######## design 1 ########
Design 1, port wiring:
Drawn at 4 px/um.
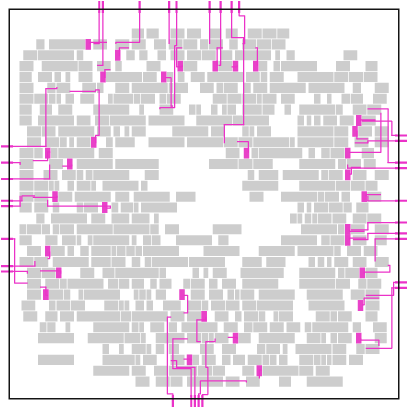

File: src/rtl/hilo_pkg.sv
// Shared types and defaults for the HI/LO register unit.
package hilo_pkg;

  localparam int HILO_WIDTH       = 32;
  localparam int HILO_MAX_LATENCY = 64;

  typedef enum logic {
    IDLE    = 1'b0,
    PENDING = 1'b1
  } hilo_state_t;

  // Counter width able to hold 0..max_latency inclusive.
  function automatic int pend_cnt_width(input int max_latency);
    return (max_latency < 2) ? 1 : $clog2(max_latency + 1);
  endfunction

endpackage

File: src/rtl/hilo_pending_ctr.sv
// Saturating count of cycles an operation has been pending, with a sticky
// timeout flag raised on the edge the count reaches MAX_LATENCY.
module hilo_pending_ctr
  import hilo_pkg::*;
#(
  parameter int MAX_LATENCY = HILO_MAX_LATENCY
) (
  input  logic clk,
  input  logic reset,
  input  logic clear,
  input  logic enable,
  output logic err_timeout
);

  localparam int CW = pend_cnt_width(MAX_LATENCY);
  localparam logic [CW-1:0] CNT_MAX  = CW'(MAX_LATENCY);
  localparam logic [CW-1:0] CNT_LAST = CW'(MAX_LATENCY - 1);

  logic [CW-1:0] pend_cnt_reg;
  logic          err_reg;

  always_ff @(posedge clk or posedge reset) begin
    if (reset) begin
      pend_cnt_reg <= '0;
      err_reg      <= 1'b0;
    end else if (clear) begin
      pend_cnt_reg <= '0;
    end else if (enable && (pend_cnt_reg != CNT_MAX)) begin
      pend_cnt_reg <= pend_cnt_reg + 1'b1;
      // Sticky: only reset can clear it.
      if (pend_cnt_reg == CNT_LAST) begin
        err_reg <= 1'b1;
      end
    end
  end

  assign err_timeout = err_reg;

endmodule

File: src/rtl/hilo_unit.sv
// Architectural HI/LO register pair fed by the MULT/DIV unit, with stall logic.
// Define HILO_BYPASS_EN to forward a completing result straight to MFHI/MFLO.
module hilo_unit
  import hilo_pkg::*;
#(
  parameter int WIDTH       = HILO_WIDTH,
  parameter int MAX_LATENCY = HILO_MAX_LATENCY
) (
  input  logic             clk,
  input  logic             reset,
  input  logic             start_in,
  input  logic             result_valid,
  input  logic [WIDTH-1:0] result_hi,
  input  logic [WIDTH-1:0] result_lo,
  input  logic             mthi_en,
  input  logic             mtlo_en,
  input  logic [WIDTH-1:0] mt_data,
  input  logic             mf_req,
  input  logic             mf_sel_hi,
  output logic [WIDTH-1:0] mf_data,
  output logic             stall,
  output logic             busy,
  output logic             err_timeout
);

  hilo_state_t      state_reg;
  logic [WIDTH-1:0] hi_reg;
  logic [WIDTH-1:0] lo_reg;

  logic any_req;
  logic bypass_hit;
  logic pending;
  logic capture;
  logic accept_start;

  assign pending = (state_reg == PENDING);
  assign capture = pending & result_valid;
  assign any_req = mf_req | mthi_en | mtlo_en | start_in;

`ifdef HILO_BYPASS_EN
  // Only a lone read may ride on the completing result.
  assign bypass_hit = capture & mf_req & ~mthi_en & ~mtlo_en & ~start_in;
`else
  assign bypass_hit = 1'b0;
`endif

  assign stall        = pending & any_req & ~bypass_hit;
  assign busy         = pending;
  assign accept_start = ~pending & start_in;

  always_comb begin
    mf_data = '0;
    if (mf_req) begin
      if (bypass_hit) begin
        mf_data = mf_sel_hi ? result_hi : result_lo;
      end else begin
        mf_data = mf_sel_hi ? hi_reg : lo_reg;
      end
    end
  end

  always_ff @(posedge clk or posedge reset) begin
    if (reset) begin
      state_reg <= IDLE;
      hi_reg    <= '0;
      lo_reg    <= '0;
    end else begin
      // A stalled MT never lands; a completing result always wins.
      if (capture) begin
        hi_reg <= result_hi;
        lo_reg <= result_lo;
      end else if (!stall) begin
        if (mthi_en) hi_reg <= mt_data;
        if (mtlo_en) lo_reg <= mt_data;
      end

      case (state_reg)
        IDLE:    if (start_in) state_reg <= PENDING;
        PENDING: if (result_valid) state_reg <= IDLE;
        default: state_reg <= IDLE;
      endcase
    end
  end

  hilo_pending_ctr #(
    .MAX_LATENCY(MAX_LATENCY)
  ) u_pending_ctr (
    .clk        (clk),
    .reset      (reset),
    .clear      (accept_start),
    .enable     (pending),
    .err_timeout(err_timeout)
  );

endmodule
File: config.mk
export PLATFORM = sky130hd
export DESIGN_NAME = hilo_unit
export DESIGN_NICKNAME = d
export VERILOG_FILES = /design/src/rtl/hilo_pkg.sv /design/src/rtl/hilo_pending_ctr.sv /design/src/rtl/hilo_unit.sv
export SDC_FILE = /design/constraint.sdc
export NUM_CORES = 1
export LEC_CHECK = 0
export CORE_MARGIN = 2
export CORE_UTILIZATION = 46
export DETAILED_ROUTE_END_ITERATION = 12
export GPL_ROUTABILITY_DRIVEN = 0
export PLACE_DENSITY = 0.92
export RECOVER_POWER = 100
export SLEW_MARGIN = 20
export SYNTH_ARGS = -nofsm -noshare
export SYNTH_HDL_FRONTEND = slang
export SYNTH_SLANG_ARGS = --single-unit
File: constraint.sdc
create_clock -name clk -period 3.27 [get_ports clk]
set_input_delay 0.981 -clock clk [delete_from_list [all_inputs] [get_ports clk]]
set_output_delay 0.981 -clock clk [all_outputs]
set_load 0.02 [all_outputs]
######## design 2 ########
<file path="config.mk">
export PLATFORM = sky130hd
export DESIGN_NAME = smpl_trig_gen_flat
export DESIGN_NICKNAME = d
export VERILOG_FILES = /design/src/rtl/smpl_trig_gen_if.sv /design/src/rtl/smpl_trig_gen.sv /design/src/flat_wrapper.sv
export SDC_FILE = /design/constraint.sdc
export NUM_CORES = 1
export LEC_CHECK = 0
export ABC_AREA = 1
export ABC_CLOCK_PERIOD_IN_PS = 2500
export CAP_MARGIN = 20
export CORE_UTILIZATION = 30
export CTS_CLUSTER_DIAMETER = 200
export DETAILED_ROUTE_END_ITERATION = 10
export GPL_ROUTABILITY_DRIVEN = 0
export PLACE_DENSITY = 0.58
export RECOVER_POWER = 50
export SLEW_MARGIN = 10
export SYNTH_ARGS = -nofsm -noshare
export SYNTH_HDL_FRONTEND = slang
export SYNTH_SLANG_ARGS = --single-unit
export TNS_END_PERCENT = 1
</file>
<file path="constraint.sdc">
create_clock -name clk -period 2.5 [get_ports clk]
set_input_delay 0.25 -clock clk [delete_from_list [all_inputs] [get_ports clk]]
set_output_delay 0.25 -clock clk [all_outputs]
set_load 0.005 [all_outputs]
</file>
<file path="src/rtl/smpl_trig_gen_if.sv">
// Control/status bundle of the sample-rate trigger generator.
// Optional overrun counter: SMPL_TRIG_OVR_CNT_EN (see smpl_trig_gen.sv).
interface smpl_trig_gen_if #(
    parameter int NCH   = 2,
    parameter int DIV_W = 12
);
    // Handshake: trig[k] is a one-cycle request to channel k, which answers with a
    // one-cycle done[k]; busy[k] spans trig..done and a trig while busy flags ovr[k].
    logic             en;
    logic [DIV_W-1:0] div_val;
    logic             div_load;
    logic [NCH-1:0]   done;
    logic             ovr_clr;
    logic [NCH-1:0]   trig;
    logic [NCH-1:0]   busy;
    logic [NCH-1:0]   ovr;
    logic [7:0]       ovr_cnt;
    logic [DIV_W-1:0] dbg_cnt;
    logic [DIV_W-1:0] dbg_div_r;
    logic             dbg_pend;

    modport master (
        output en, div_val, div_load, done, ovr_clr,
        input  trig, busy, ovr, ovr_cnt, dbg_cnt, dbg_div_r, dbg_pend
    );

    modport slave (
        input  en, div_val, div_load, done, ovr_clr,
        output trig, busy, ovr, ovr_cnt, dbg_cnt, dbg_div_r, dbg_pend
    );
endinterface

</file>
<file path="src/rtl/smpl_trig_gen.sv">
// Multi-channel sample-rate trigger generator with shadowed frame divider and overrun tracking.
// Define SMPL_TRIG_OVR_CNT_EN to build the saturating total overrun counter.
module smpl_trig_gen #(
    parameter int NCH         = 2,
    parameter int DIV_W       = 12,
    parameter int DEFAULT_DIV = 2083,
    parameter int STAGGER     = 0
) (
    input logic             clk,
    input logic             reset,
    smpl_trig_gen_if.slave  bus
);
    localparam int               MIN_DIV   = (NCH - 1) * STAGGER + 2;
    localparam logic [DIV_W-1:0] MIN_DIV_V = DIV_W'(MIN_DIV);
    localparam logic [DIV_W-1:0] DEF_DIV_V = DIV_W'(DEFAULT_DIV);

    if (DEFAULT_DIV < MIN_DIV) begin : g_bad_default_div
        $error("smpl_trig_gen: DEFAULT_DIV below (NCH-1)*STAGGER+2");
    end

    logic [DIV_W-1:0] cnt;
    logic [DIV_W-1:0] div_r;
    logic [DIV_W-1:0] shadow;
    logic             pend;
    logic [NCH-1:0]   trig_r;
    logic [NCH-1:0]   busy_r;
    logic [NCH-1:0]   ovr_r;

    logic             wrap;
    logic [DIV_W-1:0] div_clamped;
    logic [NCH-1:0]   fire;
    logic [NCH-1:0]   ovr_evt;
    logic [NCH-1:0]   busy_nxt;
    logic [NCH-1:0]   ovr_nxt;

    assign wrap        = (cnt == div_r - DIV_W'(1));
    assign div_clamped = (bus.div_val < MIN_DIV_V) ? MIN_DIV_V : bus.div_val;

    // fire is the value trig takes on this edge; busy/ovr react to it, not to trig_r.
    always_comb begin
        fire = '0;
        for (int k = 0; k < NCH; k++) begin
            fire[k] = bus.en && (cnt == DIV_W'(k * STAGGER));
        end
        ovr_evt  = fire & busy_r & ~bus.done;
        busy_nxt = fire | (busy_r & ~bus.done);
        ovr_nxt  = ovr_evt | (ovr_r & ~{NCH{bus.ovr_clr}});
    end

    always_ff @(posedge clk) begin
        if (!reset) begin
            cnt    <= '0;
            div_r  <= DEF_DIV_V;
            shadow <= '0;
            pend   <= 1'b0;
            trig_r <= '0;
            busy_r <= '0;
            ovr_r  <= '0;
        end else begin
            trig_r <= fire;
            busy_r <= busy_nxt;
            ovr_r  <= ovr_nxt;
            if (!bus.en) begin
                cnt <= '0;
            end else if (wrap) begin
                cnt <= '0;
                if (pend) begin
                    div_r <= shadow;
                    pend  <= 1'b0;
                end
            end else begin
                cnt <= cnt + DIV_W'(1);
            end
            // A load coinciding with the boundary re-arms pend for the following frame.
            if (bus.div_load) begin
                shadow <= div_clamped;
                pend   <= 1'b1;
            end
        end
    end

`ifdef SMPL_TRIG_OVR_CNT_EN
    logic [7:0] ovr_cnt_r;
    logic [4:0] n_evt;
    logic [8:0] cnt_sum;

    always_comb begin
        n_evt = '0;
        for (int k = 0; k < NCH; k++) begin
            n_evt = n_evt + 5'(ovr_evt[k]);
        end
        cnt_sum = (bus.ovr_clr ? 9'd0 : {1'b0, ovr_cnt_r}) + 9'(n_evt);
    end

    always_ff @(posedge clk) begin
        if (!reset) begin
            ovr_cnt_r <= '0;
        end else begin
            ovr_cnt_r <= cnt_sum[8] ? 8'hFF : cnt_sum[7:0];
        end
    end

    assign bus.ovr_cnt = ovr_cnt_r;
`else
    assign bus.ovr_cnt = 8'd0;
`endif

    assign bus.trig      = trig_r;
    assign bus.busy      = busy_r;
    assign bus.ovr       = ovr_r;
    assign bus.dbg_cnt   = cnt;
    assign bus.dbg_div_r = div_r;
    assign bus.dbg_pend  = pend;
endmodule
</file>
<file path="src/flat_wrapper.sv">
// flat-port wrapper written by rule: the top's interface ports become plain ports
module smpl_trig_gen_flat 
#(
    parameter int NCH         = 2,
    parameter int DIV_W       = 12,
    parameter int DEFAULT_DIV = 2083,
    parameter int STAGGER     = 0
)
  (clk, reset, bus_en, bus_div_val, bus_div_load, bus_done, bus_ovr_clr, bus_trig, bus_busy, bus_ovr, bus_ovr_cnt, bus_dbg_cnt, bus_dbg_div_r, bus_dbg_pend);
  smpl_trig_gen_if #(.NCH(NCH), .DIV_W(DIV_W)) bus_i ();
  input logic clk;
  input logic reset;
  input wire logic [$bits(bus_i.en)-1:0] bus_en;
  input wire logic [$bits(bus_i.div_val)-1:0] bus_div_val;
  input wire logic [$bits(bus_i.div_load)-1:0] bus_div_load;
  input wire logic [$bits(bus_i.done)-1:0] bus_done;
  input wire logic [$bits(bus_i.ovr_clr)-1:0] bus_ovr_clr;
  output wire logic [$bits(bus_i.trig)-1:0] bus_trig;
  output wire logic [$bits(bus_i.busy)-1:0] bus_busy;
  output wire logic [$bits(bus_i.ovr)-1:0] bus_ovr;
  output wire logic [$bits(bus_i.ovr_cnt)-1:0] bus_ovr_cnt;
  output wire logic [$bits(bus_i.dbg_cnt)-1:0] bus_dbg_cnt;
  output wire logic [$bits(bus_i.dbg_div_r)-1:0] bus_dbg_div_r;
  output wire logic [$bits(bus_i.dbg_pend)-1:0] bus_dbg_pend;
  assign bus_i.en = bus_en;
  assign bus_i.div_val = bus_div_val;
  assign bus_i.div_load = bus_div_load;
  assign bus_i.done = bus_done;
  assign bus_i.ovr_clr = bus_ovr_clr;
  assign bus_trig = bus_i.trig;
  assign bus_busy = bus_i.busy;
  assign bus_ovr = bus_i.ovr;
  assign bus_ovr_cnt = bus_i.ovr_cnt;
  assign bus_dbg_cnt = bus_i.dbg_cnt;
  assign bus_dbg_div_r = bus_i.dbg_div_r;
  assign bus_dbg_pend = bus_i.dbg_pend;
  smpl_trig_gen #(.NCH(NCH), .DIV_W(DIV_W), .DEFAULT_DIV(DEFAULT_DIV), .STAGGER(STAGGER)) u_core (.clk(clk), .reset(reset), .bus(bus_i));
endmodule
</file>
######## design 3 ########
==> config.mk <==
export PLATFORM = sky130hd
export DESIGN_NAME = vga_timing_gen_flat
export DESIGN_NICKNAME = d
export VERILOG_FILES = /design/src/rtl/vga_pkg.sv /design/src/rtl/vga_timing_gen_if.sv /design/src/rtl/vga_axis_counter.sv /design/src/rtl/vga_timing_gen.sv /design/src/flat_wrapper.sv
export SDC_FILE = /design/constraint.sdc
export NUM_CORES = 1
export LEC_CHECK = 0
export CAP_MARGIN = 15
export CORE_ASPECT_RATIO = 0.5
export CORE_UTILIZATION = 48
export DETAILED_ROUTE_END_ITERATION = 10
export HOLD_SLACK_MARGIN = 0.02
export PLACE_DENSITY = 0.85
export SKIP_CTS_REPAIR_TIMING = 1
export SKIP_LAST_GASP = 1
export SLEW_MARGIN = 20
export SYNTH_ARGS = -nofsm -noshare
export SYNTH_HDL_FRONTEND = slang
export SYNTH_SLANG_ARGS = --single-unit
==> constraint.sdc <==
create_clock -name CLOCK_50 -period 5.4 [get_ports CLOCK_50]
set_input_delay 0.81 -clock CLOCK_50 [delete_from_list [all_inputs] [get_ports CLOCK_50]]
set_output_delay 0.81 -clock CLOCK_50 [all_outputs]
set_load 0.01 [all_outputs]
==> src/rtl/vga_pkg.sv <==
`default_nettype none
// ============================================================================
//  Module      : vga_pkg
//  Description : Shared types and constants for the VGA raster engine:
//                mode timing struct, standard mode constants, the 24-bit
//                colour type and the colour-bar table used by the optional
//                test pattern (VGA_TESTPAT_EN).
//  Revision    : 1.0 - initial release
// ============================================================================
package vga_pkg;

    // Packed {R,G,B}, 8 bits per component
    typedef logic [23:0] rgb_t;

    // One axis of a video mode, in pixels (horizontal) or lines (vertical)
    typedef struct packed {
        logic [15:0] active;
        logic [15:0] fp;
        logic [15:0] sync;
        logic [15:0] bp;
    } vga_timing_t;

    localparam vga_timing_t VGA_640x480_60_H = '{active: 16'd640, fp: 16'd16, sync: 16'd96,  bp: 16'd48};
    localparam vga_timing_t VGA_640x480_60_V = '{active: 16'd480, fp: 16'd10, sync: 16'd2,   bp: 16'd33};
    localparam vga_timing_t VGA_640x480_60   = VGA_640x480_60_H;
    localparam vga_timing_t VGA_800x600_72   = '{active: 16'd800, fp: 16'd56, sync: 16'd120, bp: 16'd64};

    // Vertical colour bars, left to right
    localparam rgb_t BAR_COLOURS [8] = '{
        24'hFFFFFF,   // white
        24'hFFFF00,   // yellow
        24'h00FFFF,   // cyan
        24'h00FF00,   // green
        24'hFF00FF,   // magenta
        24'hFF0000,   // red
        24'h0000FF,   // blue
        24'h000000    // black
    };

endpackage
`default_nettype wire

==> src/rtl/vga_timing_gen_if.sv <==
`default_nettype none
// ============================================================================
//  Module      : vga_timing_gen_if
//  Description : Pixel request/response bus between the raster engine
//                (master) and the upstream pixel source (slave).
//  Revision    : 1.0 - initial release
// ============================================================================
interface vga_timing_gen_if
    import vga_pkg::*;
#(
    parameter int X_W = 10,
    parameter int Y_W = 10
);
    logic           req;
    logic [X_W-1:0] req_x;
    logic [Y_W-1:0] req_y;
    rgb_t           rgb_in;
    logic           frame_start;

    modport master (output req, req_x, req_y, frame_start, input rgb_in);
    modport slave  (input req, req_x, req_y, frame_start, output rgb_in);
endinterface
`default_nettype wire

==> src/rtl/vga_axis_counter.sv <==
`default_nettype none
// ============================================================================
//  Module      : vga_axis_counter
//  Description : One raster axis: counts 0..TOTAL-1 on ce_i, flags the last
//                position, the active region and the sync window (driven at
//                pin polarity POL).
//  Revision    : 1.0 - initial release
// ============================================================================
module vga_axis_counter #(
    parameter int ACTIVE = 640,
    parameter int FP     = 16,
    parameter int SYNC   = 96,
    parameter int BP     = 48,
    parameter bit POL    = 1'b0,
    parameter int W      = 10
) (
    input  logic         clk,
    input  logic         rst_n,
    input  logic         clr_i,
    input  logic         ce_i,
    output logic [W-1:0] count_o,
    output logic         wrap_o,
    output logic         active_o,
    output logic         sync_o
);
    localparam int           C_TOTAL      = ACTIVE + FP + SYNC + BP;
    localparam logic [W-1:0] C_LAST       = W'(C_TOTAL - 1);
    localparam logic [W-1:0] C_ACTIVE     = W'(ACTIVE);
    localparam logic [W-1:0] C_SYNC_START = W'(ACTIVE + FP);
    localparam logic [W-1:0] C_SYNC_END   = W'(ACTIVE + FP + SYNC);

    logic [W-1:0] count_q;
    logic [W-1:0] count_d;

    // wrap_o marks the last position, whether or not ce_i is high this cycle
    assign wrap_o   = (count_q == C_LAST);
    assign active_o = (count_q < C_ACTIVE);
    assign sync_o   = ((count_q >= C_SYNC_START) && (count_q < C_SYNC_END)) ? POL : ~POL;
    assign count_o  = count_q;

    // Next count: clear wins, otherwise advance and wrap on ce
    always_comb begin
        count_d = count_q;
        if (clr_i) begin
            count_d = '0;
        end else if (ce_i) begin
            count_d = wrap_o ? '0 : count_q + W'(1);
        end
    end

    // Counter register
    always_ff @(posedge clk or negedge rst_n) begin
        if (!rst_n) begin
            count_q <= '0;
        end else begin
            count_q <= count_d;
        end
    end

endmodule
`default_nettype wire

==> src/rtl/vga_timing_gen.sv <==
`default_nettype none
// ============================================================================
//  Module      : vga_timing_gen
//  Description : Parametrised VGA raster engine. Divides CLOCK_50 down to the
//                pixel rate, runs h/v counters, requests one pixel per pixel
//                period from the upstream source and registers syncs, blank
//                and colour onto the DAC pins one pixel after the request.
//                Optional macro VGA_TESTPAT_EN adds a test_mode input that
//                replaces upstream data with eight vertical colour bars.
//  Revision    : 1.0 - initial release
// ============================================================================
module vga_timing_gen
    import vga_pkg::*;
#(
    parameter int H_ACTIVE = int'(VGA_640x480_60_H.active),
    parameter int H_FP     = int'(VGA_640x480_60_H.fp),
    parameter int H_SYNC   = int'(VGA_640x480_60_H.sync),
    parameter int H_BP     = int'(VGA_640x480_60_H.bp),
    parameter int V_ACTIVE = int'(VGA_640x480_60_V.active),
    parameter int V_FP     = int'(VGA_640x480_60_V.fp),
    parameter int V_SYNC   = int'(VGA_640x480_60_V.sync),
    parameter int V_BP     = int'(VGA_640x480_60_V.bp),
    parameter int CLK_DIV  = 2,
    parameter bit HS_POL   = 1'b0,
    parameter bit VS_POL   = 1'b0,
    parameter int X_W      = 10,
    parameter int Y_W      = 10
) (
    input  logic             CLOCK_50,
    input  logic             RESET_N,
    input  logic             run,
`ifdef VGA_TESTPAT_EN
    input  logic             test_mode,
`endif
    vga_timing_gen_if.master pix_if,
    output logic [7:0]       VGA_R,
    output logic [7:0]       VGA_G,
    output logic [7:0]       VGA_B,
    output logic             VGA_CLK,
    output logic             VGA_SYNC_N,
    output logic             VGA_BLANK_N,
    output logic             VGA_HS,
    output logic             VGA_VS
);
    localparam int                   C_DIV_W    = $clog2(CLK_DIV);
    localparam logic [C_DIV_W-1:0]   C_DIV_LAST = C_DIV_W'(CLK_DIV - 1);
    localparam logic [C_DIV_W-1:0]   C_DIV_HALF = C_DIV_W'(CLK_DIV / 2);

    logic [C_DIV_W-1:0] div_q;
    logic [C_DIV_W-1:0] div_d;
    logic               vga_clk_q;
    logic               vga_clk_d;
    logic               hs_q;
    logic               vs_q;
    logic               blank_n_q;
    rgb_t               rgb_q;

    logic               w_pix_ce;
    logic               w_v_ce;
    logic               w_clr;
    logic [X_W-1:0]     w_h_count;
    logic [Y_W-1:0]     w_v_count;
    logic               w_h_wrap;
    logic               w_v_wrap_unused;   // frame boundary is taken from the counts directly
    logic               w_h_active;
    logic               w_v_active;
    logic               w_active;
    logic               w_h_sync;
    logic               w_v_sync;
    logic               w_req;
    rgb_t               w_rgb;

    assign w_clr    = ~run;
    assign w_pix_ce = run & (div_q == C_DIV_LAST);
    assign w_v_ce   = w_pix_ce & w_h_wrap;
    assign w_active = w_h_active & w_v_active;

    // Pixel-rate divider and the pixel clock derived from its next value,
    // so VGA_CLK falls with the output update and rises mid-pixel
    always_comb begin
        div_d     = (w_clr || w_pix_ce) ? '0 : div_q + C_DIV_W'(1);
        vga_clk_d = run & (div_d >= C_DIV_HALF);
    end

    vga_axis_counter #(
        .ACTIVE (H_ACTIVE),
        .FP     (H_FP),
        .SYNC   (H_SYNC),
        .BP     (H_BP),
        .POL    (HS_POL),
        .W      (X_W)
    ) u_h_counter (
        .clk      (CLOCK_50),
        .rst_n    (RESET_N),
        .clr_i    (w_clr),
        .ce_i     (w_pix_ce),
        .count_o  (w_h_count),
        .wrap_o   (w_h_wrap),
        .active_o (w_h_active),
        .sync_o   (w_h_sync)
    );

    vga_axis_counter #(
        .ACTIVE (V_ACTIVE),
        .FP     (V_FP),
        .SYNC   (V_SYNC),
        .BP     (V_BP),
        .POL    (VS_POL),
        .W      (Y_W)
    ) u_v_counter (
        .clk      (CLOCK_50),
        .rst_n    (RESET_N),
        .clr_i    (w_clr),
        .ce_i     (w_v_ce),
        .count_o  (w_v_count),
        .wrap_o   (w_v_wrap_unused),
        .active_o (w_v_active),
        .sync_o   (w_v_sync)
    );

`ifdef VGA_TESTPAT_EN
    localparam int C_BAR_W = ((H_ACTIVE / 8) > 0) ? (H_ACTIVE / 8) : 1;

    logic [X_W-1:0] w_bar_num;
    logic [2:0]     w_bar_idx;

    // Pixel request and colour source; the bar pattern suppresses requests
    always_comb begin
        w_bar_num = w_h_count / X_W'(C_BAR_W);
        w_bar_idx = (w_bar_num > X_W'(7)) ? 3'd7 : w_bar_num[2:0];
        w_req     = w_pix_ce & w_active & ~test_mode;
        w_rgb     = test_mode ? BAR_COLOURS[w_bar_idx] : pix_if.rgb_in;
    end
`else
    // Pixel request and colour source
    always_comb begin
        w_req = w_pix_ce & w_active;
        w_rgb = pix_if.rgb_in;
    end
`endif

    assign pix_if.req         = w_req;
    assign pix_if.req_x       = w_h_count;
    assign pix_if.req_y       = w_v_count;
    assign pix_if.frame_start = w_pix_ce & (w_h_count == '0) & (w_v_count == '0);

    // Pin registers: updated once per pixel from the current counters,
    // forced to idle levels whenever the raster is stopped
    always_ff @(posedge CLOCK_50 or negedge RESET_N) begin
        if (!RESET_N) begin
            div_q     <= '0;
            vga_clk_q <= 1'b0;
            hs_q      <= ~HS_POL;
            vs_q      <= ~VS_POL;
            blank_n_q <= 1'b0;
            rgb_q     <= '0;
        end else begin
            div_q     <= div_d;
            vga_clk_q <= vga_clk_d;
            if (!run) begin
                hs_q      <= ~HS_POL;
                vs_q      <= ~VS_POL;
                blank_n_q <= 1'b0;
                rgb_q     <= '0;
            end else if (w_pix_ce) begin
                hs_q      <= w_h_sync;
                vs_q      <= w_v_sync;
                blank_n_q <= w_active;
                rgb_q     <= w_active ? w_rgb : '0;
            end
        end
    end

    assign VGA_R       = rgb_q[23:16];
    assign VGA_G       = rgb_q[15:8];
    assign VGA_B       = rgb_q[7:0];
    assign VGA_CLK     = vga_clk_q;
    assign VGA_SYNC_N  = 1'b0;
    assign VGA_BLANK_N = blank_n_q;
    assign VGA_HS      = hs_q;
    assign VGA_VS      = vs_q;

endmodule
`default_nettype wire

==> src/flat_wrapper.sv <==
// flat-port wrapper written by rule: the top's interface ports become plain ports
module vga_timing_gen_flat import vga_pkg::*;
#(
    parameter int H_ACTIVE = int'(VGA_640x480_60_H.active),
    parameter int H_FP     = int'(VGA_640x480_60_H.fp),
    parameter int H_SYNC   = int'(VGA_640x480_60_H.sync),
    parameter int H_BP     = int'(VGA_640x480_60_H.bp),
    parameter int V_ACTIVE = int'(VGA_640x480_60_V.active),
    parameter int V_FP     = int'(VGA_640x480_60_V.fp),
    parameter int V_SYNC   = int'(VGA_640x480_60_V.sync),
    parameter int V_BP     = int'(VGA_640x480_60_V.bp),
    parameter int CLK_DIV  = 2,
    parameter bit HS_POL   = 1'b0,
    parameter bit VS_POL   = 1'b0,
    parameter int X_W      = 10,
    parameter int Y_W      = 10
)
  (CLOCK_50, RESET_N, run, VGA_R, VGA_G, VGA_B, VGA_CLK, VGA_SYNC_N, VGA_BLANK_N, VGA_HS, VGA_VS, pix_if_req, pix_if_req_x, pix_if_req_y, pix_if_frame_start, pix_if_rgb_in);
  vga_timing_gen_if #(.X_W(X_W), .Y_W(Y_W)) pix_if_i ();
  input  logic CLOCK_50;
  input  logic RESET_N;
  input  logic run;
  output logic [7:0] VGA_R;
  output logic [7:0] VGA_G;
  output logic [7:0] VGA_B;
  output logic VGA_CLK;
  output logic VGA_SYNC_N;
  output logic VGA_BLANK_N;
  output logic VGA_HS;
  output logic VGA_VS;
  output wire logic [$bits(pix_if_i.req)-1:0] pix_if_req;
  output wire logic [$bits(pix_if_i.req_x)-1:0] pix_if_req_x;
  output wire logic [$bits(pix_if_i.req_y)-1:0] pix_if_req_y;
  output wire logic [$bits(pix_if_i.frame_start)-1:0] pix_if_frame_start;
  input wire logic [$bits(pix_if_i.rgb_in)-1:0] pix_if_rgb_in;
  assign pix_if_req = pix_if_i.req;
  assign pix_if_req_x = pix_if_i.req_x;
  assign pix_if_req_y = pix_if_i.req_y;
  assign pix_if_frame_start = pix_if_i.frame_start;
  assign pix_if_i.rgb_in = pix_if_rgb_in;
  vga_timing_gen #(.H_ACTIVE(H_ACTIVE), .H_FP(H_FP), .H_SYNC(H_SYNC), .H_BP(H_BP), .V_ACTIVE(V_ACTIVE), .V_FP(V_FP), .V_SYNC(V_SYNC), .V_BP(V_BP), .CLK_DIV(CLK_DIV), .HS_POL(HS_POL), .VS_POL(VS_POL), .X_W(X_W), .Y_W(Y_W)) u_core (.CLOCK_50(CLOCK_50), .RESET_N(RESET_N), .run(run), .pix_if(pix_if_i), .VGA_R(VGA_R), .VGA_G(VGA_G), .VGA_B(VGA_B), .VGA_CLK(VGA_CLK), .VGA_SYNC_N(VGA_SYNC_N), .VGA_BLANK_N(VGA_BLANK_N), .VGA_HS(VGA_HS), .VGA_VS(VGA_VS));
endmodule
Design 3, port wiring:
Drawn at 6 px/um.
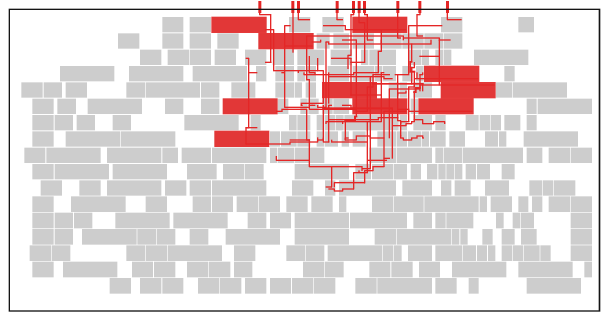
[red] pix_if_req_x | bits: 10 | direction: output | edge: north | end cells: 10 | buffers: 10 | wire: 663 um

==> results.yml, design 3 <==
# flow metrics
synth:
  compound_area_share_pct: 20.7
  synth_area_sq_um: 2220
  synth-simple-area-share_pct: 15.5
  common_cells: "dfrtp_1 (46), a22o_1 (26), nand2_1 (13)"
  synth-edff-count: 0
  synthFlopType: "dfrtp_1"
  synthCells: 203
  synthArstFlopShare_pct: 100
  top_cells_by_area: "dfrtp_1 (52%), a22o_1 (10%), a21oi_1 (2.7%)"
  synth.mux.area_fraction_pct: 1.47
  synth_chip_area_sq_um: 2220
final_timing:
  hold_ws_ps: 492
  finalClockSkew_ps: 7.12
  fmax_mhz: 276
  setup_viol: 0
power_and_ir_drop:
  p_leak_uw: 0.00129
  total_power_uw: 680
  comb_cell_power_uw: 97.9
  seq_cell_power_uw: 384
  swShare_pct: 24.2
finish:
  logic_area_sq_um: 946
  seq_area_sq_um: 1200
  seq_cells: 48
  inv_count: 10
  largest_cell_class: "sequential cells"
  signal_buffers: 77
  utilization_pct: 70.1
  top_register: "u_core.rgb_q"
  clkbuf_count: 6
cts:
  cts_sinks: 48
routing:
  drc: 2
  detail-route-antenna-nets: 0
floorplanning:
  fp.dieArea_sq_um: 4910
  core-area_sq_um: 4420
run:
  tool_warnings: 28
status:
  run_status: "complete, but fails checks"
  violations: "DRC"
hold_path:
  hold_end: "u_core.VGA_BLANK_N$_DFFE_PN0P_"
  whs_path_depth: 1
grt:
  grt_usage_pct: 22.7
critical_path:
  crit_start: "run"
  critical_path_class: "input pin to output pin"
  critical_path_buf_inv_count: 3
placed_design:
  hpwl_mm: 3.75
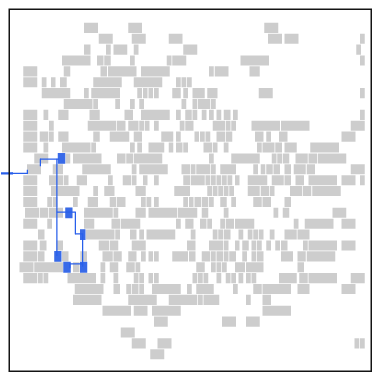
Design 2: port wiring
Drawn at 4 px/um.
[blue] bus_div_load | bits: 1 | direction: input | edge: west | end cells: 6 | buffers: 1 | wire: 59.5 um

Design 2, routed metal per tile:
Drawn at 4 px/um. 18 x 18 tiles, from dark blue (low) to red (high), scaled to the fullest tile. Values are wire area over tile area, all layers added.
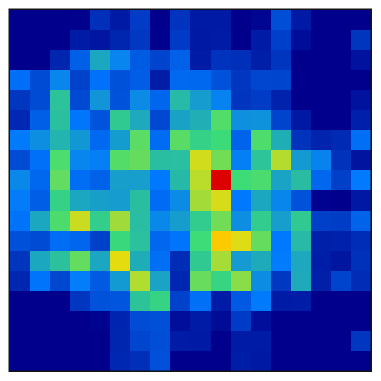
mean over tiles: 0.10
nearly empty tiles: 22%
densest ninth of the die: center
tiles over half the peak: 9.6%
fullest tile: 0.50
emptiest ninth of the die: north-east

==> results.yml, design 2 <==
# flow metrics
synth:
  yosys_warnings: 0
  synthFlopType: "dfxtp_1"
  synthArstFlopShare_pct: 0
  synthCells: 331
  synth_cell_types: 29
final_timing:
  hold_ws_ps: 469
  finalSetupTns_ps: 0
finish:
  layout_top_cell: "nand2_1"
  stdcell_count: 484
  nFillCells: 802
  seq_cells: 42
  largest_cell_class: "logic gates"
  signal_buffers: 57
  design_area_sq_um: 3000
  insertedDiodeCount: 0
grt:
  groute.layer.met3.usage_pct: 2.88
  grt_start_max_net_pins: 23
status:
  run_status: "complete, no violations"
placed_design:
  dp_worst_setup_slack_ps: 239
critical_path:
  reg2reg_to: "u_core.bus.dbg_cnt[5]$_SDFF_PP0_"
  r2r_setup_slack_ps: 300
  cp_cell_sequence: "inv_1, ha_1, inv_1, nand2_1, nand2_1, nor2_1, nand2_1, nor2_2, nand2_1, nor2_1, nand2_1, nor2_4, nand3b_4, nor2_1"
power_and_ir_drop:
  p_clk_uw: 451
  pwr-share-clk_pct: 35.5
hold_path:
  hold_end: "u_core.shadow[6]$_SDFFE_PN0P_"
cts:
  cts_tree: "yes"
  cts_root_buffer: "clkbuf_8"
floorplanning:
  rows: 31
routing:
  viasPerCell: 4.50
Design 1, metal layers overlaid:
Drawn at 4 px/um. Two of the layers only.
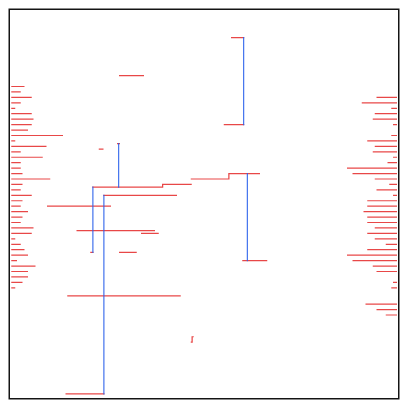
[blue] met4 | wire length: 120 um
[red] met3 | wire length: 503 um

Notes on 'port wiring' of design 1 above:
[magenta] result_hi | bits: 32 | direction: input | edge: 10 east, 9 north, 8 west, 5 south | end cells: 32 | buffers: 32 | wire: 660 um

==> results.yml, design 1 <==
# flow metrics
status:
  run_status: "complete, but fails checks"
  violations: "capacitance limit, slew limit"
final_timing:
  slew_viol_final: 37
  worstMarginPinSlew_ps: 1940
  fmax_mhz: 311
  hold_ws_ps: 478
  rsz0062_at_grt: "no"
  relSlewSlack_pct: -29.4
grt:
  grt_pass1_vias: 3520
power_and_ir_drop:
  power-top-group: "registers"
  comb_cell_power_uw: 856
synth:
  synthArstFlopShare_pct: 100
  yosysCellCount: 397
  fp_nets: 503
  synthFlopType: "dfrtp_1"
critical_path:
  reg2reg_from: "busy$_DFF_PP0_"
  path_depth: 4
run:
  drv_cap: 1
routing:
  drt_iter0_drc: 149
floorplanning:
  top_level_ports: 139
  die_w_um: 97.0
  rows: 33
cts:
  cts_sinks: 73
  cts_tree: "yes"
finish:
  stdcell_count: 639
  seq_area_sq_um: 1830
  layout_top_cell: "clkdlybuf4s50_1"
hold_path:
  hp-class: "register to register"

######## design 4 ########
Design 4, sequential cells colored by netlist name:
Drawn at 3 px/um. Other sequential cells in the stronger gray, the rest of the logic in the fainter gray.
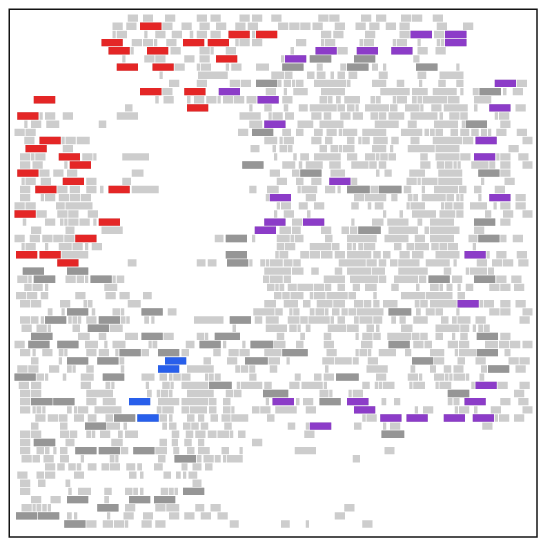

`src/rtl/mips_pkg.sv`:
```
// Shared MIPS core types: memory op codes, load/store FSM states, ALU control
// and branch conditions, plus small decode helpers for the memory unit.
package mips_pkg;

    typedef enum logic [3:0] {
        MEM_LB  = 4'd0,
        MEM_LBU = 4'd1,
        MEM_LH  = 4'd2,
        MEM_LHU = 4'd3,
        MEM_LW  = 4'd4,
        MEM_LWL = 4'd5,
        MEM_LWR = 4'd6,
        MEM_SB  = 4'd7,
        MEM_SH  = 4'd8,
        MEM_SW  = 4'd9
    } mem_op_t;

    typedef enum logic {
        ST_IDLE   = 1'b0,
        ST_ACCESS = 1'b1
    } mau_state_t;

    typedef enum logic [3:0] {
        ALU_ADD  = 4'd0,
        ALU_SUB  = 4'd1,
        ALU_AND  = 4'd2,
        ALU_OR   = 4'd3,
        ALU_XOR  = 4'd4,
        ALU_NOR  = 4'd5,
        ALU_SLT  = 4'd6,
        ALU_SLTU = 4'd7,
        ALU_SLL  = 4'd8,
        ALU_SRL  = 4'd9,
        ALU_SRA  = 4'd10,
        ALU_LUI  = 4'd11
    } alu_ctrl_t;

    typedef enum logic [2:0] {
        BR_EQ   = 3'd0,
        BR_NE   = 3'd1,
        BR_LEZ  = 3'd2,
        BR_GTZ  = 3'd3,
        BR_LTZ  = 3'd4,
        BR_GEZ  = 3'd5,
        BR_NONE = 3'd6
    } branch_cond_t;

    function automatic logic is_load(input mem_op_t op);
        return op inside {MEM_LB, MEM_LBU, MEM_LH, MEM_LHU, MEM_LW, MEM_LWL, MEM_LWR};
    endfunction

    function automatic logic is_store(input mem_op_t op);
        return op inside {MEM_SB, MEM_SH, MEM_SW};
    endfunction

    // Byte ops and the unaligned LWL/LWR pair can never fault.
    function automatic logic misaligned(input mem_op_t op, input logic [1:0] lo);
        case (op)
            MEM_LH, MEM_LHU, MEM_SH: return lo[0];
            MEM_LW, MEM_SW:          return |lo;
            default:                 return 1'b0;
        endcase
    endfunction

endpackage

```
`src/rtl/load_merge.sv`:
```
// Combinational load data path: byte/halfword extraction with sign or zero
// extension, and the LWL/LWR merge against the old rt value.
module load_merge
    import mips_pkg::*;
(
    input  logic [3:0]  mem_op,
    input  logic [1:0]  k,
    input  logic [31:0] readdata,
    input  logic [31:0] rt_old,
    output logic [31:0] result
);

    logic [7:0]  byte_sel;
    logic [15:0] half_sel;

    always_comb begin
        byte_sel = 8'(readdata >> {k, 3'b000});
        half_sel = k[1] ? readdata[31:16] : readdata[15:0];
        result   = readdata;
        case (mem_op_t'(mem_op))
            MEM_LB:  result = {{24{byte_sel[7]}}, byte_sel};
            MEM_LBU: result = {24'h000000, byte_sel};
            MEM_LH:  result = {{16{half_sel[15]}}, half_sel};
            MEM_LHU: result = {16'h0000, half_sel};
            MEM_LW:  result = readdata;
            MEM_LWL: begin
                case (k)
                    2'd0:    result = {readdata[7:0],  rt_old[23:0]};
                    2'd1:    result = {readdata[15:0], rt_old[15:0]};
                    2'd2:    result = {readdata[23:0], rt_old[7:0]};
                    default: result = readdata;
                endcase
            end
            MEM_LWR: begin
                case (k)
                    2'd0:    result = readdata;
                    2'd1:    result = {rt_old[31:24], readdata[31:8]};
                    2'd2:    result = {rt_old[31:16], readdata[31:16]};
                    default: result = {rt_old[31:8],  readdata[31:24]};
                endcase
            end
            default: result = readdata;
        endcase
    end

endmodule

```
`src/rtl/mem_access_unit.sv`:
```
// Load/store unit: two-state FSM driving an Avalon-MM master for one word
// access per request, with alignment checking and registered results.
module mem_access_unit
    import mips_pkg::*;
(
    input  logic        clk,
    input  logic        reset,
    input  logic        start,
    input  logic [3:0]  mem_op,
    input  logic [31:0] addr,
    input  logic [31:0] store_data,
    input  logic [31:0] rt_old,
    output logic        busy,
    output logic        done,
    output logic [31:0] load_result,
    output logic        addr_err,
    output logic [31:0] avm_address,
    output logic        avm_read,
    output logic        avm_write,
    output logic [31:0] avm_writedata,
    output logic [3:0]  avm_byteenable,
    input  logic        avm_waitrequest,
    input  logic [31:0] avm_readdata
);

    mau_state_t  state;
    mem_op_t     op_in;
    mem_op_t     op_reg;
    logic [1:0]  k_reg;
    logic [31:0] rt_reg;
    logic [31:0] merged;

    always_comb begin
        op_in = mem_op_t'(mem_op);
    end

    load_merge u_load_merge (
        .mem_op   (op_reg),
        .k        (k_reg),
        .readdata (avm_readdata),
        .rt_old   (rt_reg),
        .result   (merged)
    );

    always_ff @(posedge clk) begin
        if (reset) begin
            state          <= ST_IDLE;
            op_reg         <= MEM_LB;
            k_reg          <= '0;
            rt_reg         <= '0;
            busy           <= 1'b0;
            done           <= 1'b0;
            addr_err       <= 1'b0;
            load_result    <= '0;
            avm_address    <= '0;
            avm_read       <= 1'b0;
            avm_write      <= 1'b0;
            avm_writedata  <= '0;
            avm_byteenable <= '0;
        end else begin
            done     <= 1'b0;
            addr_err <= 1'b0;
            case (state)
                ST_IDLE: begin
                    // Undefined op codes are dropped without a done pulse.
                    if (start && (is_load(op_in) || is_store(op_in))) begin
                        if (misaligned(op_in, addr[1:0])) begin
                            done     <= 1'b1;
                            addr_err <= 1'b1;
                        end else begin
                            op_reg      <= op_in;
                            k_reg       <= addr[1:0];
                            rt_reg      <= rt_old;
                            avm_address <= {addr[31:2], 2'b00};
                            busy        <= 1'b1;
                            state       <= ST_ACCESS;
                            if (is_load(op_in)) begin
                                avm_read       <= 1'b1;
                                avm_byteenable <= 4'b1111;
                            end else begin
                                avm_write <= 1'b1;
                                case (op_in)
                                    MEM_SB: begin
                                        avm_byteenable <= 4'b0001 << addr[1:0];
                                        avm_writedata  <= {4{store_data[7:0]}};
                                    end
                                    MEM_SH: begin
                                        avm_byteenable <= 4'b0011 << addr[1:0];
                                        avm_writedata  <= {2{store_data[15:0]}};
                                    end
                                    default: begin
                                        avm_byteenable <= 4'b1111;
                                        avm_writedata  <= store_data;
                                    end
                                endcase
                            end
                        end
                    end
                end
                ST_ACCESS: begin
                    if (!avm_waitrequest) begin
                        avm_read  <= 1'b0;
                        avm_write <= 1'b0;
                        busy      <= 1'b0;
                        done      <= 1'b1;
                        state     <= ST_IDLE;
                        if (is_load(op_reg)) begin
                            load_result <= merged;
                        end
                    end
                end
                default: state <= ST_IDLE;
            endcase
        end
    end

endmodule

```
`config.mk`:
```
export PLATFORM = sky130hd
export DESIGN_NAME = mem_access_unit
export DESIGN_NICKNAME = d
export VERILOG_FILES = /design/src/rtl/mips_pkg.sv /design/src/rtl/load_merge.sv /design/src/rtl/mem_access_unit.sv
export SDC_FILE = /design/constraint.sdc
export NUM_CORES = 1
export LEC_CHECK = 0
export CELL_PAD_IN_SITES_DETAIL_PLACEMENT = 0
export CELL_PAD_IN_SITES_GLOBAL_PLACEMENT = 2
export CORE_UTILIZATION = 25
export DETAILED_ROUTE_END_ITERATION = 7
export PLACE_DENSITY = 0.77
export SYNTH_ARGS = -nofsm -noshare
export SYNTH_HDL_FRONTEND = slang
export SYNTH_SLANG_ARGS = --single-unit
```
`constraint.sdc`:
```
create_clock -name clk -period 1.6 [get_ports clk]
set_input_delay 0.24 -clock clk [delete_from_list [all_inputs] [get_ports clk]]
set_output_delay 0.24 -clock clk [all_outputs]
set_load 0.005 [all_outputs]
```
######## design 5 ########
[src/rtl/key_pio_debounce.sv]
// Debounced pushbutton PIO with per-channel edge capture and maskable irq.
// Four-word Avalon-MM slave with registered one-cycle read latency.
module key_pio_debounce #(
    parameter int WIDTH           = 3,
    parameter int DEBOUNCE_CYCLES = 500000,
    parameter bit ACTIVE_LOW      = 1'b1,
    parameter int CNT_W           = $clog2(DEBOUNCE_CYCLES)
) (
    input  logic             clk_0,
    input  logic             reset,
    input  logic [WIDTH-1:0] in_port,
    input  logic             chipselect,
    input  logic [1:0]       address,
    input  logic             read,
    input  logic             write,
    input  logic [31:0]      writedata,
    output logic [31:0]      readdata,
    output logic             irq
);

    localparam logic [1:0] ADDR_DATA = 2'd0;
    localparam logic [1:0] ADDR_MASK = 2'd1;
    localparam logic [1:0] ADDR_CAP  = 2'd2;
    localparam logic [1:0] ADDR_SEL  = 2'd3;

    localparam logic [CNT_W-1:0] CNT_MAX = CNT_W'(DEBOUNCE_CYCLES - 1);

    logic [WIDTH-1:0] pin_level;
    logic [WIDTH-1:0] sync_meta;
    logic [WIDTH-1:0] sync_level;
    logic [WIDTH-1:0] stable;
    logic [WIDTH-1:0] stable_d;
    logic [WIDTH-1:0] press_evt;
    logic [WIDTH-1:0] release_evt;
    logic [WIDTH-1:0] cap_set;
    logic [WIDTH-1:0] cap_clr;
    logic [WIDTH-1:0] irq_mask;
    logic [WIDTH-1:0] edge_cap;
    logic [WIDTH-1:0] edge_sel;
    logic [WIDTH-1:0] wdata;
    logic [31:0]      rd_word;
    logic             wr_en;
    logic             rd_en;
    logic             unused_wdata;

    // Internal polarity: 1 always means pressed.
    assign pin_level = in_port ^ {WIDTH{ACTIVE_LOW}};

    always_ff @(posedge clk_0) begin
        if (reset) begin
            sync_meta  <= '0;
            sync_level <= '0;
        end else begin
            sync_meta  <= pin_level;
            sync_level <= sync_meta;
        end
    end

    for (genvar i = 0; i < WIDTH; i++) begin : g_deb
        logic [CNT_W-1:0] cnt;
        logic             state;

        // Any return to the stable level restarts the count.
        always_ff @(posedge clk_0) begin
            if (reset) begin
                cnt   <= '0;
                state <= 1'b0;
            end else if (sync_level[i] == state) begin
                cnt <= '0;
            end else if (cnt == CNT_MAX) begin
                cnt   <= '0;
                state <= sync_level[i];
            end else begin
                cnt <= cnt + 1'b1;
            end
        end

        assign stable[i] = state;
    end

    always_ff @(posedge clk_0) begin
        if (reset) begin
            stable_d <= '0;
        end else begin
            stable_d <= stable;
        end
    end

    assign press_evt   = stable & ~stable_d;
    assign release_evt = ~stable & stable_d;
    assign cap_set     = (press_evt & ~edge_sel) | (release_evt & edge_sel);

    assign wr_en        = chipselect & write;
    assign rd_en        = chipselect & read;
    assign wdata        = writedata[WIDTH-1:0];
    assign unused_wdata = ^writedata;

    always_comb begin
        cap_clr = '0;
        if (wr_en && address == ADDR_CAP) begin
            cap_clr = wdata;
        end
    end

    always_ff @(posedge clk_0) begin
        if (reset) begin
            irq_mask <= '0;
            edge_sel <= '0;
            edge_cap <= '0;
        end else begin
            if (wr_en && address == ADDR_MASK) begin
                irq_mask <= wdata;
            end
            if (wr_en && address == ADDR_SEL) begin
                edge_sel <= wdata;
            end
            // A new event outranks a same-cycle clear.
            edge_cap <= (edge_cap & ~cap_clr) | cap_set;
        end
    end

    always_comb begin
        rd_word = '0;
        unique case (address)
            ADDR_DATA: rd_word[WIDTH-1:0] = stable;
            ADDR_MASK: rd_word[WIDTH-1:0] = irq_mask;
            ADDR_CAP:  rd_word[WIDTH-1:0] = edge_cap;
            ADDR_SEL:  rd_word[WIDTH-1:0] = edge_sel;
            default:   rd_word = '0;
        endcase
    end

    always_ff @(posedge clk_0) begin
        if (reset) begin
            readdata <= '0;
        end else if (rd_en) begin
            readdata <= rd_word;
        end
    end

    assign irq = |(edge_cap & irq_mask);

endmodule

[config.mk]
export PLATFORM = sky130hd
export DESIGN_NAME = key_pio_debounce
export DESIGN_NICKNAME = d
export VERILOG_FILES = /design/src/rtl/key_pio_debounce.sv
export SDC_FILE = /design/constraint.sdc
export NUM_CORES = 1
export LEC_CHECK = 0
export CAP_MARGIN = 20
export CORE_UTILIZATION = 55
export CTS_BUF_LIST = sky130_fd_sc_hd__clkbuf_8
export DETAILED_ROUTE_END_ITERATION = 7
export GPL_ROUTABILITY_DRIVEN = 0
export HOLD_SLACK_MARGIN = 0.08
export PLACE_DENSITY = 0.84
export SLEW_MARGIN = 30
export SYNTH_ARGS = -nofsm -noshare
export SYNTH_HDL_FRONTEND = slang
export SYNTH_SLANG_ARGS = --single-unit
export TNS_END_PERCENT = 20
[constraint.sdc]
create_clock -name clk_0 -period 5.4 [get_ports clk_0]
set_input_delay 0.54 -clock clk_0 [delete_from_list [all_inputs] [get_ports clk_0]]
set_output_delay 0.54 -clock clk_0 [all_outputs]
set_load 0.02 [all_outputs]
######## design 6 ########
$ cat config.mk
export PLATFORM = sky130hd
export DESIGN_NAME = tdc_phase_encoder
export DESIGN_NICKNAME = d
export VERILOG_FILES = /design/src/rtl/tdc_pkg.sv /design/src/rtl/tdc_therm_enc.sv /design/src/rtl/tdc_phase_encoder.sv
export SDC_FILE = /design/constraint.sdc
export NUM_CORES = 1
export LEC_CHECK = 0
export CORE_UTILIZATION = 54
export CTS_CLUSTER_DIAMETER = 150
export DETAILED_ROUTE_END_ITERATION = 8
export PLACE_DENSITY_LB_ADDON = 0.3
export SLEW_MARGIN = 20
export SYNTH_ARGS = -nofsm -noshare
export SYNTH_HDL_FRONTEND = slang
export SYNTH_SLANG_ARGS = --single-unit
$ cat constraint.sdc
create_clock -name clk -period 8.1 [get_ports clk]
set_input_delay 2.43 -clock clk [delete_from_list [all_inputs] [get_ports clk]]
set_output_delay 2.43 -clock clk [all_outputs]
set_load 0.02 [all_outputs]
$ cat src/rtl/tdc_pkg.sv
// rtl/tdc_pkg.sv - shared TDC word geometry for the phase encoder and back end
package tdc_pkg;

  localparam int TDC_NPH = 16;  // thermometer phase taps
  localparam int TDC_CW  = 7;   // ring counter width
  localparam int TDC_WW  = 12;  // phase accumulator / tdc_word width
  localparam int TDC_FW  = 5;   // fine field width inside the accumulator

  // Coarse word carries -c plus the back end's phase[0] compensation.
  function automatic logic [TDC_CW-1:0] tdc_coarse_word(input logic [TDC_CW-1:0] c,
                                                         input logic             fine_low);
    return (TDC_CW'(0) - c) + {{(TDC_CW-1){1'b0}}, fine_low};
  endfunction

endpackage

$ cat src/rtl/tdc_therm_enc.sv
// rtl/tdc_therm_enc.sv - fine field to 16-bit cyclic thermometer phase word
module tdc_therm_enc
  import tdc_pkg::*;
(
  input  logic [TDC_FW-1:0]  f,
  output logic [TDC_NPH-1:0] phase
);

  // Lower half of the fine range fills ones from bit 0; upper half drains them.
  always_comb begin
    phase = '0;
    for (int i = 0; i < TDC_NPH; i++) begin
      phase[i] = f[TDC_FW-1] ^ (i <= int'(f[TDC_FW-2:0]));
    end
  end

endmodule

$ cat src/rtl/tdc_phase_encoder.sv
// rtl/tdc_phase_encoder.sv - phase accumulator with offset FIFO driving TDC counter/phase words
module tdc_phase_encoder
  import tdc_pkg::*;
#(
  parameter int                FIFO_DEPTH = 4,
  parameter logic [TDC_WW-1:0] ACC_INIT   = 12'd0
) (
  input  logic                          clk,
  input  logic                          rst,
  input  logic                          en,
  input  logic [TDC_WW-1:0]             step_nom,
  input  logic                          offs_valid,
  input  logic [TDC_WW-1:0]             offs_data,
  output logic                          offs_ready,
  output logic [TDC_CW-1:0]             counter_out,
  output logic [TDC_NPH-1:0]            phase_out,
  output logic [TDC_WW-1:0]             acc_out,
  output logic [$clog2(FIFO_DEPTH):0]   offs_count
);

  localparam int PTR_W = $clog2(FIFO_DEPTH);
  localparam int CNT_W = PTR_W + 1;

  logic [TDC_WW-1:0]  fifo_mem [FIFO_DEPTH];
  logic [PTR_W-1:0]   wr_ptr;
  logic [PTR_W-1:0]   rd_ptr;
  logic [CNT_W-1:0]   count_q;
  logic [TDC_WW-1:0]  acc_q;

  logic               push;
  logic               pop;
  logic [TDC_WW-1:0]  head;
  logic [TDC_WW-1:0]  acc_next;
  logic [TDC_NPH-1:0] phase_next;
  logic [TDC_CW-1:0]  counter_next;
  logic [TDC_CW-1:0]  init_counter;
  logic [TDC_NPH-1:0] init_phase;

  // Ready comes from the registered count, so a same-cycle pop cannot re-open a full FIFO.
  assign offs_ready = (count_q < CNT_W'(FIFO_DEPTH));
  assign offs_count = count_q;
  assign acc_out    = acc_q;

  always_comb begin
    push     = offs_valid && offs_ready;
    pop      = en && (count_q != '0);
    head     = pop ? fifo_mem[rd_ptr] : '0;
    acc_next = en ? (acc_q + step_nom + head) : acc_q;
  end

  tdc_therm_enc u_enc_next (
    .f     (acc_next[TDC_FW-1:0]),
    .phase (phase_next)
  );

  tdc_therm_enc u_enc_init (
    .f     (ACC_INIT[TDC_FW-1:0]),
    .phase (init_phase)
  );

  // The encoding is registered alongside P so all outputs move on the same edge.
  assign counter_next = tdc_coarse_word(acc_next[TDC_WW-1:TDC_FW], ~acc_next[TDC_FW-1]);
  assign init_counter = tdc_coarse_word(ACC_INIT[TDC_WW-1:TDC_FW], ~ACC_INIT[TDC_FW-1]);

  always_ff @(posedge clk) begin
    if (rst) begin
      acc_q       <= ACC_INIT;
      counter_out <= init_counter;
      phase_out   <= init_phase;
    end else begin
      acc_q       <= acc_next;
      counter_out <= counter_next;
      phase_out   <= phase_next;
    end
  end

  always_ff @(posedge clk) begin
    if (rst) begin
      wr_ptr  <= '0;
      rd_ptr  <= '0;
      count_q <= '0;
    end else begin
      if (push) begin
        fifo_mem[wr_ptr] <= offs_data;
        wr_ptr           <= wr_ptr + 1'b1;
      end
      if (pop) begin
        rd_ptr <= rd_ptr + 1'b1;
      end
      case ({push, pop})
        2'b10:   count_q <= count_q + 1'b1;
        2'b01:   count_q <= count_q - 1'b1;
        default: count_q <= count_q;
      endcase
    end
  end

endmodule

######## design 7 ########
===== src/rtl/freq_est.sv =====
// freq_est -- gated rising-edge counter that estimates an NCO phase increment.
//
// A measurement window of 2^GATE_LOG2 clocks is opened by a start pulse. The
// number of rising edges of sig_in seen inside the window is the fraction of
// a full accumulator wrap per window. Shifting it left by
// ACC_WIDTH-GATE_LOG2 therefore gives the per-clock phase increment.
//
// Parameters
//   ACC_WIDTH  width of the estimated phase-increment word
//   GATE_LOG2  window length is 2^GATE_LOG2 clocks (2..ACC_WIDTH)
//
// Ports
//   clk      clock, rising edge
//   reset    synchronous, active-high reset
//   sig_in   signal under measurement
//   start    one-cycle request to open a window
//   abort    cancel an open window (no result produced)
//   ack      consumer acknowledge of the held result
//   busy     window open (state MEASURE)
//   valid    result held (state DONE)
//   edges    rising-edge count of the last completed window
//   inc_est  estimated phase increment of the last completed window
//
// Build option
//   FREQ_EST_SYNC_EN  when defined, sig_in passes through a two-flop
//                     synchronizer (asynchronous input). Otherwise sig_in
//                     must be synchronous to clk and gets one register stage.
module freq_est #(
  parameter int ACC_WIDTH = 24,
  parameter int GATE_LOG2 = 8
) (
  input  logic                 clk,
  input  logic                 reset,
  input  logic                 sig_in,
  input  logic                 start,
  input  logic                 abort,
  input  logic                 ack,
  output logic                 busy,
  output logic                 valid,
  output logic [GATE_LOG2-1:0] edges,
  output logic [ACC_WIDTH-1:0] inc_est
);

  localparam int SH = ACC_WIDTH - GATE_LOG2;

  typedef enum logic [1:0] {IDLE, MEASURE, DONE} state_t;

  state_t               state, state_nxt;
  logic [GATE_LOG2-1:0] win_cnt;
  logic [GATE_LOG2-1:0] edge_cnt, edge_nxt;
  logic                 s_q, s_d;
  logic                 edge_det, win_last, clr;

  // Input sampling. Only the latency differs between the two builds; the
  // window and FSM timing are identical.
`ifdef FREQ_EST_SYNC_EN
  logic meta;
  always_ff @(posedge clk) begin
    if (reset) begin
      meta <= 1'b0;
      s_q  <= 1'b0;
    end else begin
      meta <= sig_in;
      s_q  <= meta;
    end
  end
`else
  always_ff @(posedge clk) begin
    if (reset) s_q <= 1'b0;
    else       s_q <= sig_in;
  end
`endif

  assign edge_det = s_q & ~s_d;
  assign win_last = (win_cnt == '1);
  // Saturate rather than wrap so an over-range count reads as all-ones.
  assign edge_nxt = (edge_det && edge_cnt != '1) ? edge_cnt + 1'b1 : edge_cnt;
  // Counters clear on every entry into MEASURE (from IDLE or from DONE).
  assign clr      = (state_nxt == MEASURE) && (state != MEASURE);

  always_comb begin
    state_nxt = state;
    case (state)
      IDLE:    if (start) state_nxt = MEASURE;
      MEASURE: begin
        if (abort)         state_nxt = IDLE;
        else if (win_last) state_nxt = DONE;
      end
      DONE:    if (ack) state_nxt = start ? MEASURE : IDLE;
      default: state_nxt = IDLE;
    endcase
  end

  always_ff @(posedge clk) begin
    if (reset) begin
      state    <= IDLE;
      s_d      <= 1'b0;
      win_cnt  <= '0;
      edge_cnt <= '0;
      edges    <= '0;
      inc_est  <= '0;
    end else begin
      state <= state_nxt;
      // Previous sample tracks in every state, so a level that is already
      // high when the window opens is not seen as an edge.
      s_d   <= s_q;
      if (clr) begin
        win_cnt  <= '0;
        edge_cnt <= '0;
      end else if (state == MEASURE) begin
        win_cnt  <= win_cnt + 1'b1;
        edge_cnt <= edge_nxt;
      end
      // Results load only on a completed window; abort wins over completion.
      if (state == MEASURE && !abort && win_last) begin
        edges   <= edge_nxt;
        inc_est <= ACC_WIDTH'(edge_nxt) << SH;
      end
    end
  end

  assign busy  = (state == MEASURE);
  assign valid = (state == DONE);

endmodule


===== config.mk =====
export PLATFORM = sky130hd
export DESIGN_NAME = freq_est
export DESIGN_NICKNAME = d
export VERILOG_FILES = /design/src/rtl/freq_est.sv
export SDC_FILE = /design/constraint.sdc
export NUM_CORES = 1
export LEC_CHECK = 0
export CORE_UTILIZATION = 52
export DETAILED_ROUTE_END_ITERATION = 10
export PLACE_DENSITY_LB_ADDON = 0.12
export SYNTH_ARGS = -nofsm -noshare
export SYNTH_HDL_FRONTEND = slang
export SYNTH_SLANG_ARGS = --single-unit
export TNS_END_PERCENT = 10

===== constraint.sdc =====
create_clock -name clk -period 3.7 [get_ports clk]
set_clock_uncertainty 0.15 [all_clocks]
set_input_delay 0.74 -clock clk [delete_from_list [all_inputs] [get_ports clk]]
set_output_delay 0.74 -clock clk [all_outputs]
set_load 0.01 [all_outputs]


==> notes/layouts.md <==
Pictures saved along the way, in no particular order.

Port wiring.
image #1
Drawn at 3 px/um.
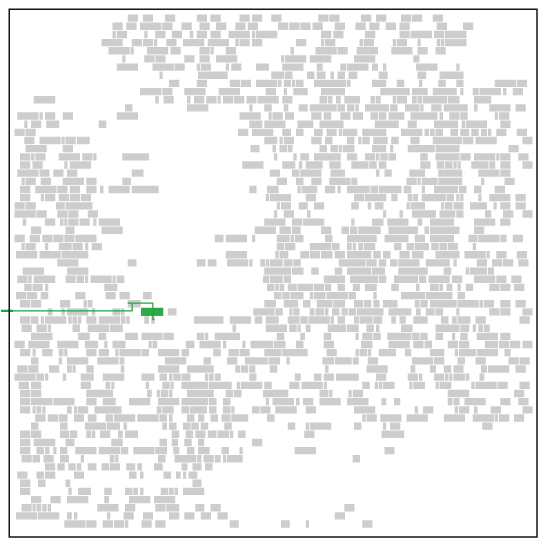
image #2
Drawn at 6 px/um.
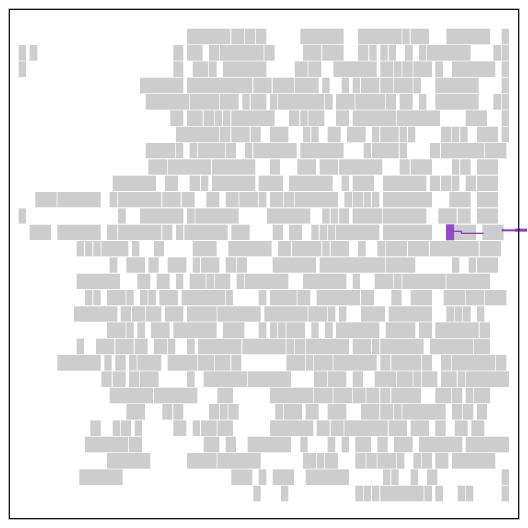
image #3
Drawn at 4 px/um.
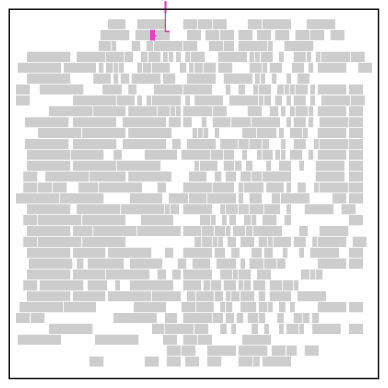
image #4
Drawn at 8 px/um.
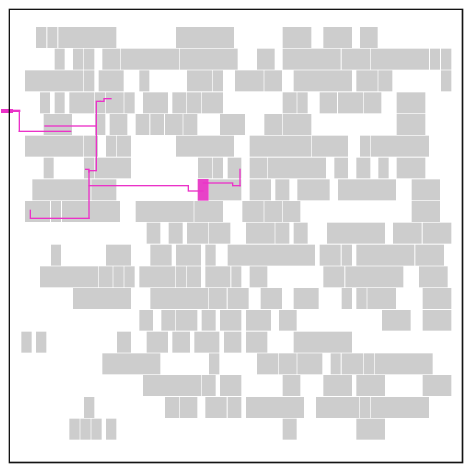
image #3: design 6
image #4: design 7
image #1: design 4
image #2: design 5
Of these, largest die: image #1
Of these, most cells: image #1

Key to image #2:
[purple] irq | bits: 1 | direction: output | edge: east | end cells: 1 | buffers: 1 | wire: 7.90 um

Design 6, routed metal per tile:
Drawn at 4 px/um. 18 x 18 tiles, from dark blue (low) to red (high), scaled to the fullest tile. Values are wire area over tile area, all layers added.
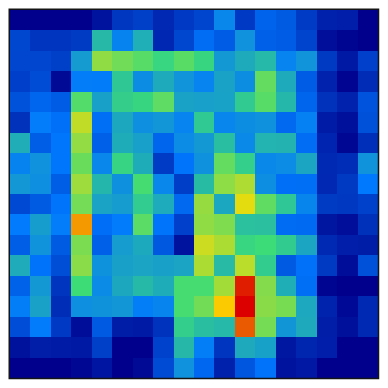
fullest tile: 0.53
mean over tiles: 0.14
nearly empty tiles: 7.7%
tiles over half the peak: 14%

Design 6, placement view:
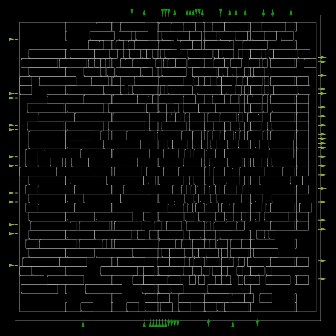
Flops: 92
core area: 7770 sq um
Tapcells: 102

==> results.yml, design 6 <==
# flow metrics
status:
  run_status: "complete, no violations"
finish:
  syn2layout_area_growth_pct: 21.9
  buf_share_pct: 12.8
  utilization_pct: 68.6
  insertedDiodeCount: 0
  drive_gt1_share_pct: 8.55
  inv_count: 17
cts:
  cts_sinks: 92
  cts_tree: "yes"
  path_clk_slew_ps: 90
critical_path:
  critical_path_buf_inv_count: 3
  endpoint_kind: "register"
  cp-start-kind: "input pin"
synth:
  netlist.area_leader.share_pct: 33.0
  synth.mux.area_fraction_pct: 7.59
  yosys.area.top_type: "edfxtp_1"
grt:
  antenna_found_initial: 0
  grt_use_met2_pct: 34.1
  grt_start_max_net_pins: 41
final_timing:
  worstMarginPinSlew_ps: 792
  timing.final.crit_period_ps: 6820
power_and_ir_drop:
  power_density_nw_per_um2: 403
  pwr-share-seq_pct: 31.3
routing:
  drc: 0
placed_design:
  gp_congestion: 0.859
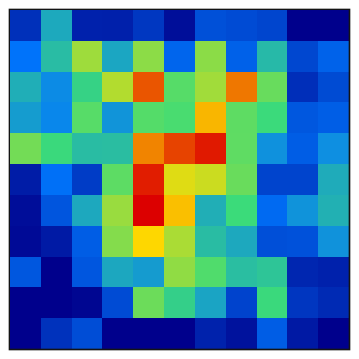
Design 7: routed metal per tile
Drawn at 6 px/um. 11 x 11 tiles, from dark blue (low) to red (high), scaled to the fullest tile. Values are wire area over tile area, all layers added.
mean over tiles: 0.14
fullest tile: 0.41
emptiest ninth of the die: south-west
tiles over half the peak: 27%

==> results.yml, design 7 <==
# flow metrics
synth:
  netlist.area_leader.share_pct: 36.3
  ys_seq_share_pct: 36.3
  synthTopLogicFamily: "simple AND/OR/NAND/NOR gates"
  common_cells: "dfxtp_1 (28), buf_4 (24), nor2_1 (14)"
  yosys_warnings: 0
finish:
  stdcell_count: 220
  signal_buffers: 23
  final_nets: 198
  seq_share_pct: 33.2
  insertedDiodeCount: 0
  nFillCells: 261
  layout_top_cells: "dfxtp_1 (28), clkdlybuf4s50_1 (23), conb_1 (16)"
  syn2layout_area_growth_pct: 9.57
  buf_share_pct: 13.6
  largest_cell_class: "logic gates"
  clk_share_pct: 3.11
  drive_gt1_share_pct: 5.82
  utilization_pct: 60.8
critical_path:
  reg2reg_to: "edges[7]$_SDFFE_PP0P_"
  cp_top_family: "buffers and inverters"
  cp_cell_sequence: "nand2b_1, clkinv_1, clkdlybuf4s50_1"
  worst_path_max_delay_cell: "clkdlybuf4s50_1"
  critPathCapture: "busy"
  endpoint_kind: "output pin"
  critPathMaxFanout: 11
  cp-start-kind: "register"
  path_depth: 3
routing:
  wl_per_cell_um: 12.5
  detail-route-antenna-nets: 0
  drt-met1-wl_mm: 1.30
  drt_iter0_drc: 30
cts:
  cts_buffer_depth: 2
  path_clk_slew_ps: 160
  clk_latency_ps: 340
  cts_sinks: 28
  cts_hold_buf: 0
  cts_tree: "yes"
power_and_ir_drop:
  pwr-share-seq_pct: 56.2
  comb_cell_power_uw: 36.7
  seq_cell_power_uw: 308
  p_clk_uw: 203
  p_leak_uw: 0.000567
  combPwrFrac_pct: 6.7
  p_switching_uw: 121
grt:
  use_met1_pct: 25.1
  grt_usage_pct: 19.3
floorplanning:
  fp.dieArea_sq_um: 3190
  tap_cells: 31
  die_w_um: 56.5
  top_level_ports: 40
final_timing:
  finalSetupTns_ps: 0
  setup_viol: 0
  hold_ws_ps: 340
status:
  run_status: "complete, no violations"
run:
  tool_warnings: 26
placed_design:
  dpl-instance-area_sq_um: 1640
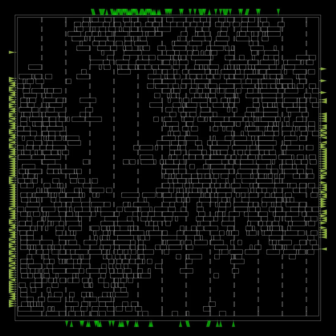
Design 4: placement view
row cnt: 63
final cell count without fillers: 1,566

About 'sequential cells colored by netlist name' of design 4:
[red] avm_address | flops: 30 | where: north-west
[purple] rt_reg | flops: 32
[blue] avm_byteenable | flops: 4
not colored: 76

==> results.yml, design 4 <==
# flow metrics
status:
  run_status: "complete, but fails checks"
  violations: "setup timing"
synth:
  yosysMostFrequentCell: "nor2_1"
  common_cells: "nor2_1 (148), dfxtp_1 (142), mux2i_1 (126)"
  synth-edff-count: 0
  synth.cellmix.adderShare_pct: 0
  yosys.area.top_type: "dfxtp_1"
routing:
  drt-met1-wl_mm: 12.4
  detail-route-antenna-nets: 0
  wl_per_cell_um: 18.4
  first_pass_iters: 7
finish:
  seq_area_sq_um: 2870
  nFillCells: 2921
  syn2layout_area_growth_pct: 69.8
  buf_share_pct: 32.1
cts:
  cts_hold_buf: 0
  cts_sinks: 142
  htreeDepth: 4
final_timing:
  timing.final.crit_period_ps: 1820
  setup_viol: 30
  worstMarginPinSlew_ps: 610
  hold_ws_ps: 205
  slew_viol_final: 0
  finalSetupTns_ps: -4810
  fmax_mhz: 550
  setup_ws_ps: -217
placed_design:
  dp_worst_setup_slack_ps: -590
  gp_congestion: 0.828
critical_path:
  worst_path_max_delay_cell: "mux4_2"
  cp-start-kind: "register"
  critPathCapture: "load_result[15]$_SDFFE_PP0P_"
  cp.arrival_ps: 2130
  critical_path_buf_inv_count: 2
  slowest_delay_ps: 530
  reg2reg_from: "k_reg[0]$_SDFFE_PP0P_"
  r2r_cells: 5
power_and_ir_drop:
  combPwrFrac_pct: 25.3
  irDropWorstVdd_mv: 0.624
  total_power_uw: 10800
  internal-power_uw: 7570
hold_path:
  whs_path_depth: 4
grt:
  gr-total-overflow: 0
  grt_pass1_vias: 7427
floorplanning:
  top_level_ports: 241
Design 5, metal layers overlaid:
Drawn at 4 px/um. Two of the layers only.
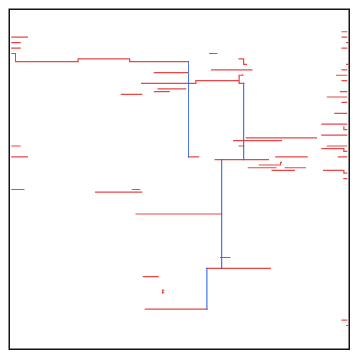
[red] met3 | wire length: 340 um
[blue] met4 | wire length: 80.2 um

==> results.yml, design 5 <==
# flow metrics
cts:
  cts_hold_buf: 0
  cts_buffer_depth: 2
  cts_sinks: 81
grt:
  grt_pass1_wl_mm: 11.7
  grt_usage_pct: 20.4
  gr-total-overflow: 0
routing:
  routed-via-count: 2931
  drt-met1-wl_mm: 3.22
  drc: 3
  route.met2.wl_mm: 3.31
  drt_iter0_drc: 169
  postRouteWirelength_mm: 6.95
  first_pass_iters: 8
finish:
  largest_cell_class: "logic gates"
  syn2layout_area_growth_pct: 8.69
  inv_count: 14
  clkbuf_count: 12
  layout_top_cell: "dfxtp_1"
  largest_reg_flops: 57
  utilization_pct: 63.2
power_and_ir_drop:
  p_clk_uw: 501
  p_switching_uw: 241
  irDropWorstVdd_mv: 0.149
  seq_cell_power_uw: 603
  power_density_nw_per_um2: 281
run:
  tool_warnings: 55
  drv_cap: 0
status:
  run_status: "complete, but fails checks"
  violations: "DRC"
synth:
  netlist.area_leader.share_pct: 43.2
  yosysMostFrequentCell: "dfxtp_1"
  synthTopLogicFamily: "simple AND/OR/NAND/NOR gates"
  synth_area_sq_um: 3760
hold_path:
  whs_path_depth: 1
floorplanning:
  fp.dieArea_sq_um: 7170
critical_path:
  cp_top_family: "simple AND/OR/NAND/NOR gates"
  reg2reg_from: "g_deb[2].cnt[0]$_SDFF_PP0_"
  cp-start-kind: "register"
  cp.arrival_ps: 2540
  critical_path_class: "register to register"
final_timing:
  worstMarginPinSlew_ps: 924
  rsz0062_at_grt: "no"
  finalHoldViolations: 0
  setup_ws_ps: 3070
placed_design:
  hpwl_mm: 4.80

######## design 8 ########
Design 8, sequential cells colored by netlist name:
Drawn at 4 px/um. Other sequential cells in the stronger gray, the rest of the logic in the fainter gray.
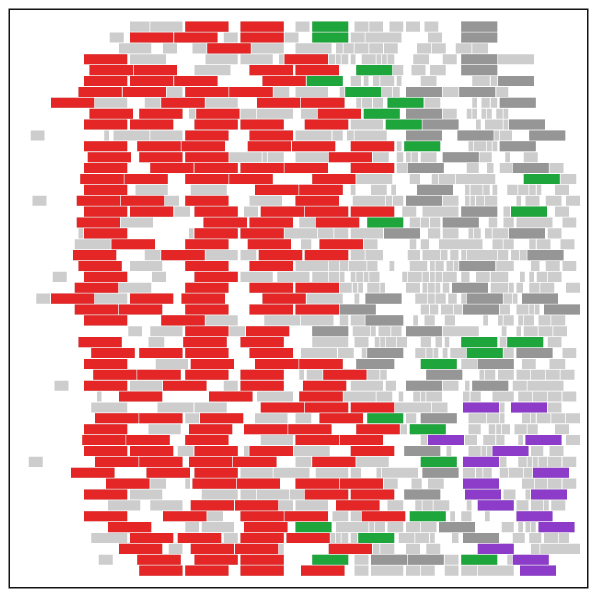

## src/rtl/audio_stream_scheduler_pkg.sv

```systemverilog
// Shared constants and types for the audio stream scheduler.
package audio_stream_scheduler_pkg;

  localparam int unsigned SAMPLE_DIV_48K      = 768;
  localparam int unsigned FIFO_DEPTH_DEFAULT  = 8;
  localparam int unsigned PRIME_LEVEL_DEFAULT = 4;
  localparam int unsigned SYNTH_WIDTH_DEFAULT = 24;

  typedef enum logic [1:0] {
    IDLE  = 2'd0,
    PRIME = 2'd1,
    RUN   = 2'd2
  } stream_state_t;

  function automatic logic [15:0] sat_inc16(input logic [15:0] v);
    return (v == 16'hFFFF) ? v : v + 16'd1;
  endfunction

endpackage

```

## src/rtl/audio_stream_scheduler_fifo.sv

```systemverilog
// Single-clock sample FIFO with occupancy count and synchronous flush.
module sample_fifo #(
  parameter int unsigned WIDTH = 24,
  parameter int unsigned DEPTH = 8
) (
  input  logic                       clk_in,
  input  logic                       rst_n_in,
  input  logic                       flush_in,
  input  logic                       push_in,
  input  logic [WIDTH-1:0]           push_data_in,
  input  logic                       pop_in,
  output logic [WIDTH-1:0]           head_c,
  output logic                       empty_c,
  output logic [$clog2(DEPTH+1)-1:0] level_out,
  output logic [$clog2(DEPTH+1)-1:0] level_next_c
);

  localparam int unsigned PTR_W = $clog2(DEPTH);
  localparam int unsigned LVL_W = $clog2(DEPTH + 1);

  logic [WIDTH-1:0] mem_q [DEPTH];
  logic [PTR_W-1:0] wr_ptr_q, wr_ptr_d;
  logic [PTR_W-1:0] rd_ptr_q, rd_ptr_d;
  logic [LVL_W-1:0] level_q, level_d;
  logic             full_c;
  logic             push_ok, pop_ok;

  assign full_c       = (level_q == LVL_W'(DEPTH));
  assign empty_c      = (level_q == '0);
  assign head_c       = mem_q[rd_ptr_q];
  assign level_out    = level_q;
  assign level_next_c = level_d;

  always_comb begin
    push_ok  = push_in && !full_c;
    pop_ok   = pop_in && !empty_c;
    wr_ptr_d = wr_ptr_q;
    rd_ptr_d = rd_ptr_q;
    level_d  = level_q;
    if (flush_in) begin
      wr_ptr_d = '0;
      rd_ptr_d = '0;
      level_d  = '0;
    end else begin
      if (push_ok) wr_ptr_d = wr_ptr_q + PTR_W'(1);
      if (pop_ok)  rd_ptr_d = rd_ptr_q + PTR_W'(1);
      case ({push_ok, pop_ok})
        2'b10:   level_d = level_q + LVL_W'(1);
        2'b01:   level_d = level_q - LVL_W'(1);
        default: level_d = level_q;
      endcase
    end
  end

  // Storage carries no reset; occupancy and pointers define validity.
  always_ff @(posedge clk_in) begin
    if (push_ok) mem_q[wr_ptr_q] <= push_data_in;
  end

  always_ff @(posedge clk_in or negedge rst_n_in) begin
    if (!rst_n_in) begin
      wr_ptr_q <= '0;
      rd_ptr_q <= '0;
      level_q  <= '0;
    end else begin
      wr_ptr_q <= wr_ptr_d;
      rd_ptr_q <= rd_ptr_d;
      level_q  <= level_d;
    end
  end

endmodule

```

## src/rtl/audio_stream_scheduler.sv

```systemverilog
// Frame-rate pacer: buffers synth samples, selects synth or line-in, and
// presents one held sample per frame to the I2S transmitter.
module audio_stream_scheduler
  import audio_stream_scheduler_pkg::*;
#(
  parameter int unsigned SAMPLE_DIV    = SAMPLE_DIV_48K,
  parameter int unsigned FIFO_DEPTH    = FIFO_DEPTH_DEFAULT,
  parameter int unsigned PRIME_LEVEL   = PRIME_LEVEL_DEFAULT,
  parameter int unsigned UNDERRUN_MUTE = 1,
  parameter int unsigned SYNTH_WIDTH   = SYNTH_WIDTH_DEFAULT
) (
  input  logic                            clk_in,
  input  logic                            rst_n_in,
  input  logic                            enable_in,
  input  logic                            src_sel_in,
  input  logic [SYNTH_WIDTH-1:0]          synth_sample_in,
  input  logic                            synth_valid_in,
  output logic                            synth_ready_out,
  input  logic [SYNTH_WIDTH-1:0]          lin_sample_in,
  input  logic                            lin_valid_in,
  output logic                            frame_tick_out,
  output logic [SYNTH_WIDTH-1:0]          tx_sample_out,
  output logic                            tx_valid_out,
  output logic [$clog2(FIFO_DEPTH+1)-1:0] fifo_level_out,
  output logic [15:0]                     underrun_count_out
);

  localparam int unsigned CNT_W = (SAMPLE_DIV > 1) ? $clog2(SAMPLE_DIV) : 1;
  localparam int unsigned LVL_W = $clog2(FIFO_DEPTH + 1);

  stream_state_t          state_q, state_d;
  logic [CNT_W-1:0]       cnt_q, cnt_d;
  logic                   tick_q, tick_d;
  logic [SYNTH_WIDTH-1:0] tx_sample_q, tx_sample_d;
  logic                   tx_valid_q, tx_valid_d;
  logic                   src_sel_q, src_sel_d;
  logic [SYNTH_WIDTH-1:0] lin_hold_q, lin_hold_d;
  logic [15:0]            underrun_q, underrun_d;
  logic                   ready_q, ready_d;
  logic                   stop_pend_q, stop_pend_d;

  logic                   tick_c, push_c, pop_c, flush_c, underrun_c;
  logic [SYNTH_WIDTH-1:0] fifo_head;
  logic                   fifo_empty;
  logic [LVL_W-1:0]       fifo_level, fifo_level_next;

  sample_fifo #(
    .WIDTH (SYNTH_WIDTH),
    .DEPTH (FIFO_DEPTH)
  ) u_fifo (
    .clk_in       (clk_in),
    .rst_n_in     (rst_n_in),
    .flush_in     (flush_c),
    .push_in      (push_c),
    .push_data_in (synth_sample_in),
    .pop_in       (pop_c),
    .head_c       (fifo_head),
    .empty_c      (fifo_empty),
    .level_out    (fifo_level),
    .level_next_c (fifo_level_next)
  );

  always_comb begin
    state_d     = state_q;
    cnt_d       = '0;
    stop_pend_d = stop_pend_q;
    src_sel_d   = src_sel_q;
    tx_sample_d = tx_sample_q;
    tx_valid_d  = tx_valid_q;
    underrun_d  = underrun_q;
    lin_hold_d  = lin_valid_in ? lin_sample_in : lin_hold_q;

    tick_c     = (state_q == RUN) && (cnt_q == CNT_W'(SAMPLE_DIV - 1));
    push_c     = synth_valid_in && ready_q;
    pop_c      = tick_c && !src_sel_q && !fifo_empty;
    underrun_c = tick_c && !src_sel_q && fifo_empty;

    case (state_q)
      IDLE: begin
        if (enable_in) state_d = PRIME;
      end
      PRIME: begin
        if (!enable_in) state_d = IDLE;
        else if ((fifo_level >= LVL_W'(PRIME_LEVEL)) || src_sel_in) state_d = RUN;
      end
      RUN: begin
        // A stop request is remembered so the current frame always completes.
        if (!enable_in) stop_pend_d = 1'b1;
        if (tick_c && (stop_pend_q || !enable_in)) state_d = IDLE;
      end
      default: state_d = IDLE;
    endcase

    if (state_d != RUN) stop_pend_d = 1'b0;
    flush_c = (state_q != IDLE) && (state_d == IDLE);

    if ((state_q == RUN) && (state_d == RUN)) begin
      cnt_d = tick_c ? '0 : cnt_q + CNT_W'(1);
    end

    if ((state_q != RUN) || tick_c) src_sel_d = src_sel_in;

    if (tick_c) begin
      if (src_sel_q) begin
        tx_sample_d = lin_valid_in ? lin_sample_in : lin_hold_q;
      end else if (!fifo_empty) begin
        tx_sample_d = fifo_head;
      end else if (UNDERRUN_MUTE != 0) begin
        tx_sample_d = '0;
      end
    end

    if (state_q == IDLE) tx_valid_d = 1'b0;
    else if (tick_c)     tx_valid_d = 1'b1;

    if (underrun_c) underrun_d = sat_inc16(underrun_q);

    // Ready is computed from next-cycle state so it can be a plain flop.
    ready_d = ((state_d == PRIME) || (state_d == RUN)) && !src_sel_d &&
              (fifo_level_next != LVL_W'(FIFO_DEPTH));
    tick_d  = tick_c;
  end

  always_ff @(posedge clk_in or negedge rst_n_in) begin
    if (!rst_n_in) begin
      state_q     <= IDLE;
      cnt_q       <= '0;
      tick_q      <= 1'b0;
      tx_sample_q <= '0;
      tx_valid_q  <= 1'b0;
      src_sel_q   <= 1'b0;
      lin_hold_q  <= '0;
      underrun_q  <= '0;
      ready_q     <= 1'b0;
      stop_pend_q <= 1'b0;
    end else begin
      state_q     <= state_d;
      cnt_q       <= cnt_d;
      tick_q      <= tick_d;
      tx_sample_q <= tx_sample_d;
      tx_valid_q  <= tx_valid_d;
      src_sel_q   <= src_sel_d;
      lin_hold_q  <= lin_hold_d;
      underrun_q  <= underrun_d;
      ready_q     <= ready_d;
      stop_pend_q <= stop_pend_d;
    end
  end

  assign synth_ready_out    = ready_q;
  assign frame_tick_out     = tick_q;
  assign tx_sample_out      = tx_sample_q;
  assign tx_valid_out       = tx_valid_q;
  assign fifo_level_out     = fifo_level;
  assign underrun_count_out = underrun_q;

endmodule
```

## config.mk

```make
export PLATFORM = sky130hd
export DESIGN_NAME = audio_stream_scheduler
export DESIGN_NICKNAME = d
export VERILOG_FILES = /design/src/rtl/audio_stream_scheduler_pkg.sv /design/src/rtl/audio_stream_scheduler_fifo.sv /design/src/rtl/audio_stream_scheduler.sv
export SDC_FILE = /design/constraint.sdc
export NUM_CORES = 1
export LEC_CHECK = 0
export CAP_MARGIN = 20
export CORE_MARGIN = 1.5
export CORE_UTILIZATION = 57
export CTS_CLUSTER_SIZE = 24
export DETAILED_ROUTE_END_ITERATION = 7
export PLACE_DENSITY = 0.81
export SYNTH_ARGS = -nofsm -noshare
export SYNTH_HDL_FRONTEND = slang
export SYNTH_SLANG_ARGS = --single-unit
```

## constraint.sdc

```tcl
create_clock -name clk_in -period 5.1 [get_ports clk_in]
set_input_delay 1.02 -clock clk_in [delete_from_list [all_inputs] [get_ports clk_in]]
set_output_delay 1.02 -clock clk_in [all_outputs]
set_load 0.01 [all_outputs]
```

######## design 9 ########
--- config.mk ---
export PLATFORM = sky130hd
export DESIGN_NAME = ft245r_tx_fifo
export DESIGN_NICKNAME = d
export VERILOG_FILES = /design/src/rtl/ft245r_tx_fifo.sv
export SDC_FILE = /design/constraint.sdc
export NUM_CORES = 1
export LEC_CHECK = 0
export CORE_MARGIN = 2
export CORE_UTILIZATION = 64
export DETAILED_ROUTE_END_ITERATION = 7
export HOLD_SLACK_MARGIN = 0.02
export PLACE_DENSITY = 0.93
export SYNTH_ARGS = -nofsm -noshare
export SYNTH_HDL_FRONTEND = slang
export SYNTH_SLANG_ARGS = --single-unit
--- constraint.sdc ---
create_clock -name i_clk -period 9.7 [get_ports i_clk]
set_input_delay 0.97 -clock i_clk [delete_from_list [all_inputs] [get_ports i_clk]]
set_output_delay 0.97 -clock i_clk [all_outputs]
set_load 0.02 [all_outputs]
--- src/rtl/ft245r_tx_fifo.sv ---
// FT245R transmit path: small circular FIFO from fabric logic, drained one
// byte at a time onto the shared FT245R bus with a SETUP/STROBE/HOLD/BLANK
// write cycle. TXE# is synchronised and only consulted while idle.
//
// state    | meaning
// ---------+-------------------------------------------------------------
// S_IDLE   | bus released; wait for a buffered byte, TXE# low, no read
// S_SETUP  | data and oe driven, wr low
// S_STROBE | wr high
// S_HOLD   | wr low, data still driven; head popped on the first cycle
// S_BLANK  | bus released; TXE# ignored while the FT updates it
module ft245r_tx_fifo #(
    parameter int FIFO_DEPTH     = 16,
    parameter int SETUP_CYCLES   = 1,
    parameter int WR_HIGH_CYCLES = 2,
    parameter int HOLD_CYCLES    = 1,
    parameter int TXE_BLANK      = 4
) (
    input  logic                          i_clk,
    input  logic                          i_rst,
    input  logic [7:0]                    i_in_data,
    input  logic                          i_in_valid,
    output logic                          o_in_ready,
    input  logic                          i_txe_,
    input  logic                          i_rd_active,
    output logic [7:0]                    o_usb_dout,
    output logic                          o_usb_oe,
    output logic                          o_wr,
    output logic [$clog2(FIFO_DEPTH):0]   o_fifo_count,
    output logic                          o_busy
);

    localparam int AW = $clog2(FIFO_DEPTH);
    localparam int CW = AW + 1;
    localparam int TW = 8;

    typedef enum logic [2:0] {
        S_IDLE,
        S_SETUP,
        S_STROBE,
        S_HOLD,
        S_BLANK
    } state_t;

    state_t          r_state;
    state_t          w_state_next;
    logic [TW-1:0]   r_phase;
    logic [TW-1:0]   w_phase_load;
    logic            w_phase_tc;
    logic            w_start;

    logic            r_txe_s1;
    logic            r_txe_s2;

    logic [7:0]      r_mem [FIFO_DEPTH];
    logic [AW-1:0]   r_head;
    logic [AW-1:0]   r_tail;
    logic [CW-1:0]   r_count;
    logic            w_push;
    logic            w_pop;

    logic [7:0]      r_dout;
    logic            r_oe;
    logic            r_wr;

    assign o_in_ready   = (r_count != CW'(FIFO_DEPTH));
    assign w_push       = i_in_valid & o_in_ready;
    assign w_phase_tc   = (r_phase == '0);
    // The head leaves the FIFO on the first HOLD cycle; the FT has latched it on wr fall.
    assign w_pop        = (r_state == S_HOLD) && (r_phase == TW'(HOLD_CYCLES - 1));
    assign o_fifo_count = r_count;
    assign o_busy       = (r_state != S_IDLE);
    assign o_usb_dout   = r_dout;
    assign o_usb_oe     = r_oe;
    assign o_wr         = r_wr;

    // Two-flop synchroniser for the asynchronous TXE# input.
    always_ff @(posedge i_clk) begin
        if (i_rst) begin
            r_txe_s1 <= 1'b1;
            r_txe_s2 <= 1'b1;
        end else begin
            r_txe_s1 <= i_txe_;
            r_txe_s2 <= r_txe_s1;
        end
    end

    // FIFO storage; contents need no reset since the count gates every read.
    always_ff @(posedge i_clk) begin
        if (w_push) begin
            r_mem[r_tail] <= i_in_data;
        end
    end

    // FIFO pointers and occupancy.
    always_ff @(posedge i_clk) begin
        if (i_rst) begin
            r_head  <= '0;
            r_tail  <= '0;
            r_count <= '0;
        end else begin
            if (w_push) begin
                r_tail <= r_tail + AW'(1);
            end
            if (w_pop) begin
                r_head <= r_head + AW'(1);
            end
            case ({w_push, w_pop})
                2'b10:   r_count <= r_count + CW'(1);
                2'b01:   r_count <= r_count - CW'(1);
                default: r_count <= r_count;
            endcase
        end
    end

    // Next-state decode; each phase reloads the down-counter on entry.
    always_comb begin
        w_state_next = r_state;
        w_phase_load = '0;
        w_start      = 1'b0;
        case (r_state)
            S_IDLE: begin
                if ((r_count != '0) && !r_txe_s2 && !i_rd_active) begin
                    w_state_next = S_SETUP;
                    w_phase_load = TW'(SETUP_CYCLES - 1);
                    w_start      = 1'b1;
                end
            end
            S_SETUP: begin
                if (w_phase_tc) begin
                    w_state_next = S_STROBE;
                    w_phase_load = TW'(WR_HIGH_CYCLES - 1);
                end
            end
            S_STROBE: begin
                if (w_phase_tc) begin
                    w_state_next = S_HOLD;
                    w_phase_load = TW'(HOLD_CYCLES - 1);
                end
            end
            S_HOLD: begin
                if (w_phase_tc) begin
                    w_state_next = S_BLANK;
                    w_phase_load = TW'(TXE_BLANK - 1);
                end
            end
            S_BLANK: begin
                if (w_phase_tc) begin
                    w_state_next = S_IDLE;
                end
            end
            default: begin
                w_state_next = S_IDLE;
            end
        endcase
    end

    // State, phase counter and registered (glitch-free) bus controls.
    always_ff @(posedge i_clk) begin
        if (i_rst) begin
            r_state <= S_IDLE;
            r_phase <= '0;
            r_dout  <= '0;
            r_oe    <= 1'b0;
            r_wr    <= 1'b0;
        end else begin
            r_state <= w_state_next;
            if (w_state_next != r_state) begin
                r_phase <= w_phase_load;
            end else if (!w_phase_tc) begin
                r_phase <= r_phase - TW'(1);
            end
            if (w_start) begin
                r_dout <= r_mem[r_head];
            end
            r_oe <= (w_state_next == S_SETUP) || (w_state_next == S_STROBE) ||
                    (w_state_next == S_HOLD);
            r_wr <= (w_state_next == S_STROBE);
        end
    end

endmodule


==> notes/layouts.md <==
Pictures saved along the way, in no particular order.

Placement view.
(a)
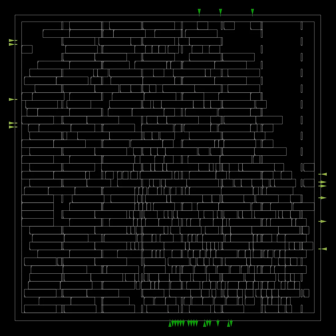
(b)
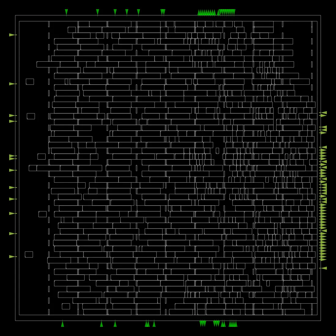
(a) comes from design 9.
(b) comes from design 8.

Design 8, routed metal per tile:
Drawn at 2 px/um. 29 x 29 tiles, from dark blue (low) to red (high), scaled to the fullest tile. Values are wire area over tile area, all layers added.
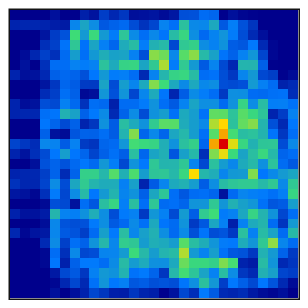
tiles over half the peak: 4.5%
fullest tile: 0.77
densest ninth of the die: east

About 'sequential cells colored by netlist name' of design 8:
[purple] underrun_count_out | flops: 16 | where: south-east
[red] u_fifo.mem_q | flops: 192
[green] tx_sample_out | flops: 24
not colored: 51

==> results.yml, design 8 <==
# flow metrics
finish:
  layout_top_cell: "edfxtp_1"
  nMultiInputCombCells: 343
  largest_cell_class: "sequential cells"
  drive_gt1_share_pct: 20.1
  final_nets: 843
  design_area_sq_um: 13600
  seq_share_pct: 59.1
  layout_top_cells: "edfxtp_1 (192), clkdlybuf4s50_1 (99), dfrtp_1 (89)"
  syn2layout_area_growth_pct: 19.7
  seq_area_sq_um: 8050
  nFillCells: 1207
routing:
  detail-route-antenna-nets: 0
  drt_iter0_drc: 440
  wl_per_cell_um: 22.4
  route.met2.wl_mm: 12.3
  routed-via-count: 6425
final_timing:
  finalHoldViolations: 0
  hold_ws_ps: 450
  final.period_utilization_pct: 67.3
  relSlewSlack_pct: 35.9
  fmax_mhz: 291
  setup_viol: 0
  finalSetupTns_ps: 0
  rsz0062_at_grt: "no"
  setup_ws_ps: 1670
power_and_ir_drop:
  seq_cell_power_uw: 2640
  combPwrFrac_pct: 10.7
  power-top-group: "registers"
  p_leak_uw: 0.00467
hold_path:
  hp-class: "input pin to async pin"
synth:
  synth-seq-cells: 283
  synth_area_sq_um: 11400
  yosys_warnings: 0
  synthArstFlopShare_pct: 32.2
  synth_chip_area_sq_um: 11400
critical_path:
  cp.arrival_ps: 3860
  path_depth: 10
  reg2reg_to: "synth_ready_out$_DFF_PN0_"
  critical_path_buf_inv_count: 2
  endpoint_kind: "register"
  reg2reg_from: "cnt_q[0]$_DFF_PN0_"
grt:
  grt_usage_pct: 24.0
  grt_pass1_wl_mm: 37.2
  grt_pass1_vias: 6677
  grt_start_max_net_pins: 92
placed_design:
  gp_congestion: 0.854
  dp.cells: 1014
floorplanning:
  tap_cells: 265
  core-area_sq_um: 19500
  fp.dieArea_sq_um: 20800
status:
  run_status: "complete, no violations"
cts:
  htreeDepth: 1
  cts_buffer_depth: 3
  path_clk_slew_ps: 70
run:
  tool_warnings: 27
Design 9, routed metal per tile:
Drawn at 4 px/um. 21 x 21 tiles, from dark blue (low) to red (high), scaled to the fullest tile. Values are wire area over tile area, all layers added.
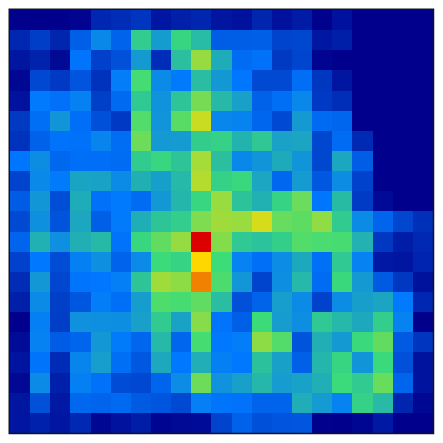
tiles over half the peak: 9.1%
fullest tile: 0.76
nearly empty tiles: 13%
emptiest ninth of the die: north-east

Design 9, metal layers overlaid:
Drawn at 4 px/um. Two of the layers only.
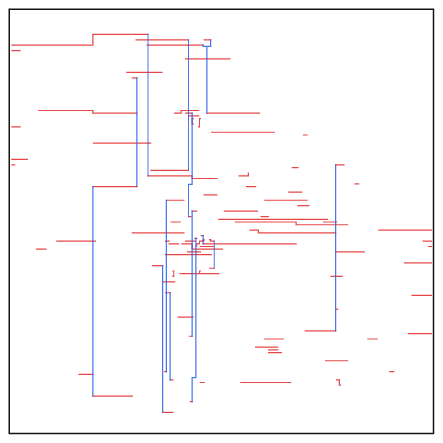
[blue] met4 | wire length: 420 um
[red] met3 | wire length: 567 um

==> results.yml, design 9 <==
# flow metrics
finish:
  utilization_pct: 74.6
  syn2layout_area_growth_pct: 14.8
  top_register: "r_mem"
  stdcell_count: 622
  seq_share_pct: 60.1
  seq_cells: 164
  design_area_sq_um: 7600
  clk_share_pct: 7.72
  buf_share_pct: 4.12
  largest_cell_class: "sequential cells"
  seq_area_sq_um: 4570
grt:
  grt_use_met2_pct: 43.7
  grt_pass1_wl_mm: 21.4
  grt_start_max_net_pins: 43
  grt_usage_pct: 26.2
  grt_pass1_vias: 3975
hold_path:
  hp-class: "register to register"
final_timing:
  hold_ws_ps: 410
  finalSetupTns_ps: 0
  relSlewSlack_pct: 11.9
  fmax_mhz: 272
power_and_ir_drop:
  internal-power_uw: 1250
  irDropWorstVdd_mv: 0.173
  pwr-share-seq_pct: 49.1
  p_clk_uw: 667
  seq_cell_power_uw: 800
  total_power_uw: 1630
  power_density_nw_per_um2: 214
  power-top-group: "registers"
cts:
  cts_setup_buffers: 0
  cts_hold_buf: 0
floorplanning:
  top_level_ports: 30
  initial_core_util_pct: 65.0
synth:
  synth-edff-count: 128
  synth_chip_area_sq_um: 6620
  yosysCellCount: 446
  synth_area_sq_um: 6620
  synth.cellmix.adderShare_pct: 2.19
  top_cells_by_area: "edfxtp_1 (58%), dfxtp_1 (11%), mux4_2 (5.4%)"
  yosys.area.top_type: "edfxtp_1"
critical_path:
  critical_path_class: "register to register"
  cp.arrival_ps: 4100
  crit_required_ps: 10120
  r2r_cells: 12
  cp_cell_sequence: "inv_1, ha_1, or4b_1, nor4_4, ha_1, inv_1, fa_1, nor2b_1, o21ai_0, nand3_1, or3b_2, mux2_2"
  r2r_setup_slack_ps: 6020
placed_design:
  dpl-instance-area_sq_um: 7000
status:
  run_status: "complete, no violations"
routing:
  detail-route-antenna-nets: 0
  viasPerCell: 6.22

######## design 10 ########
Design 10, sequential cells colored by netlist name:
Drawn at 4 px/um. Other sequential cells in the stronger gray, the rest of the logic in the fainter gray.
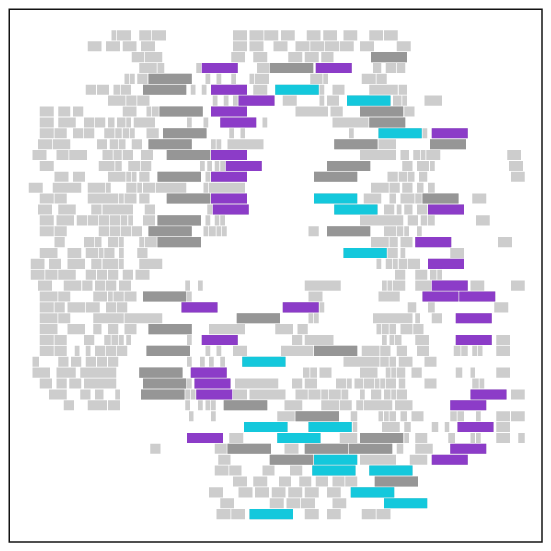

## config.mk

```make
export PLATFORM = sky130hd
export DESIGN_NAME = addsub_flags_pipe
export DESIGN_NICKNAME = d
export VERILOG_FILES = /design/src/rtl/alu_pkg.sv /design/src/rtl/addsub16.sv /design/src/rtl/addsub_flags_pipe.sv
export SDC_FILE = /design/constraint.sdc
export NUM_CORES = 1
export LEC_CHECK = 0
export CORE_MARGIN = 4
export CORE_UTILIZATION = 30
export CTS_BUF_LIST = sky130_fd_sc_hd__clkbuf_16
export CTS_CLUSTER_DIAMETER = 150
export DETAILED_ROUTE_END_ITERATION = 10
export SLEW_MARGIN = 20
export SYNTH_ARGS = -nofsm -noshare
export SYNTH_HDL_FRONTEND = slang
export SYNTH_SLANG_ARGS = --single-unit
```

## constraint.sdc

```tcl
create_clock -name clk -period 2.6 [get_ports clk]
set_clock_uncertainty 0.15 [all_clocks]
set_input_delay 0.52 -clock clk [delete_from_list [all_inputs] [get_ports clk]]
set_output_delay 0.52 -clock clk [all_outputs]
set_load 0.02 [all_outputs]
```

## src/rtl/alu_pkg.sv

```systemverilog
// Shared ALU constants, flag bundle and overflow helper for the add/sub pipeline.
package alu_pkg;

  localparam int ALU_WIDTH = 32;
  localparam int ALU_HALF  = 16;

  localparam logic ALU_ADD = 1'b0;
  localparam logic ALU_SUB = 1'b1;

  typedef struct packed {
    logic neg;
    logic ovf;
    logic carry;
    logic zero;
  } alu_flags_t;

  // Signed overflow: operands agree in sign but the result does not.
  function automatic logic signed_ovf(input logic a_msb, input logic b_msb, input logic r_msb);
    return (a_msb == b_msb) && (r_msb != a_msb);
  endfunction

endpackage

```

## src/rtl/addsub16.sv

```systemverilog
// 16-bit adder with carry-in; bit 16 of the sum is the carry-out.
module addsub16
  import alu_pkg::*;
(
  input  logic [ALU_HALF-1:0] i_a,
  input  logic [ALU_HALF-1:0] i_b,
  input  logic                i_cin,
  output logic [ALU_HALF:0]   o_sum
);

  assign o_sum = {1'b0, i_a} + {1'b0, i_b} + {{ALU_HALF{1'b0}}, i_cin};

endmodule

```

## src/rtl/addsub_flags_pipe.sv

```systemverilog
// Two-stage 32-bit add/sub with neg/ovf/carry/zero flags and valid/ready on both sides.
// Define ADDSUB_ZERO_FLAG_EN to compute the zero flag; otherwise it is tied to 0.
module addsub_flags_pipe
  import alu_pkg::*;
#(
  parameter int DELAY = 0
) (
  input  logic                 clk,
  input  logic                 reset_n,
  input  logic                 in_valid,
  output logic                 in_ready,
  input  logic [ALU_WIDTH-1:0] a,
  input  logic [ALU_WIDTH-1:0] b,
  input  logic                 op,
  output logic                 out_valid,
  input  logic                 out_ready,
  output logic [ALU_WIDTH-1:0] result,
  output logic                 neg,
  output logic                 ovf,
  output logic                 carry,
  output logic                 zero
);

  // DELAY is a simulation annotation only; nothing in the logic depends on it.
  if (DELAY < 0) begin : g_delay_unused
  end

  logic [ALU_WIDTH-1:0] w_b_eff;
  logic [ALU_HALF:0]    w_lo;
  logic [ALU_HALF:0]    w_hi;
  logic                 w_s1_adv;
  logic                 w_s2_adv;
  logic                 w_zero;
  alu_flags_t           w_flags;

  logic                 r_s1_v;
  logic [ALU_HALF-1:0]  r_lo;
  logic                 r_c16;
  logic [ALU_HALF-1:0]  r_a_hi;
  logic [ALU_HALF-1:0]  r_b_hi;

  logic                 r_s2_v;
  logic [ALU_WIDTH-1:0] r_result;
  alu_flags_t           r_flags;

  assign w_b_eff  = (op == ALU_SUB) ? ~b : b;

  // A full stage may still move if the one ahead of it is moving this cycle.
  assign w_s2_adv = !r_s2_v || out_ready;
  assign w_s1_adv = !r_s1_v || w_s2_adv;
  assign in_ready = w_s1_adv;

  addsub16 u_lo (
    .i_a   (a[ALU_HALF-1:0]),
    .i_b   (w_b_eff[ALU_HALF-1:0]),
    .i_cin (op),
    .o_sum (w_lo)
  );

  always_ff @(posedge clk or negedge reset_n) begin
    if (!reset_n) r_s1_v <= 1'b0;
    else if (w_s1_adv) r_s1_v <= in_valid;
  end

  always_ff @(posedge clk) begin
    if (w_s1_adv && in_valid) begin
      r_lo   <= w_lo[ALU_HALF-1:0];
      r_c16  <= w_lo[ALU_HALF];
      r_a_hi <= a[ALU_WIDTH-1:ALU_HALF];
      r_b_hi <= w_b_eff[ALU_WIDTH-1:ALU_HALF];
    end
  end

  addsub16 u_hi (
    .i_a   (r_a_hi),
    .i_b   (r_b_hi),
    .i_cin (r_c16),
    .o_sum (w_hi)
  );

`ifdef ADDSUB_ZERO_FLAG_EN
  assign w_zero = ~|{w_hi[ALU_HALF-1:0], r_lo};
`else
  assign w_zero = 1'b0;
`endif

  assign w_flags.neg   = w_hi[ALU_HALF-1];
  assign w_flags.ovf   = signed_ovf(r_a_hi[ALU_HALF-1], r_b_hi[ALU_HALF-1], w_hi[ALU_HALF-1]);
  assign w_flags.carry = w_hi[ALU_HALF];
  assign w_flags.zero  = w_zero;

  always_ff @(posedge clk or negedge reset_n) begin
    if (!reset_n) begin
      r_s2_v   <= 1'b0;
      r_result <= '0;
      r_flags  <= '0;
    end else if (w_s2_adv) begin
      r_s2_v <= r_s1_v;
      if (r_s1_v) begin
        r_result <= {w_hi[ALU_HALF-1:0], r_lo};
        r_flags  <= w_flags;
      end
    end
  end

  assign out_valid = r_s2_v;
  assign result    = r_result;
  assign neg       = r_flags.neg;
  assign ovf       = r_flags.ovf;
  assign carry     = r_flags.carry;
  assign zero      = r_flags.zero;

endmodule

```

######## design 11 ########
## config.mk

```make
export PLATFORM = sky130hd
export DESIGN_NAME = ccff_bitstream_loader_flat
export DESIGN_NICKNAME = d
export VERILOG_FILES = /design/src/rtl/ccff_bitstream_loader_if.sv /design/src/rtl/ccff_bitstream_loader.sv /design/src/flat_wrapper.sv
export SDC_FILE = /design/constraint.sdc
export NUM_CORES = 1
export LEC_CHECK = 0
export CORE_MARGIN = 2
export CORE_UTILIZATION = 35
export CTS_CLUSTER_SIZE = 10
export DETAILED_ROUTE_END_ITERATION = 7
export DONT_BUFFER_PORTS = 1
export GPL_ROUTABILITY_DRIVEN = 0
export SYNTH_ARGS = -nofsm -noshare
export SYNTH_HDL_FRONTEND = slang
export SYNTH_SLANG_ARGS = --single-unit
```

## constraint.sdc

```tcl
create_clock -name prog_clk -period 8.7 [get_ports prog_clk]
set_input_delay 2.61 -clock prog_clk [delete_from_list [all_inputs] [get_ports prog_clk]]
set_output_delay 2.61 -clock prog_clk [all_outputs]
set_load 0.05 [all_outputs]
```

## src/rtl/ccff_bitstream_loader_if.sv

```systemverilog
// Byte stream carrying the configuration bitstream into the chain loader.
//   s_data  : bitstream byte, bit 7 is shifted into the chain first
//   s_valid : s_data holds a valid byte
//   s_ready : loader accepts s_data this cycle
// master drives the bytes; slave is the loader.
interface ccff_bitstream_loader_if;
  logic [7:0] s_data;
  logic       s_valid;
  logic       s_ready;

  modport master (
    output s_data,
    output s_valid,
    input  s_ready
  );

  modport slave (
    input  s_data,
    input  s_valid,
    output s_ready
  );
endinterface

```

## src/rtl/ccff_bitstream_loader.sv

```systemverilog
// Configuration-chain loader. Serialises a byte stream onto ccff_head, one bit per prog_clk,
// with a matching shift enable for the chain's clock gate. An optional verify pass recirculates
// the chain through ccff_tail and compares a CRC-16-CCITT of the returned bits with the CRC of
// the loaded bits.
//   prog_clk, pReset : clock, synchronous active-high reset
//   start, verify_en : load request (IDLE only); verify_en is latched with start
//   s_if             : byte stream (slave side)
//   ccff_head/tail   : serial data into / out of the chain
//   chain_shift_en   : chain clock-gate enable
//   busy, done       : not-idle flag, one-cycle completion pulse
//   crc_err, crc_out : sticky verify mismatch, CRC of the loaded bits
module ccff_bitstream_loader #(
  parameter int unsigned CHAIN_LEN = 67,
  parameter int unsigned CNT_W     = $clog2(CHAIN_LEN + 1)
) (
  input  logic                          prog_clk,
  input  logic                          pReset,
  input  logic                          start,
  input  logic                          verify_en,
  ccff_bitstream_loader_if.slave        s_if,
  output logic                          ccff_head,
  input  logic                          ccff_tail,
  output logic                          chain_shift_en,
  output logic                          busy,
  output logic                          done,
  output logic                          crc_err,
  output logic [15:0]                   crc_out
);

  typedef enum logic [1:0] {StIdle, StLoad, StVerify, StDone} state_e;

  localparam logic [CNT_W-1:0] LastCnt   = CNT_W'(CHAIN_LEN);
  localparam logic [CNT_W-1:0] VerifyEnd = CNT_W'(CHAIN_LEN - 1);

  function automatic logic [15:0] crc_step(input logic [15:0] crc, input logic b);
    return {crc[14:0], 1'b0} ^ ((crc[15] ^ b) ? 16'h1021 : 16'h0000);
  endfunction

  state_e           state_q, state_d;
  logic             verify_q, verify_d;
  logic [7:0]       buf_q, buf_d;       // left-aligned, MSB is the next bit out
  logic [3:0]       buf_cnt_q, buf_cnt_d;
  logic [CNT_W-1:0] bit_cnt_q, bit_cnt_d;
  logic             head_q, head_d;
  logic             shift_en_q, shift_en_d;
  logic [15:0]      crc_load_q, crc_load_d;
  logic [15:0]      crc_ver_q, crc_ver_d;
  logic             crc_err_q, crc_err_d;

  logic [CNT_W:0]   pending;   // bits issued plus bits still buffered
  logic [CNT_W:0]   remaining;
  logic [3:0]       new_cnt;   // valid bits in the byte being accepted
  logic             s_ready;
  logic             accept;
  logic             issue;
  logic             issue_bit;

  assign pending   = {1'b0, bit_cnt_q} + (CNT_W + 1)'(buf_cnt_q);
  assign remaining = (CNT_W + 1)'(CHAIN_LEN) - pending;
  assign new_cnt   = (remaining >= (CNT_W + 1)'(8)) ? 4'd8 : 4'(remaining);
  // A byte can land when the buffer is empty or its last bit leaves this cycle.
  assign s_ready   = (state_q == StLoad) && (buf_cnt_q <= 4'd1) &&
                     (pending < (CNT_W + 1)'(CHAIN_LEN));
  assign accept    = s_if.s_valid & s_ready;

  always_comb begin
    state_d    = state_q;
    verify_d   = verify_q;
    buf_d      = buf_q;
    buf_cnt_d  = buf_cnt_q;
    bit_cnt_d  = bit_cnt_q;
    head_d     = head_q;
    shift_en_d = 1'b0;
    crc_load_d = crc_load_q;
    crc_ver_d  = crc_ver_q;
    crc_err_d  = crc_err_q;
    issue      = 1'b0;
    issue_bit  = head_q;

    unique case (state_q)
      StIdle: begin
        if (start) begin
          state_d    = StLoad;
          verify_d   = verify_en;
          buf_d      = '0;
          buf_cnt_d  = '0;
          bit_cnt_d  = '0;
          crc_load_d = 16'hFFFF;
          crc_ver_d  = 16'hFFFF;
          crc_err_d  = 1'b0;
        end
      end
      StLoad: begin
        if (bit_cnt_q == LastCnt) begin
          // The last bit is on ccff_head this cycle; leave once it has shifted.
          bit_cnt_d = '0;
          if (verify_q) begin
            state_d    = StVerify;
            shift_en_d = 1'b1;
          end else begin
            state_d = StDone;
          end
        end else begin
          if (buf_cnt_q != 4'd0) begin
            issue     = 1'b1;
            issue_bit = buf_q[7];
            buf_d     = {buf_q[6:0], 1'b0};
            buf_cnt_d = buf_cnt_q - 4'd1;
            if (accept) begin
              buf_d     = s_if.s_data;
              buf_cnt_d = new_cnt;
            end
          end else if (accept) begin
            // Empty buffer: the accepted byte's MSB goes straight out.
            issue     = 1'b1;
            issue_bit = s_if.s_data[7];
            buf_d     = {s_if.s_data[6:0], 1'b0};
            buf_cnt_d = new_cnt - 4'd1;
          end
          if (issue) begin
            head_d     = issue_bit;
            shift_en_d = 1'b1;
            crc_load_d = crc_step(crc_load_q, issue_bit);
            bit_cnt_d  = bit_cnt_q + CNT_W'(1);
          end
        end
      end
      StVerify: begin
        crc_ver_d = crc_step(crc_ver_q, ccff_tail);
        bit_cnt_d = bit_cnt_q + CNT_W'(1);
        if (bit_cnt_q == VerifyEnd) begin
          state_d = StDone;
        end else begin
          shift_en_d = 1'b1;
        end
      end
      StDone: begin
        crc_err_d = verify_q & (crc_ver_q != crc_load_q);
        state_d   = StIdle;
      end
      default: state_d = StIdle;
    endcase
  end

  always_ff @(posedge prog_clk) begin
    if (pReset) begin
      state_q    <= StIdle;
      verify_q   <= 1'b0;
      buf_q      <= '0;
      buf_cnt_q  <= '0;
      bit_cnt_q  <= '0;
      head_q     <= 1'b0;
      shift_en_q <= 1'b0;
      crc_load_q <= 16'hFFFF;
      crc_ver_q  <= 16'hFFFF;
      crc_err_q  <= 1'b0;
    end else begin
      state_q    <= state_d;
      verify_q   <= verify_d;
      buf_q      <= buf_d;
      buf_cnt_q  <= buf_cnt_d;
      bit_cnt_q  <= bit_cnt_d;
      head_q     <= head_d;
      shift_en_q <= shift_en_d;
      crc_load_q <= crc_load_d;
      crc_ver_q  <= crc_ver_d;
      crc_err_q  <= crc_err_d;
    end
  end

  assign s_if.s_ready   = s_ready;
  // During verify the chain recirculates: tail feeds head in the same cycle.
  assign ccff_head      = (state_q == StVerify) ? ccff_tail : head_q;
  assign chain_shift_en = shift_en_q;
  assign busy           = (state_q != StIdle);
  assign done           = (state_q == StDone);
  assign crc_err        = crc_err_q;
  assign crc_out        = crc_load_q;

endmodule

```

## src/flat_wrapper.sv

```systemverilog
// flat-port wrapper written by rule: the top's interface ports become plain ports
module ccff_bitstream_loader_flat 
#(
  parameter int unsigned CHAIN_LEN = 67,
  parameter int unsigned CNT_W     = $clog2(CHAIN_LEN + 1)
)
  (prog_clk, pReset, start, verify_en, ccff_head, ccff_tail, chain_shift_en, busy, done, crc_err, crc_out, s_if_s_data, s_if_s_valid, s_if_s_ready);
  ccff_bitstream_loader_if s_if_i ();
  input  logic prog_clk;
  input  logic pReset;
  input  logic start;
  input  logic verify_en;
  output logic ccff_head;
  input  logic ccff_tail;
  output logic chain_shift_en;
  output logic busy;
  output logic done;
  output logic crc_err;
  output logic [15:0] crc_out;
  input wire logic [$bits(s_if_i.s_data)-1:0] s_if_s_data;
  input wire logic [$bits(s_if_i.s_valid)-1:0] s_if_s_valid;
  output wire logic [$bits(s_if_i.s_ready)-1:0] s_if_s_ready;
  assign s_if_i.s_data = s_if_s_data;
  assign s_if_i.s_valid = s_if_s_valid;
  assign s_if_s_ready = s_if_i.s_ready;
  ccff_bitstream_loader #(.CHAIN_LEN(CHAIN_LEN), .CNT_W(CNT_W)) u_core (.prog_clk(prog_clk), .pReset(pReset), .start(start), .verify_en(verify_en), .s_if(s_if_i), .ccff_head(ccff_head), .ccff_tail(ccff_tail), .chain_shift_en(chain_shift_en), .busy(busy), .done(done), .crc_err(crc_err), .crc_out(crc_out));
endmodule
```


==> layout pictures side by side <==
Routed metal per tile.
shot_01.png
Drawn at 4 px/um. 20 x 20 tiles, from dark blue (low) to red (high), scaled to the fullest tile. Values are wire area over tile area, all layers added.
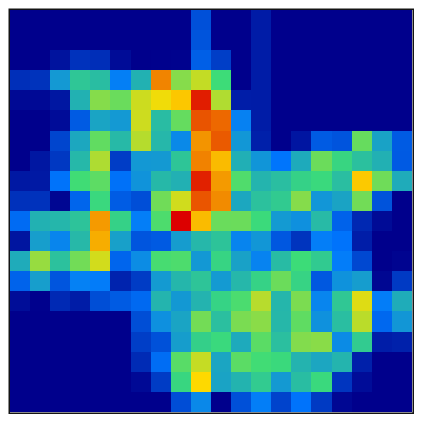
shot_02.png
Drawn at 3 px/um. 27 x 27 tiles, from dark blue (low) to red (high), scaled to the fullest tile. Values are wire area over tile area, all layers added.
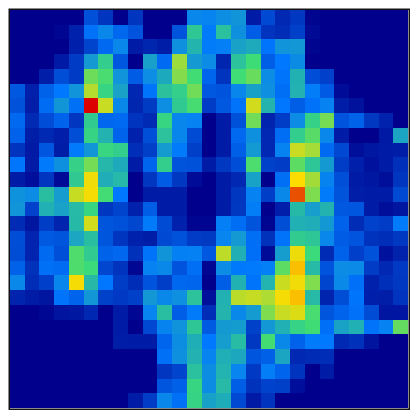
- largest die: shot_02.png
shot_02.png -> design 10
shot_01.png -> design 11

Design 11, sequential cells colored by netlist name:
Drawn at 6 px/um. Other sequential cells in the stronger gray, the rest of the logic in the fainter gray.
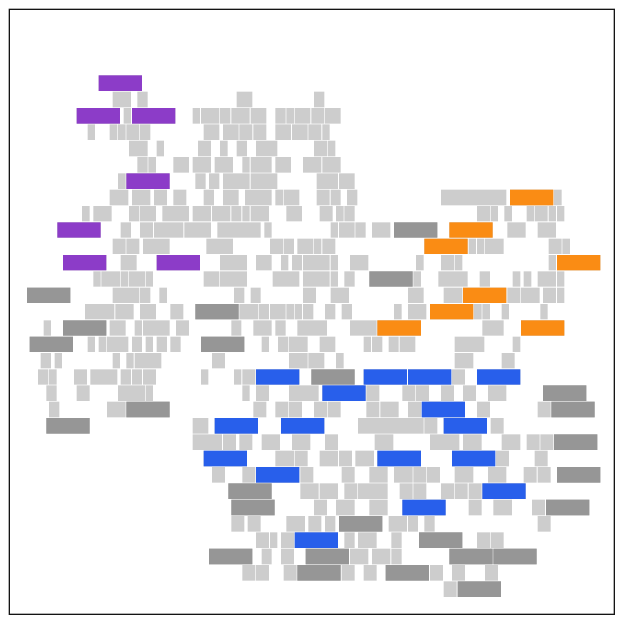
[blue] u_core.crc_ver_q | flops: 16
[purple] u_core.bit_cnt_q | flops: 7
[orange] u_core.buf_q | flops: 8 | where: east

Design 11, placement view:
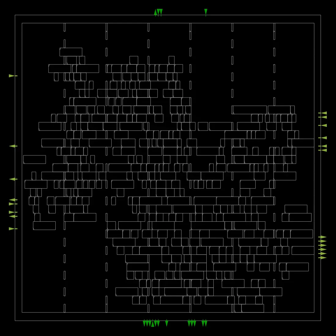
sequential fraction of total cell area: 32.1%
Flops: 57
Post-Route Utilization: 38.8%
core area: 9150 sq um
Tapcells: 111

==> results.yml, design 11 <==
# flow metrics
synth:
  ys_seq_share_pct: 34.9
  synth-simple-area-share_pct: 22.3
  yosysMostFrequentCell: "dfxtp_1"
  synth.avg_cell_area_sq_um: 8.37
  common_cells: "dfxtp_1 (57), nor2_1 (33), nand2b_1 (31)"
  synth_chip_area_sq_um: 3270
critical_path:
  crit_required_ps: 6090
  worst_path_max_delay_cell: "o21ai_1"
  critPathMaxFanout: 2
  slowest_delay_ps: 510
  crit_start: "ccff_tail"
  path_depth: 2
  cp_cell_sequence: "nand2_1, o21ai_1"
  critical_path_class: "input pin to output pin"
power_and_ir_drop:
  pwr-share-seq_pct: 30.8
  irDropWorstVdd_mv: 0.179
  swShare_pct: 43.8
  seq_cell_power_uw: 318
  p_clk_uw: 281
  comb_cell_power_uw: 433
hold_path:
  min-delay-start: "u_core.buf_q[7]$_SDFFE_PP0P_"
  hp-class: "register to register"
finish:
  clkbuf_count: 9
  nMultiInputCombCells: 302
  logic_area_sq_um: 2000
  layout_top_cells: "dfxtp_1 (57), nor2_1 (33), nand2b_1 (31)"
  drive_gt1_share_pct: 6.44
routing:
  detail-route-antenna-nets: 0
  drt-met1-wl_mm: 3.94
  routed-via-count: 2819
  viasPerCell: 5.65
  postRouteWirelength_mm: 7.89
floorplanning:
  die_w_um: 101
  fp.dieH_um: 101
grt:
  use_met1_pct: 21.8
  groute.layer.met3.usage_pct: 4.99
status:
  run_status: "complete, no violations"
final_timing:
  finalHoldViolations: 0
  rsz0062_at_grt: "no"
  setup_ws_ps: 2930
  finalSetupTns_ps: 0
cts:
  cts_repair_resize_count: 0
  clk_latency_ps: 340
  path_clk_slew_ps: 70
  cts_buffer_depth: 2
placed_design:
  dpl-instance-area_sq_um: 3330
Design 10, metal layers overlaid:
Drawn at 3 px/um. Two of the layers only.
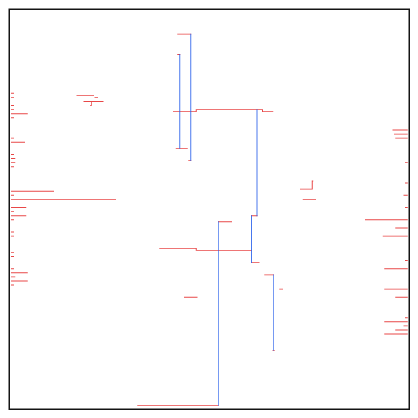
[red] met3 | wire length: 320 um
[blue] met4 | wire length: 211 um

Notes on 'sequential cells colored by netlist name' of design 10 above:
[purple] result | flops: 32
[cyan] r_a_hi | flops: 16

==> results.yml, design 10 <==
# flow metrics
power_and_ir_drop:
  power_density_nw_per_um2: 689
  total_power_uw: 4710
cts:
  cts_buffer_depth: 2
  htreeDepth: 3
  cts_repair_resize_count: 8
final_timing:
  setup_viol: 5
  setup_ws_ps: -225
critical_path:
  worst_path_max_delay_cell: "fa_2"
  cp-start-kind: "register"
  cp.arrival_ps: 2880
  critPathMaxFanout: 3
synth:
  ys_seq_share_pct: 50.7
finish:
  stdcell_count: 803
  nFillCells: 1446
status:
  violations: "setup timing"
  run_status: "complete, but fails checks"
grt:
  grt.busiest_layer: "met2"
floorplanning:
  die_w_um: 133


## Gallery

Metal layers overlaid.
Plate I
Drawn at 4 px/um. Two of the layers only.
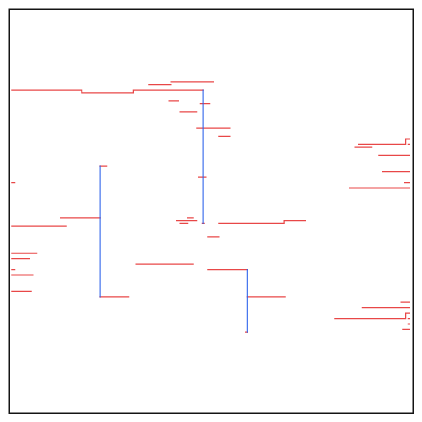
Plate II
Drawn at 4 px/um. Two of the layers only.
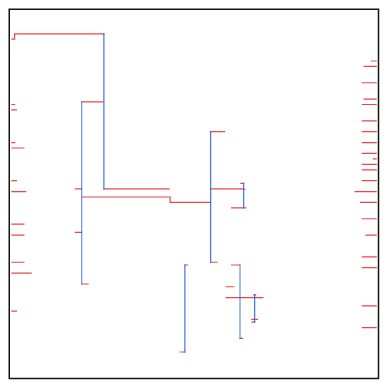
Plate III
Drawn at 4 px/um. Two of the layers only.
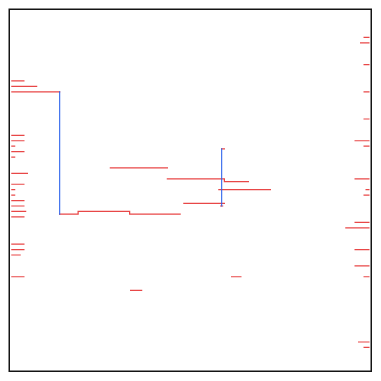
Plate IV
Drawn at 2 px/um. Two of the layers only.
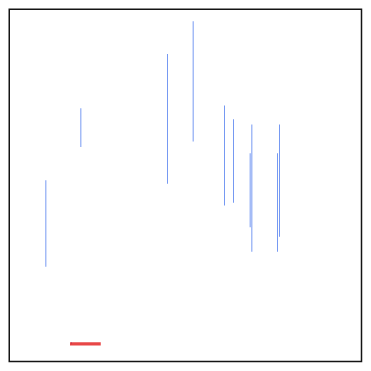
Plate V
Drawn at 6 px/um. Two of the layers only.
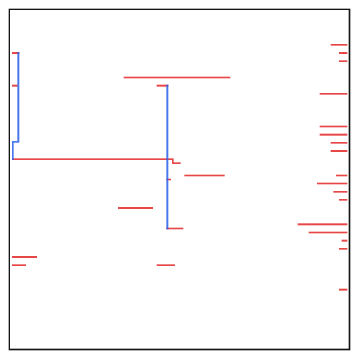
Plate VI
Drawn at 2 px/um. Two of the layers only.
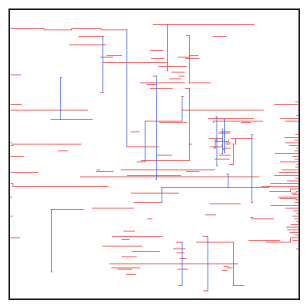
Plate III is design 2.
Plate V is design 7.
Plate II is design 6.
Plate IV is design 4.
Plate VI is design 8.
Plate I is design 11.
The one with the largest die is Plate IV.


## Gallery

Routed metal per tile.
panel A
Drawn at 4 px/um. 17 x 17 tiles, from dark blue (low) to red (high), scaled to the fullest tile. Values are wire area over tile area, all layers added.
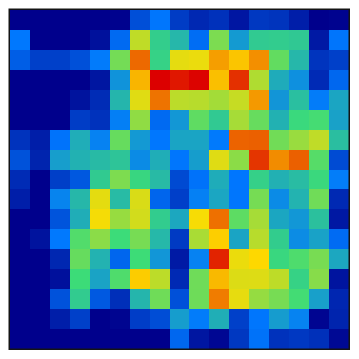
panel B
Drawn at 2 px/um. 35 x 35 tiles, from dark blue (low) to red (high), scaled to the fullest tile. Values are wire area over tile area, all layers added.
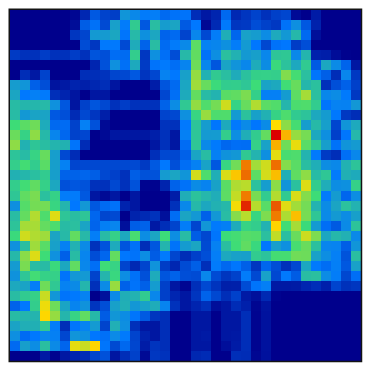
panel C
Drawn at 4 px/um. 19 x 19 tiles, from dark blue (low) to red (high), scaled to the fullest tile. Values are wire area over tile area, all layers added.
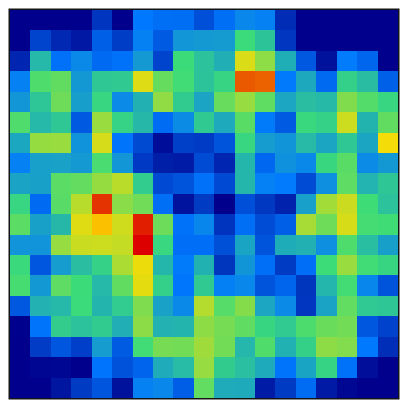
panel D
Drawn at 4 px/um. 20 x 10 tiles, from dark blue (low) to red (high), scaled to the fullest tile. Values are wire area over tile area, all layers added.
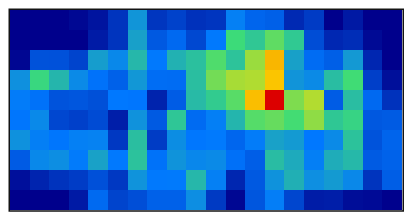
panel D: design 3
panel C: design 1
panel A: design 5
panel B: design 4
Of these, smallest die: panel D
Of these, largest die: panel B

No activity file was given, so power comes from the tool's default toggle rates.
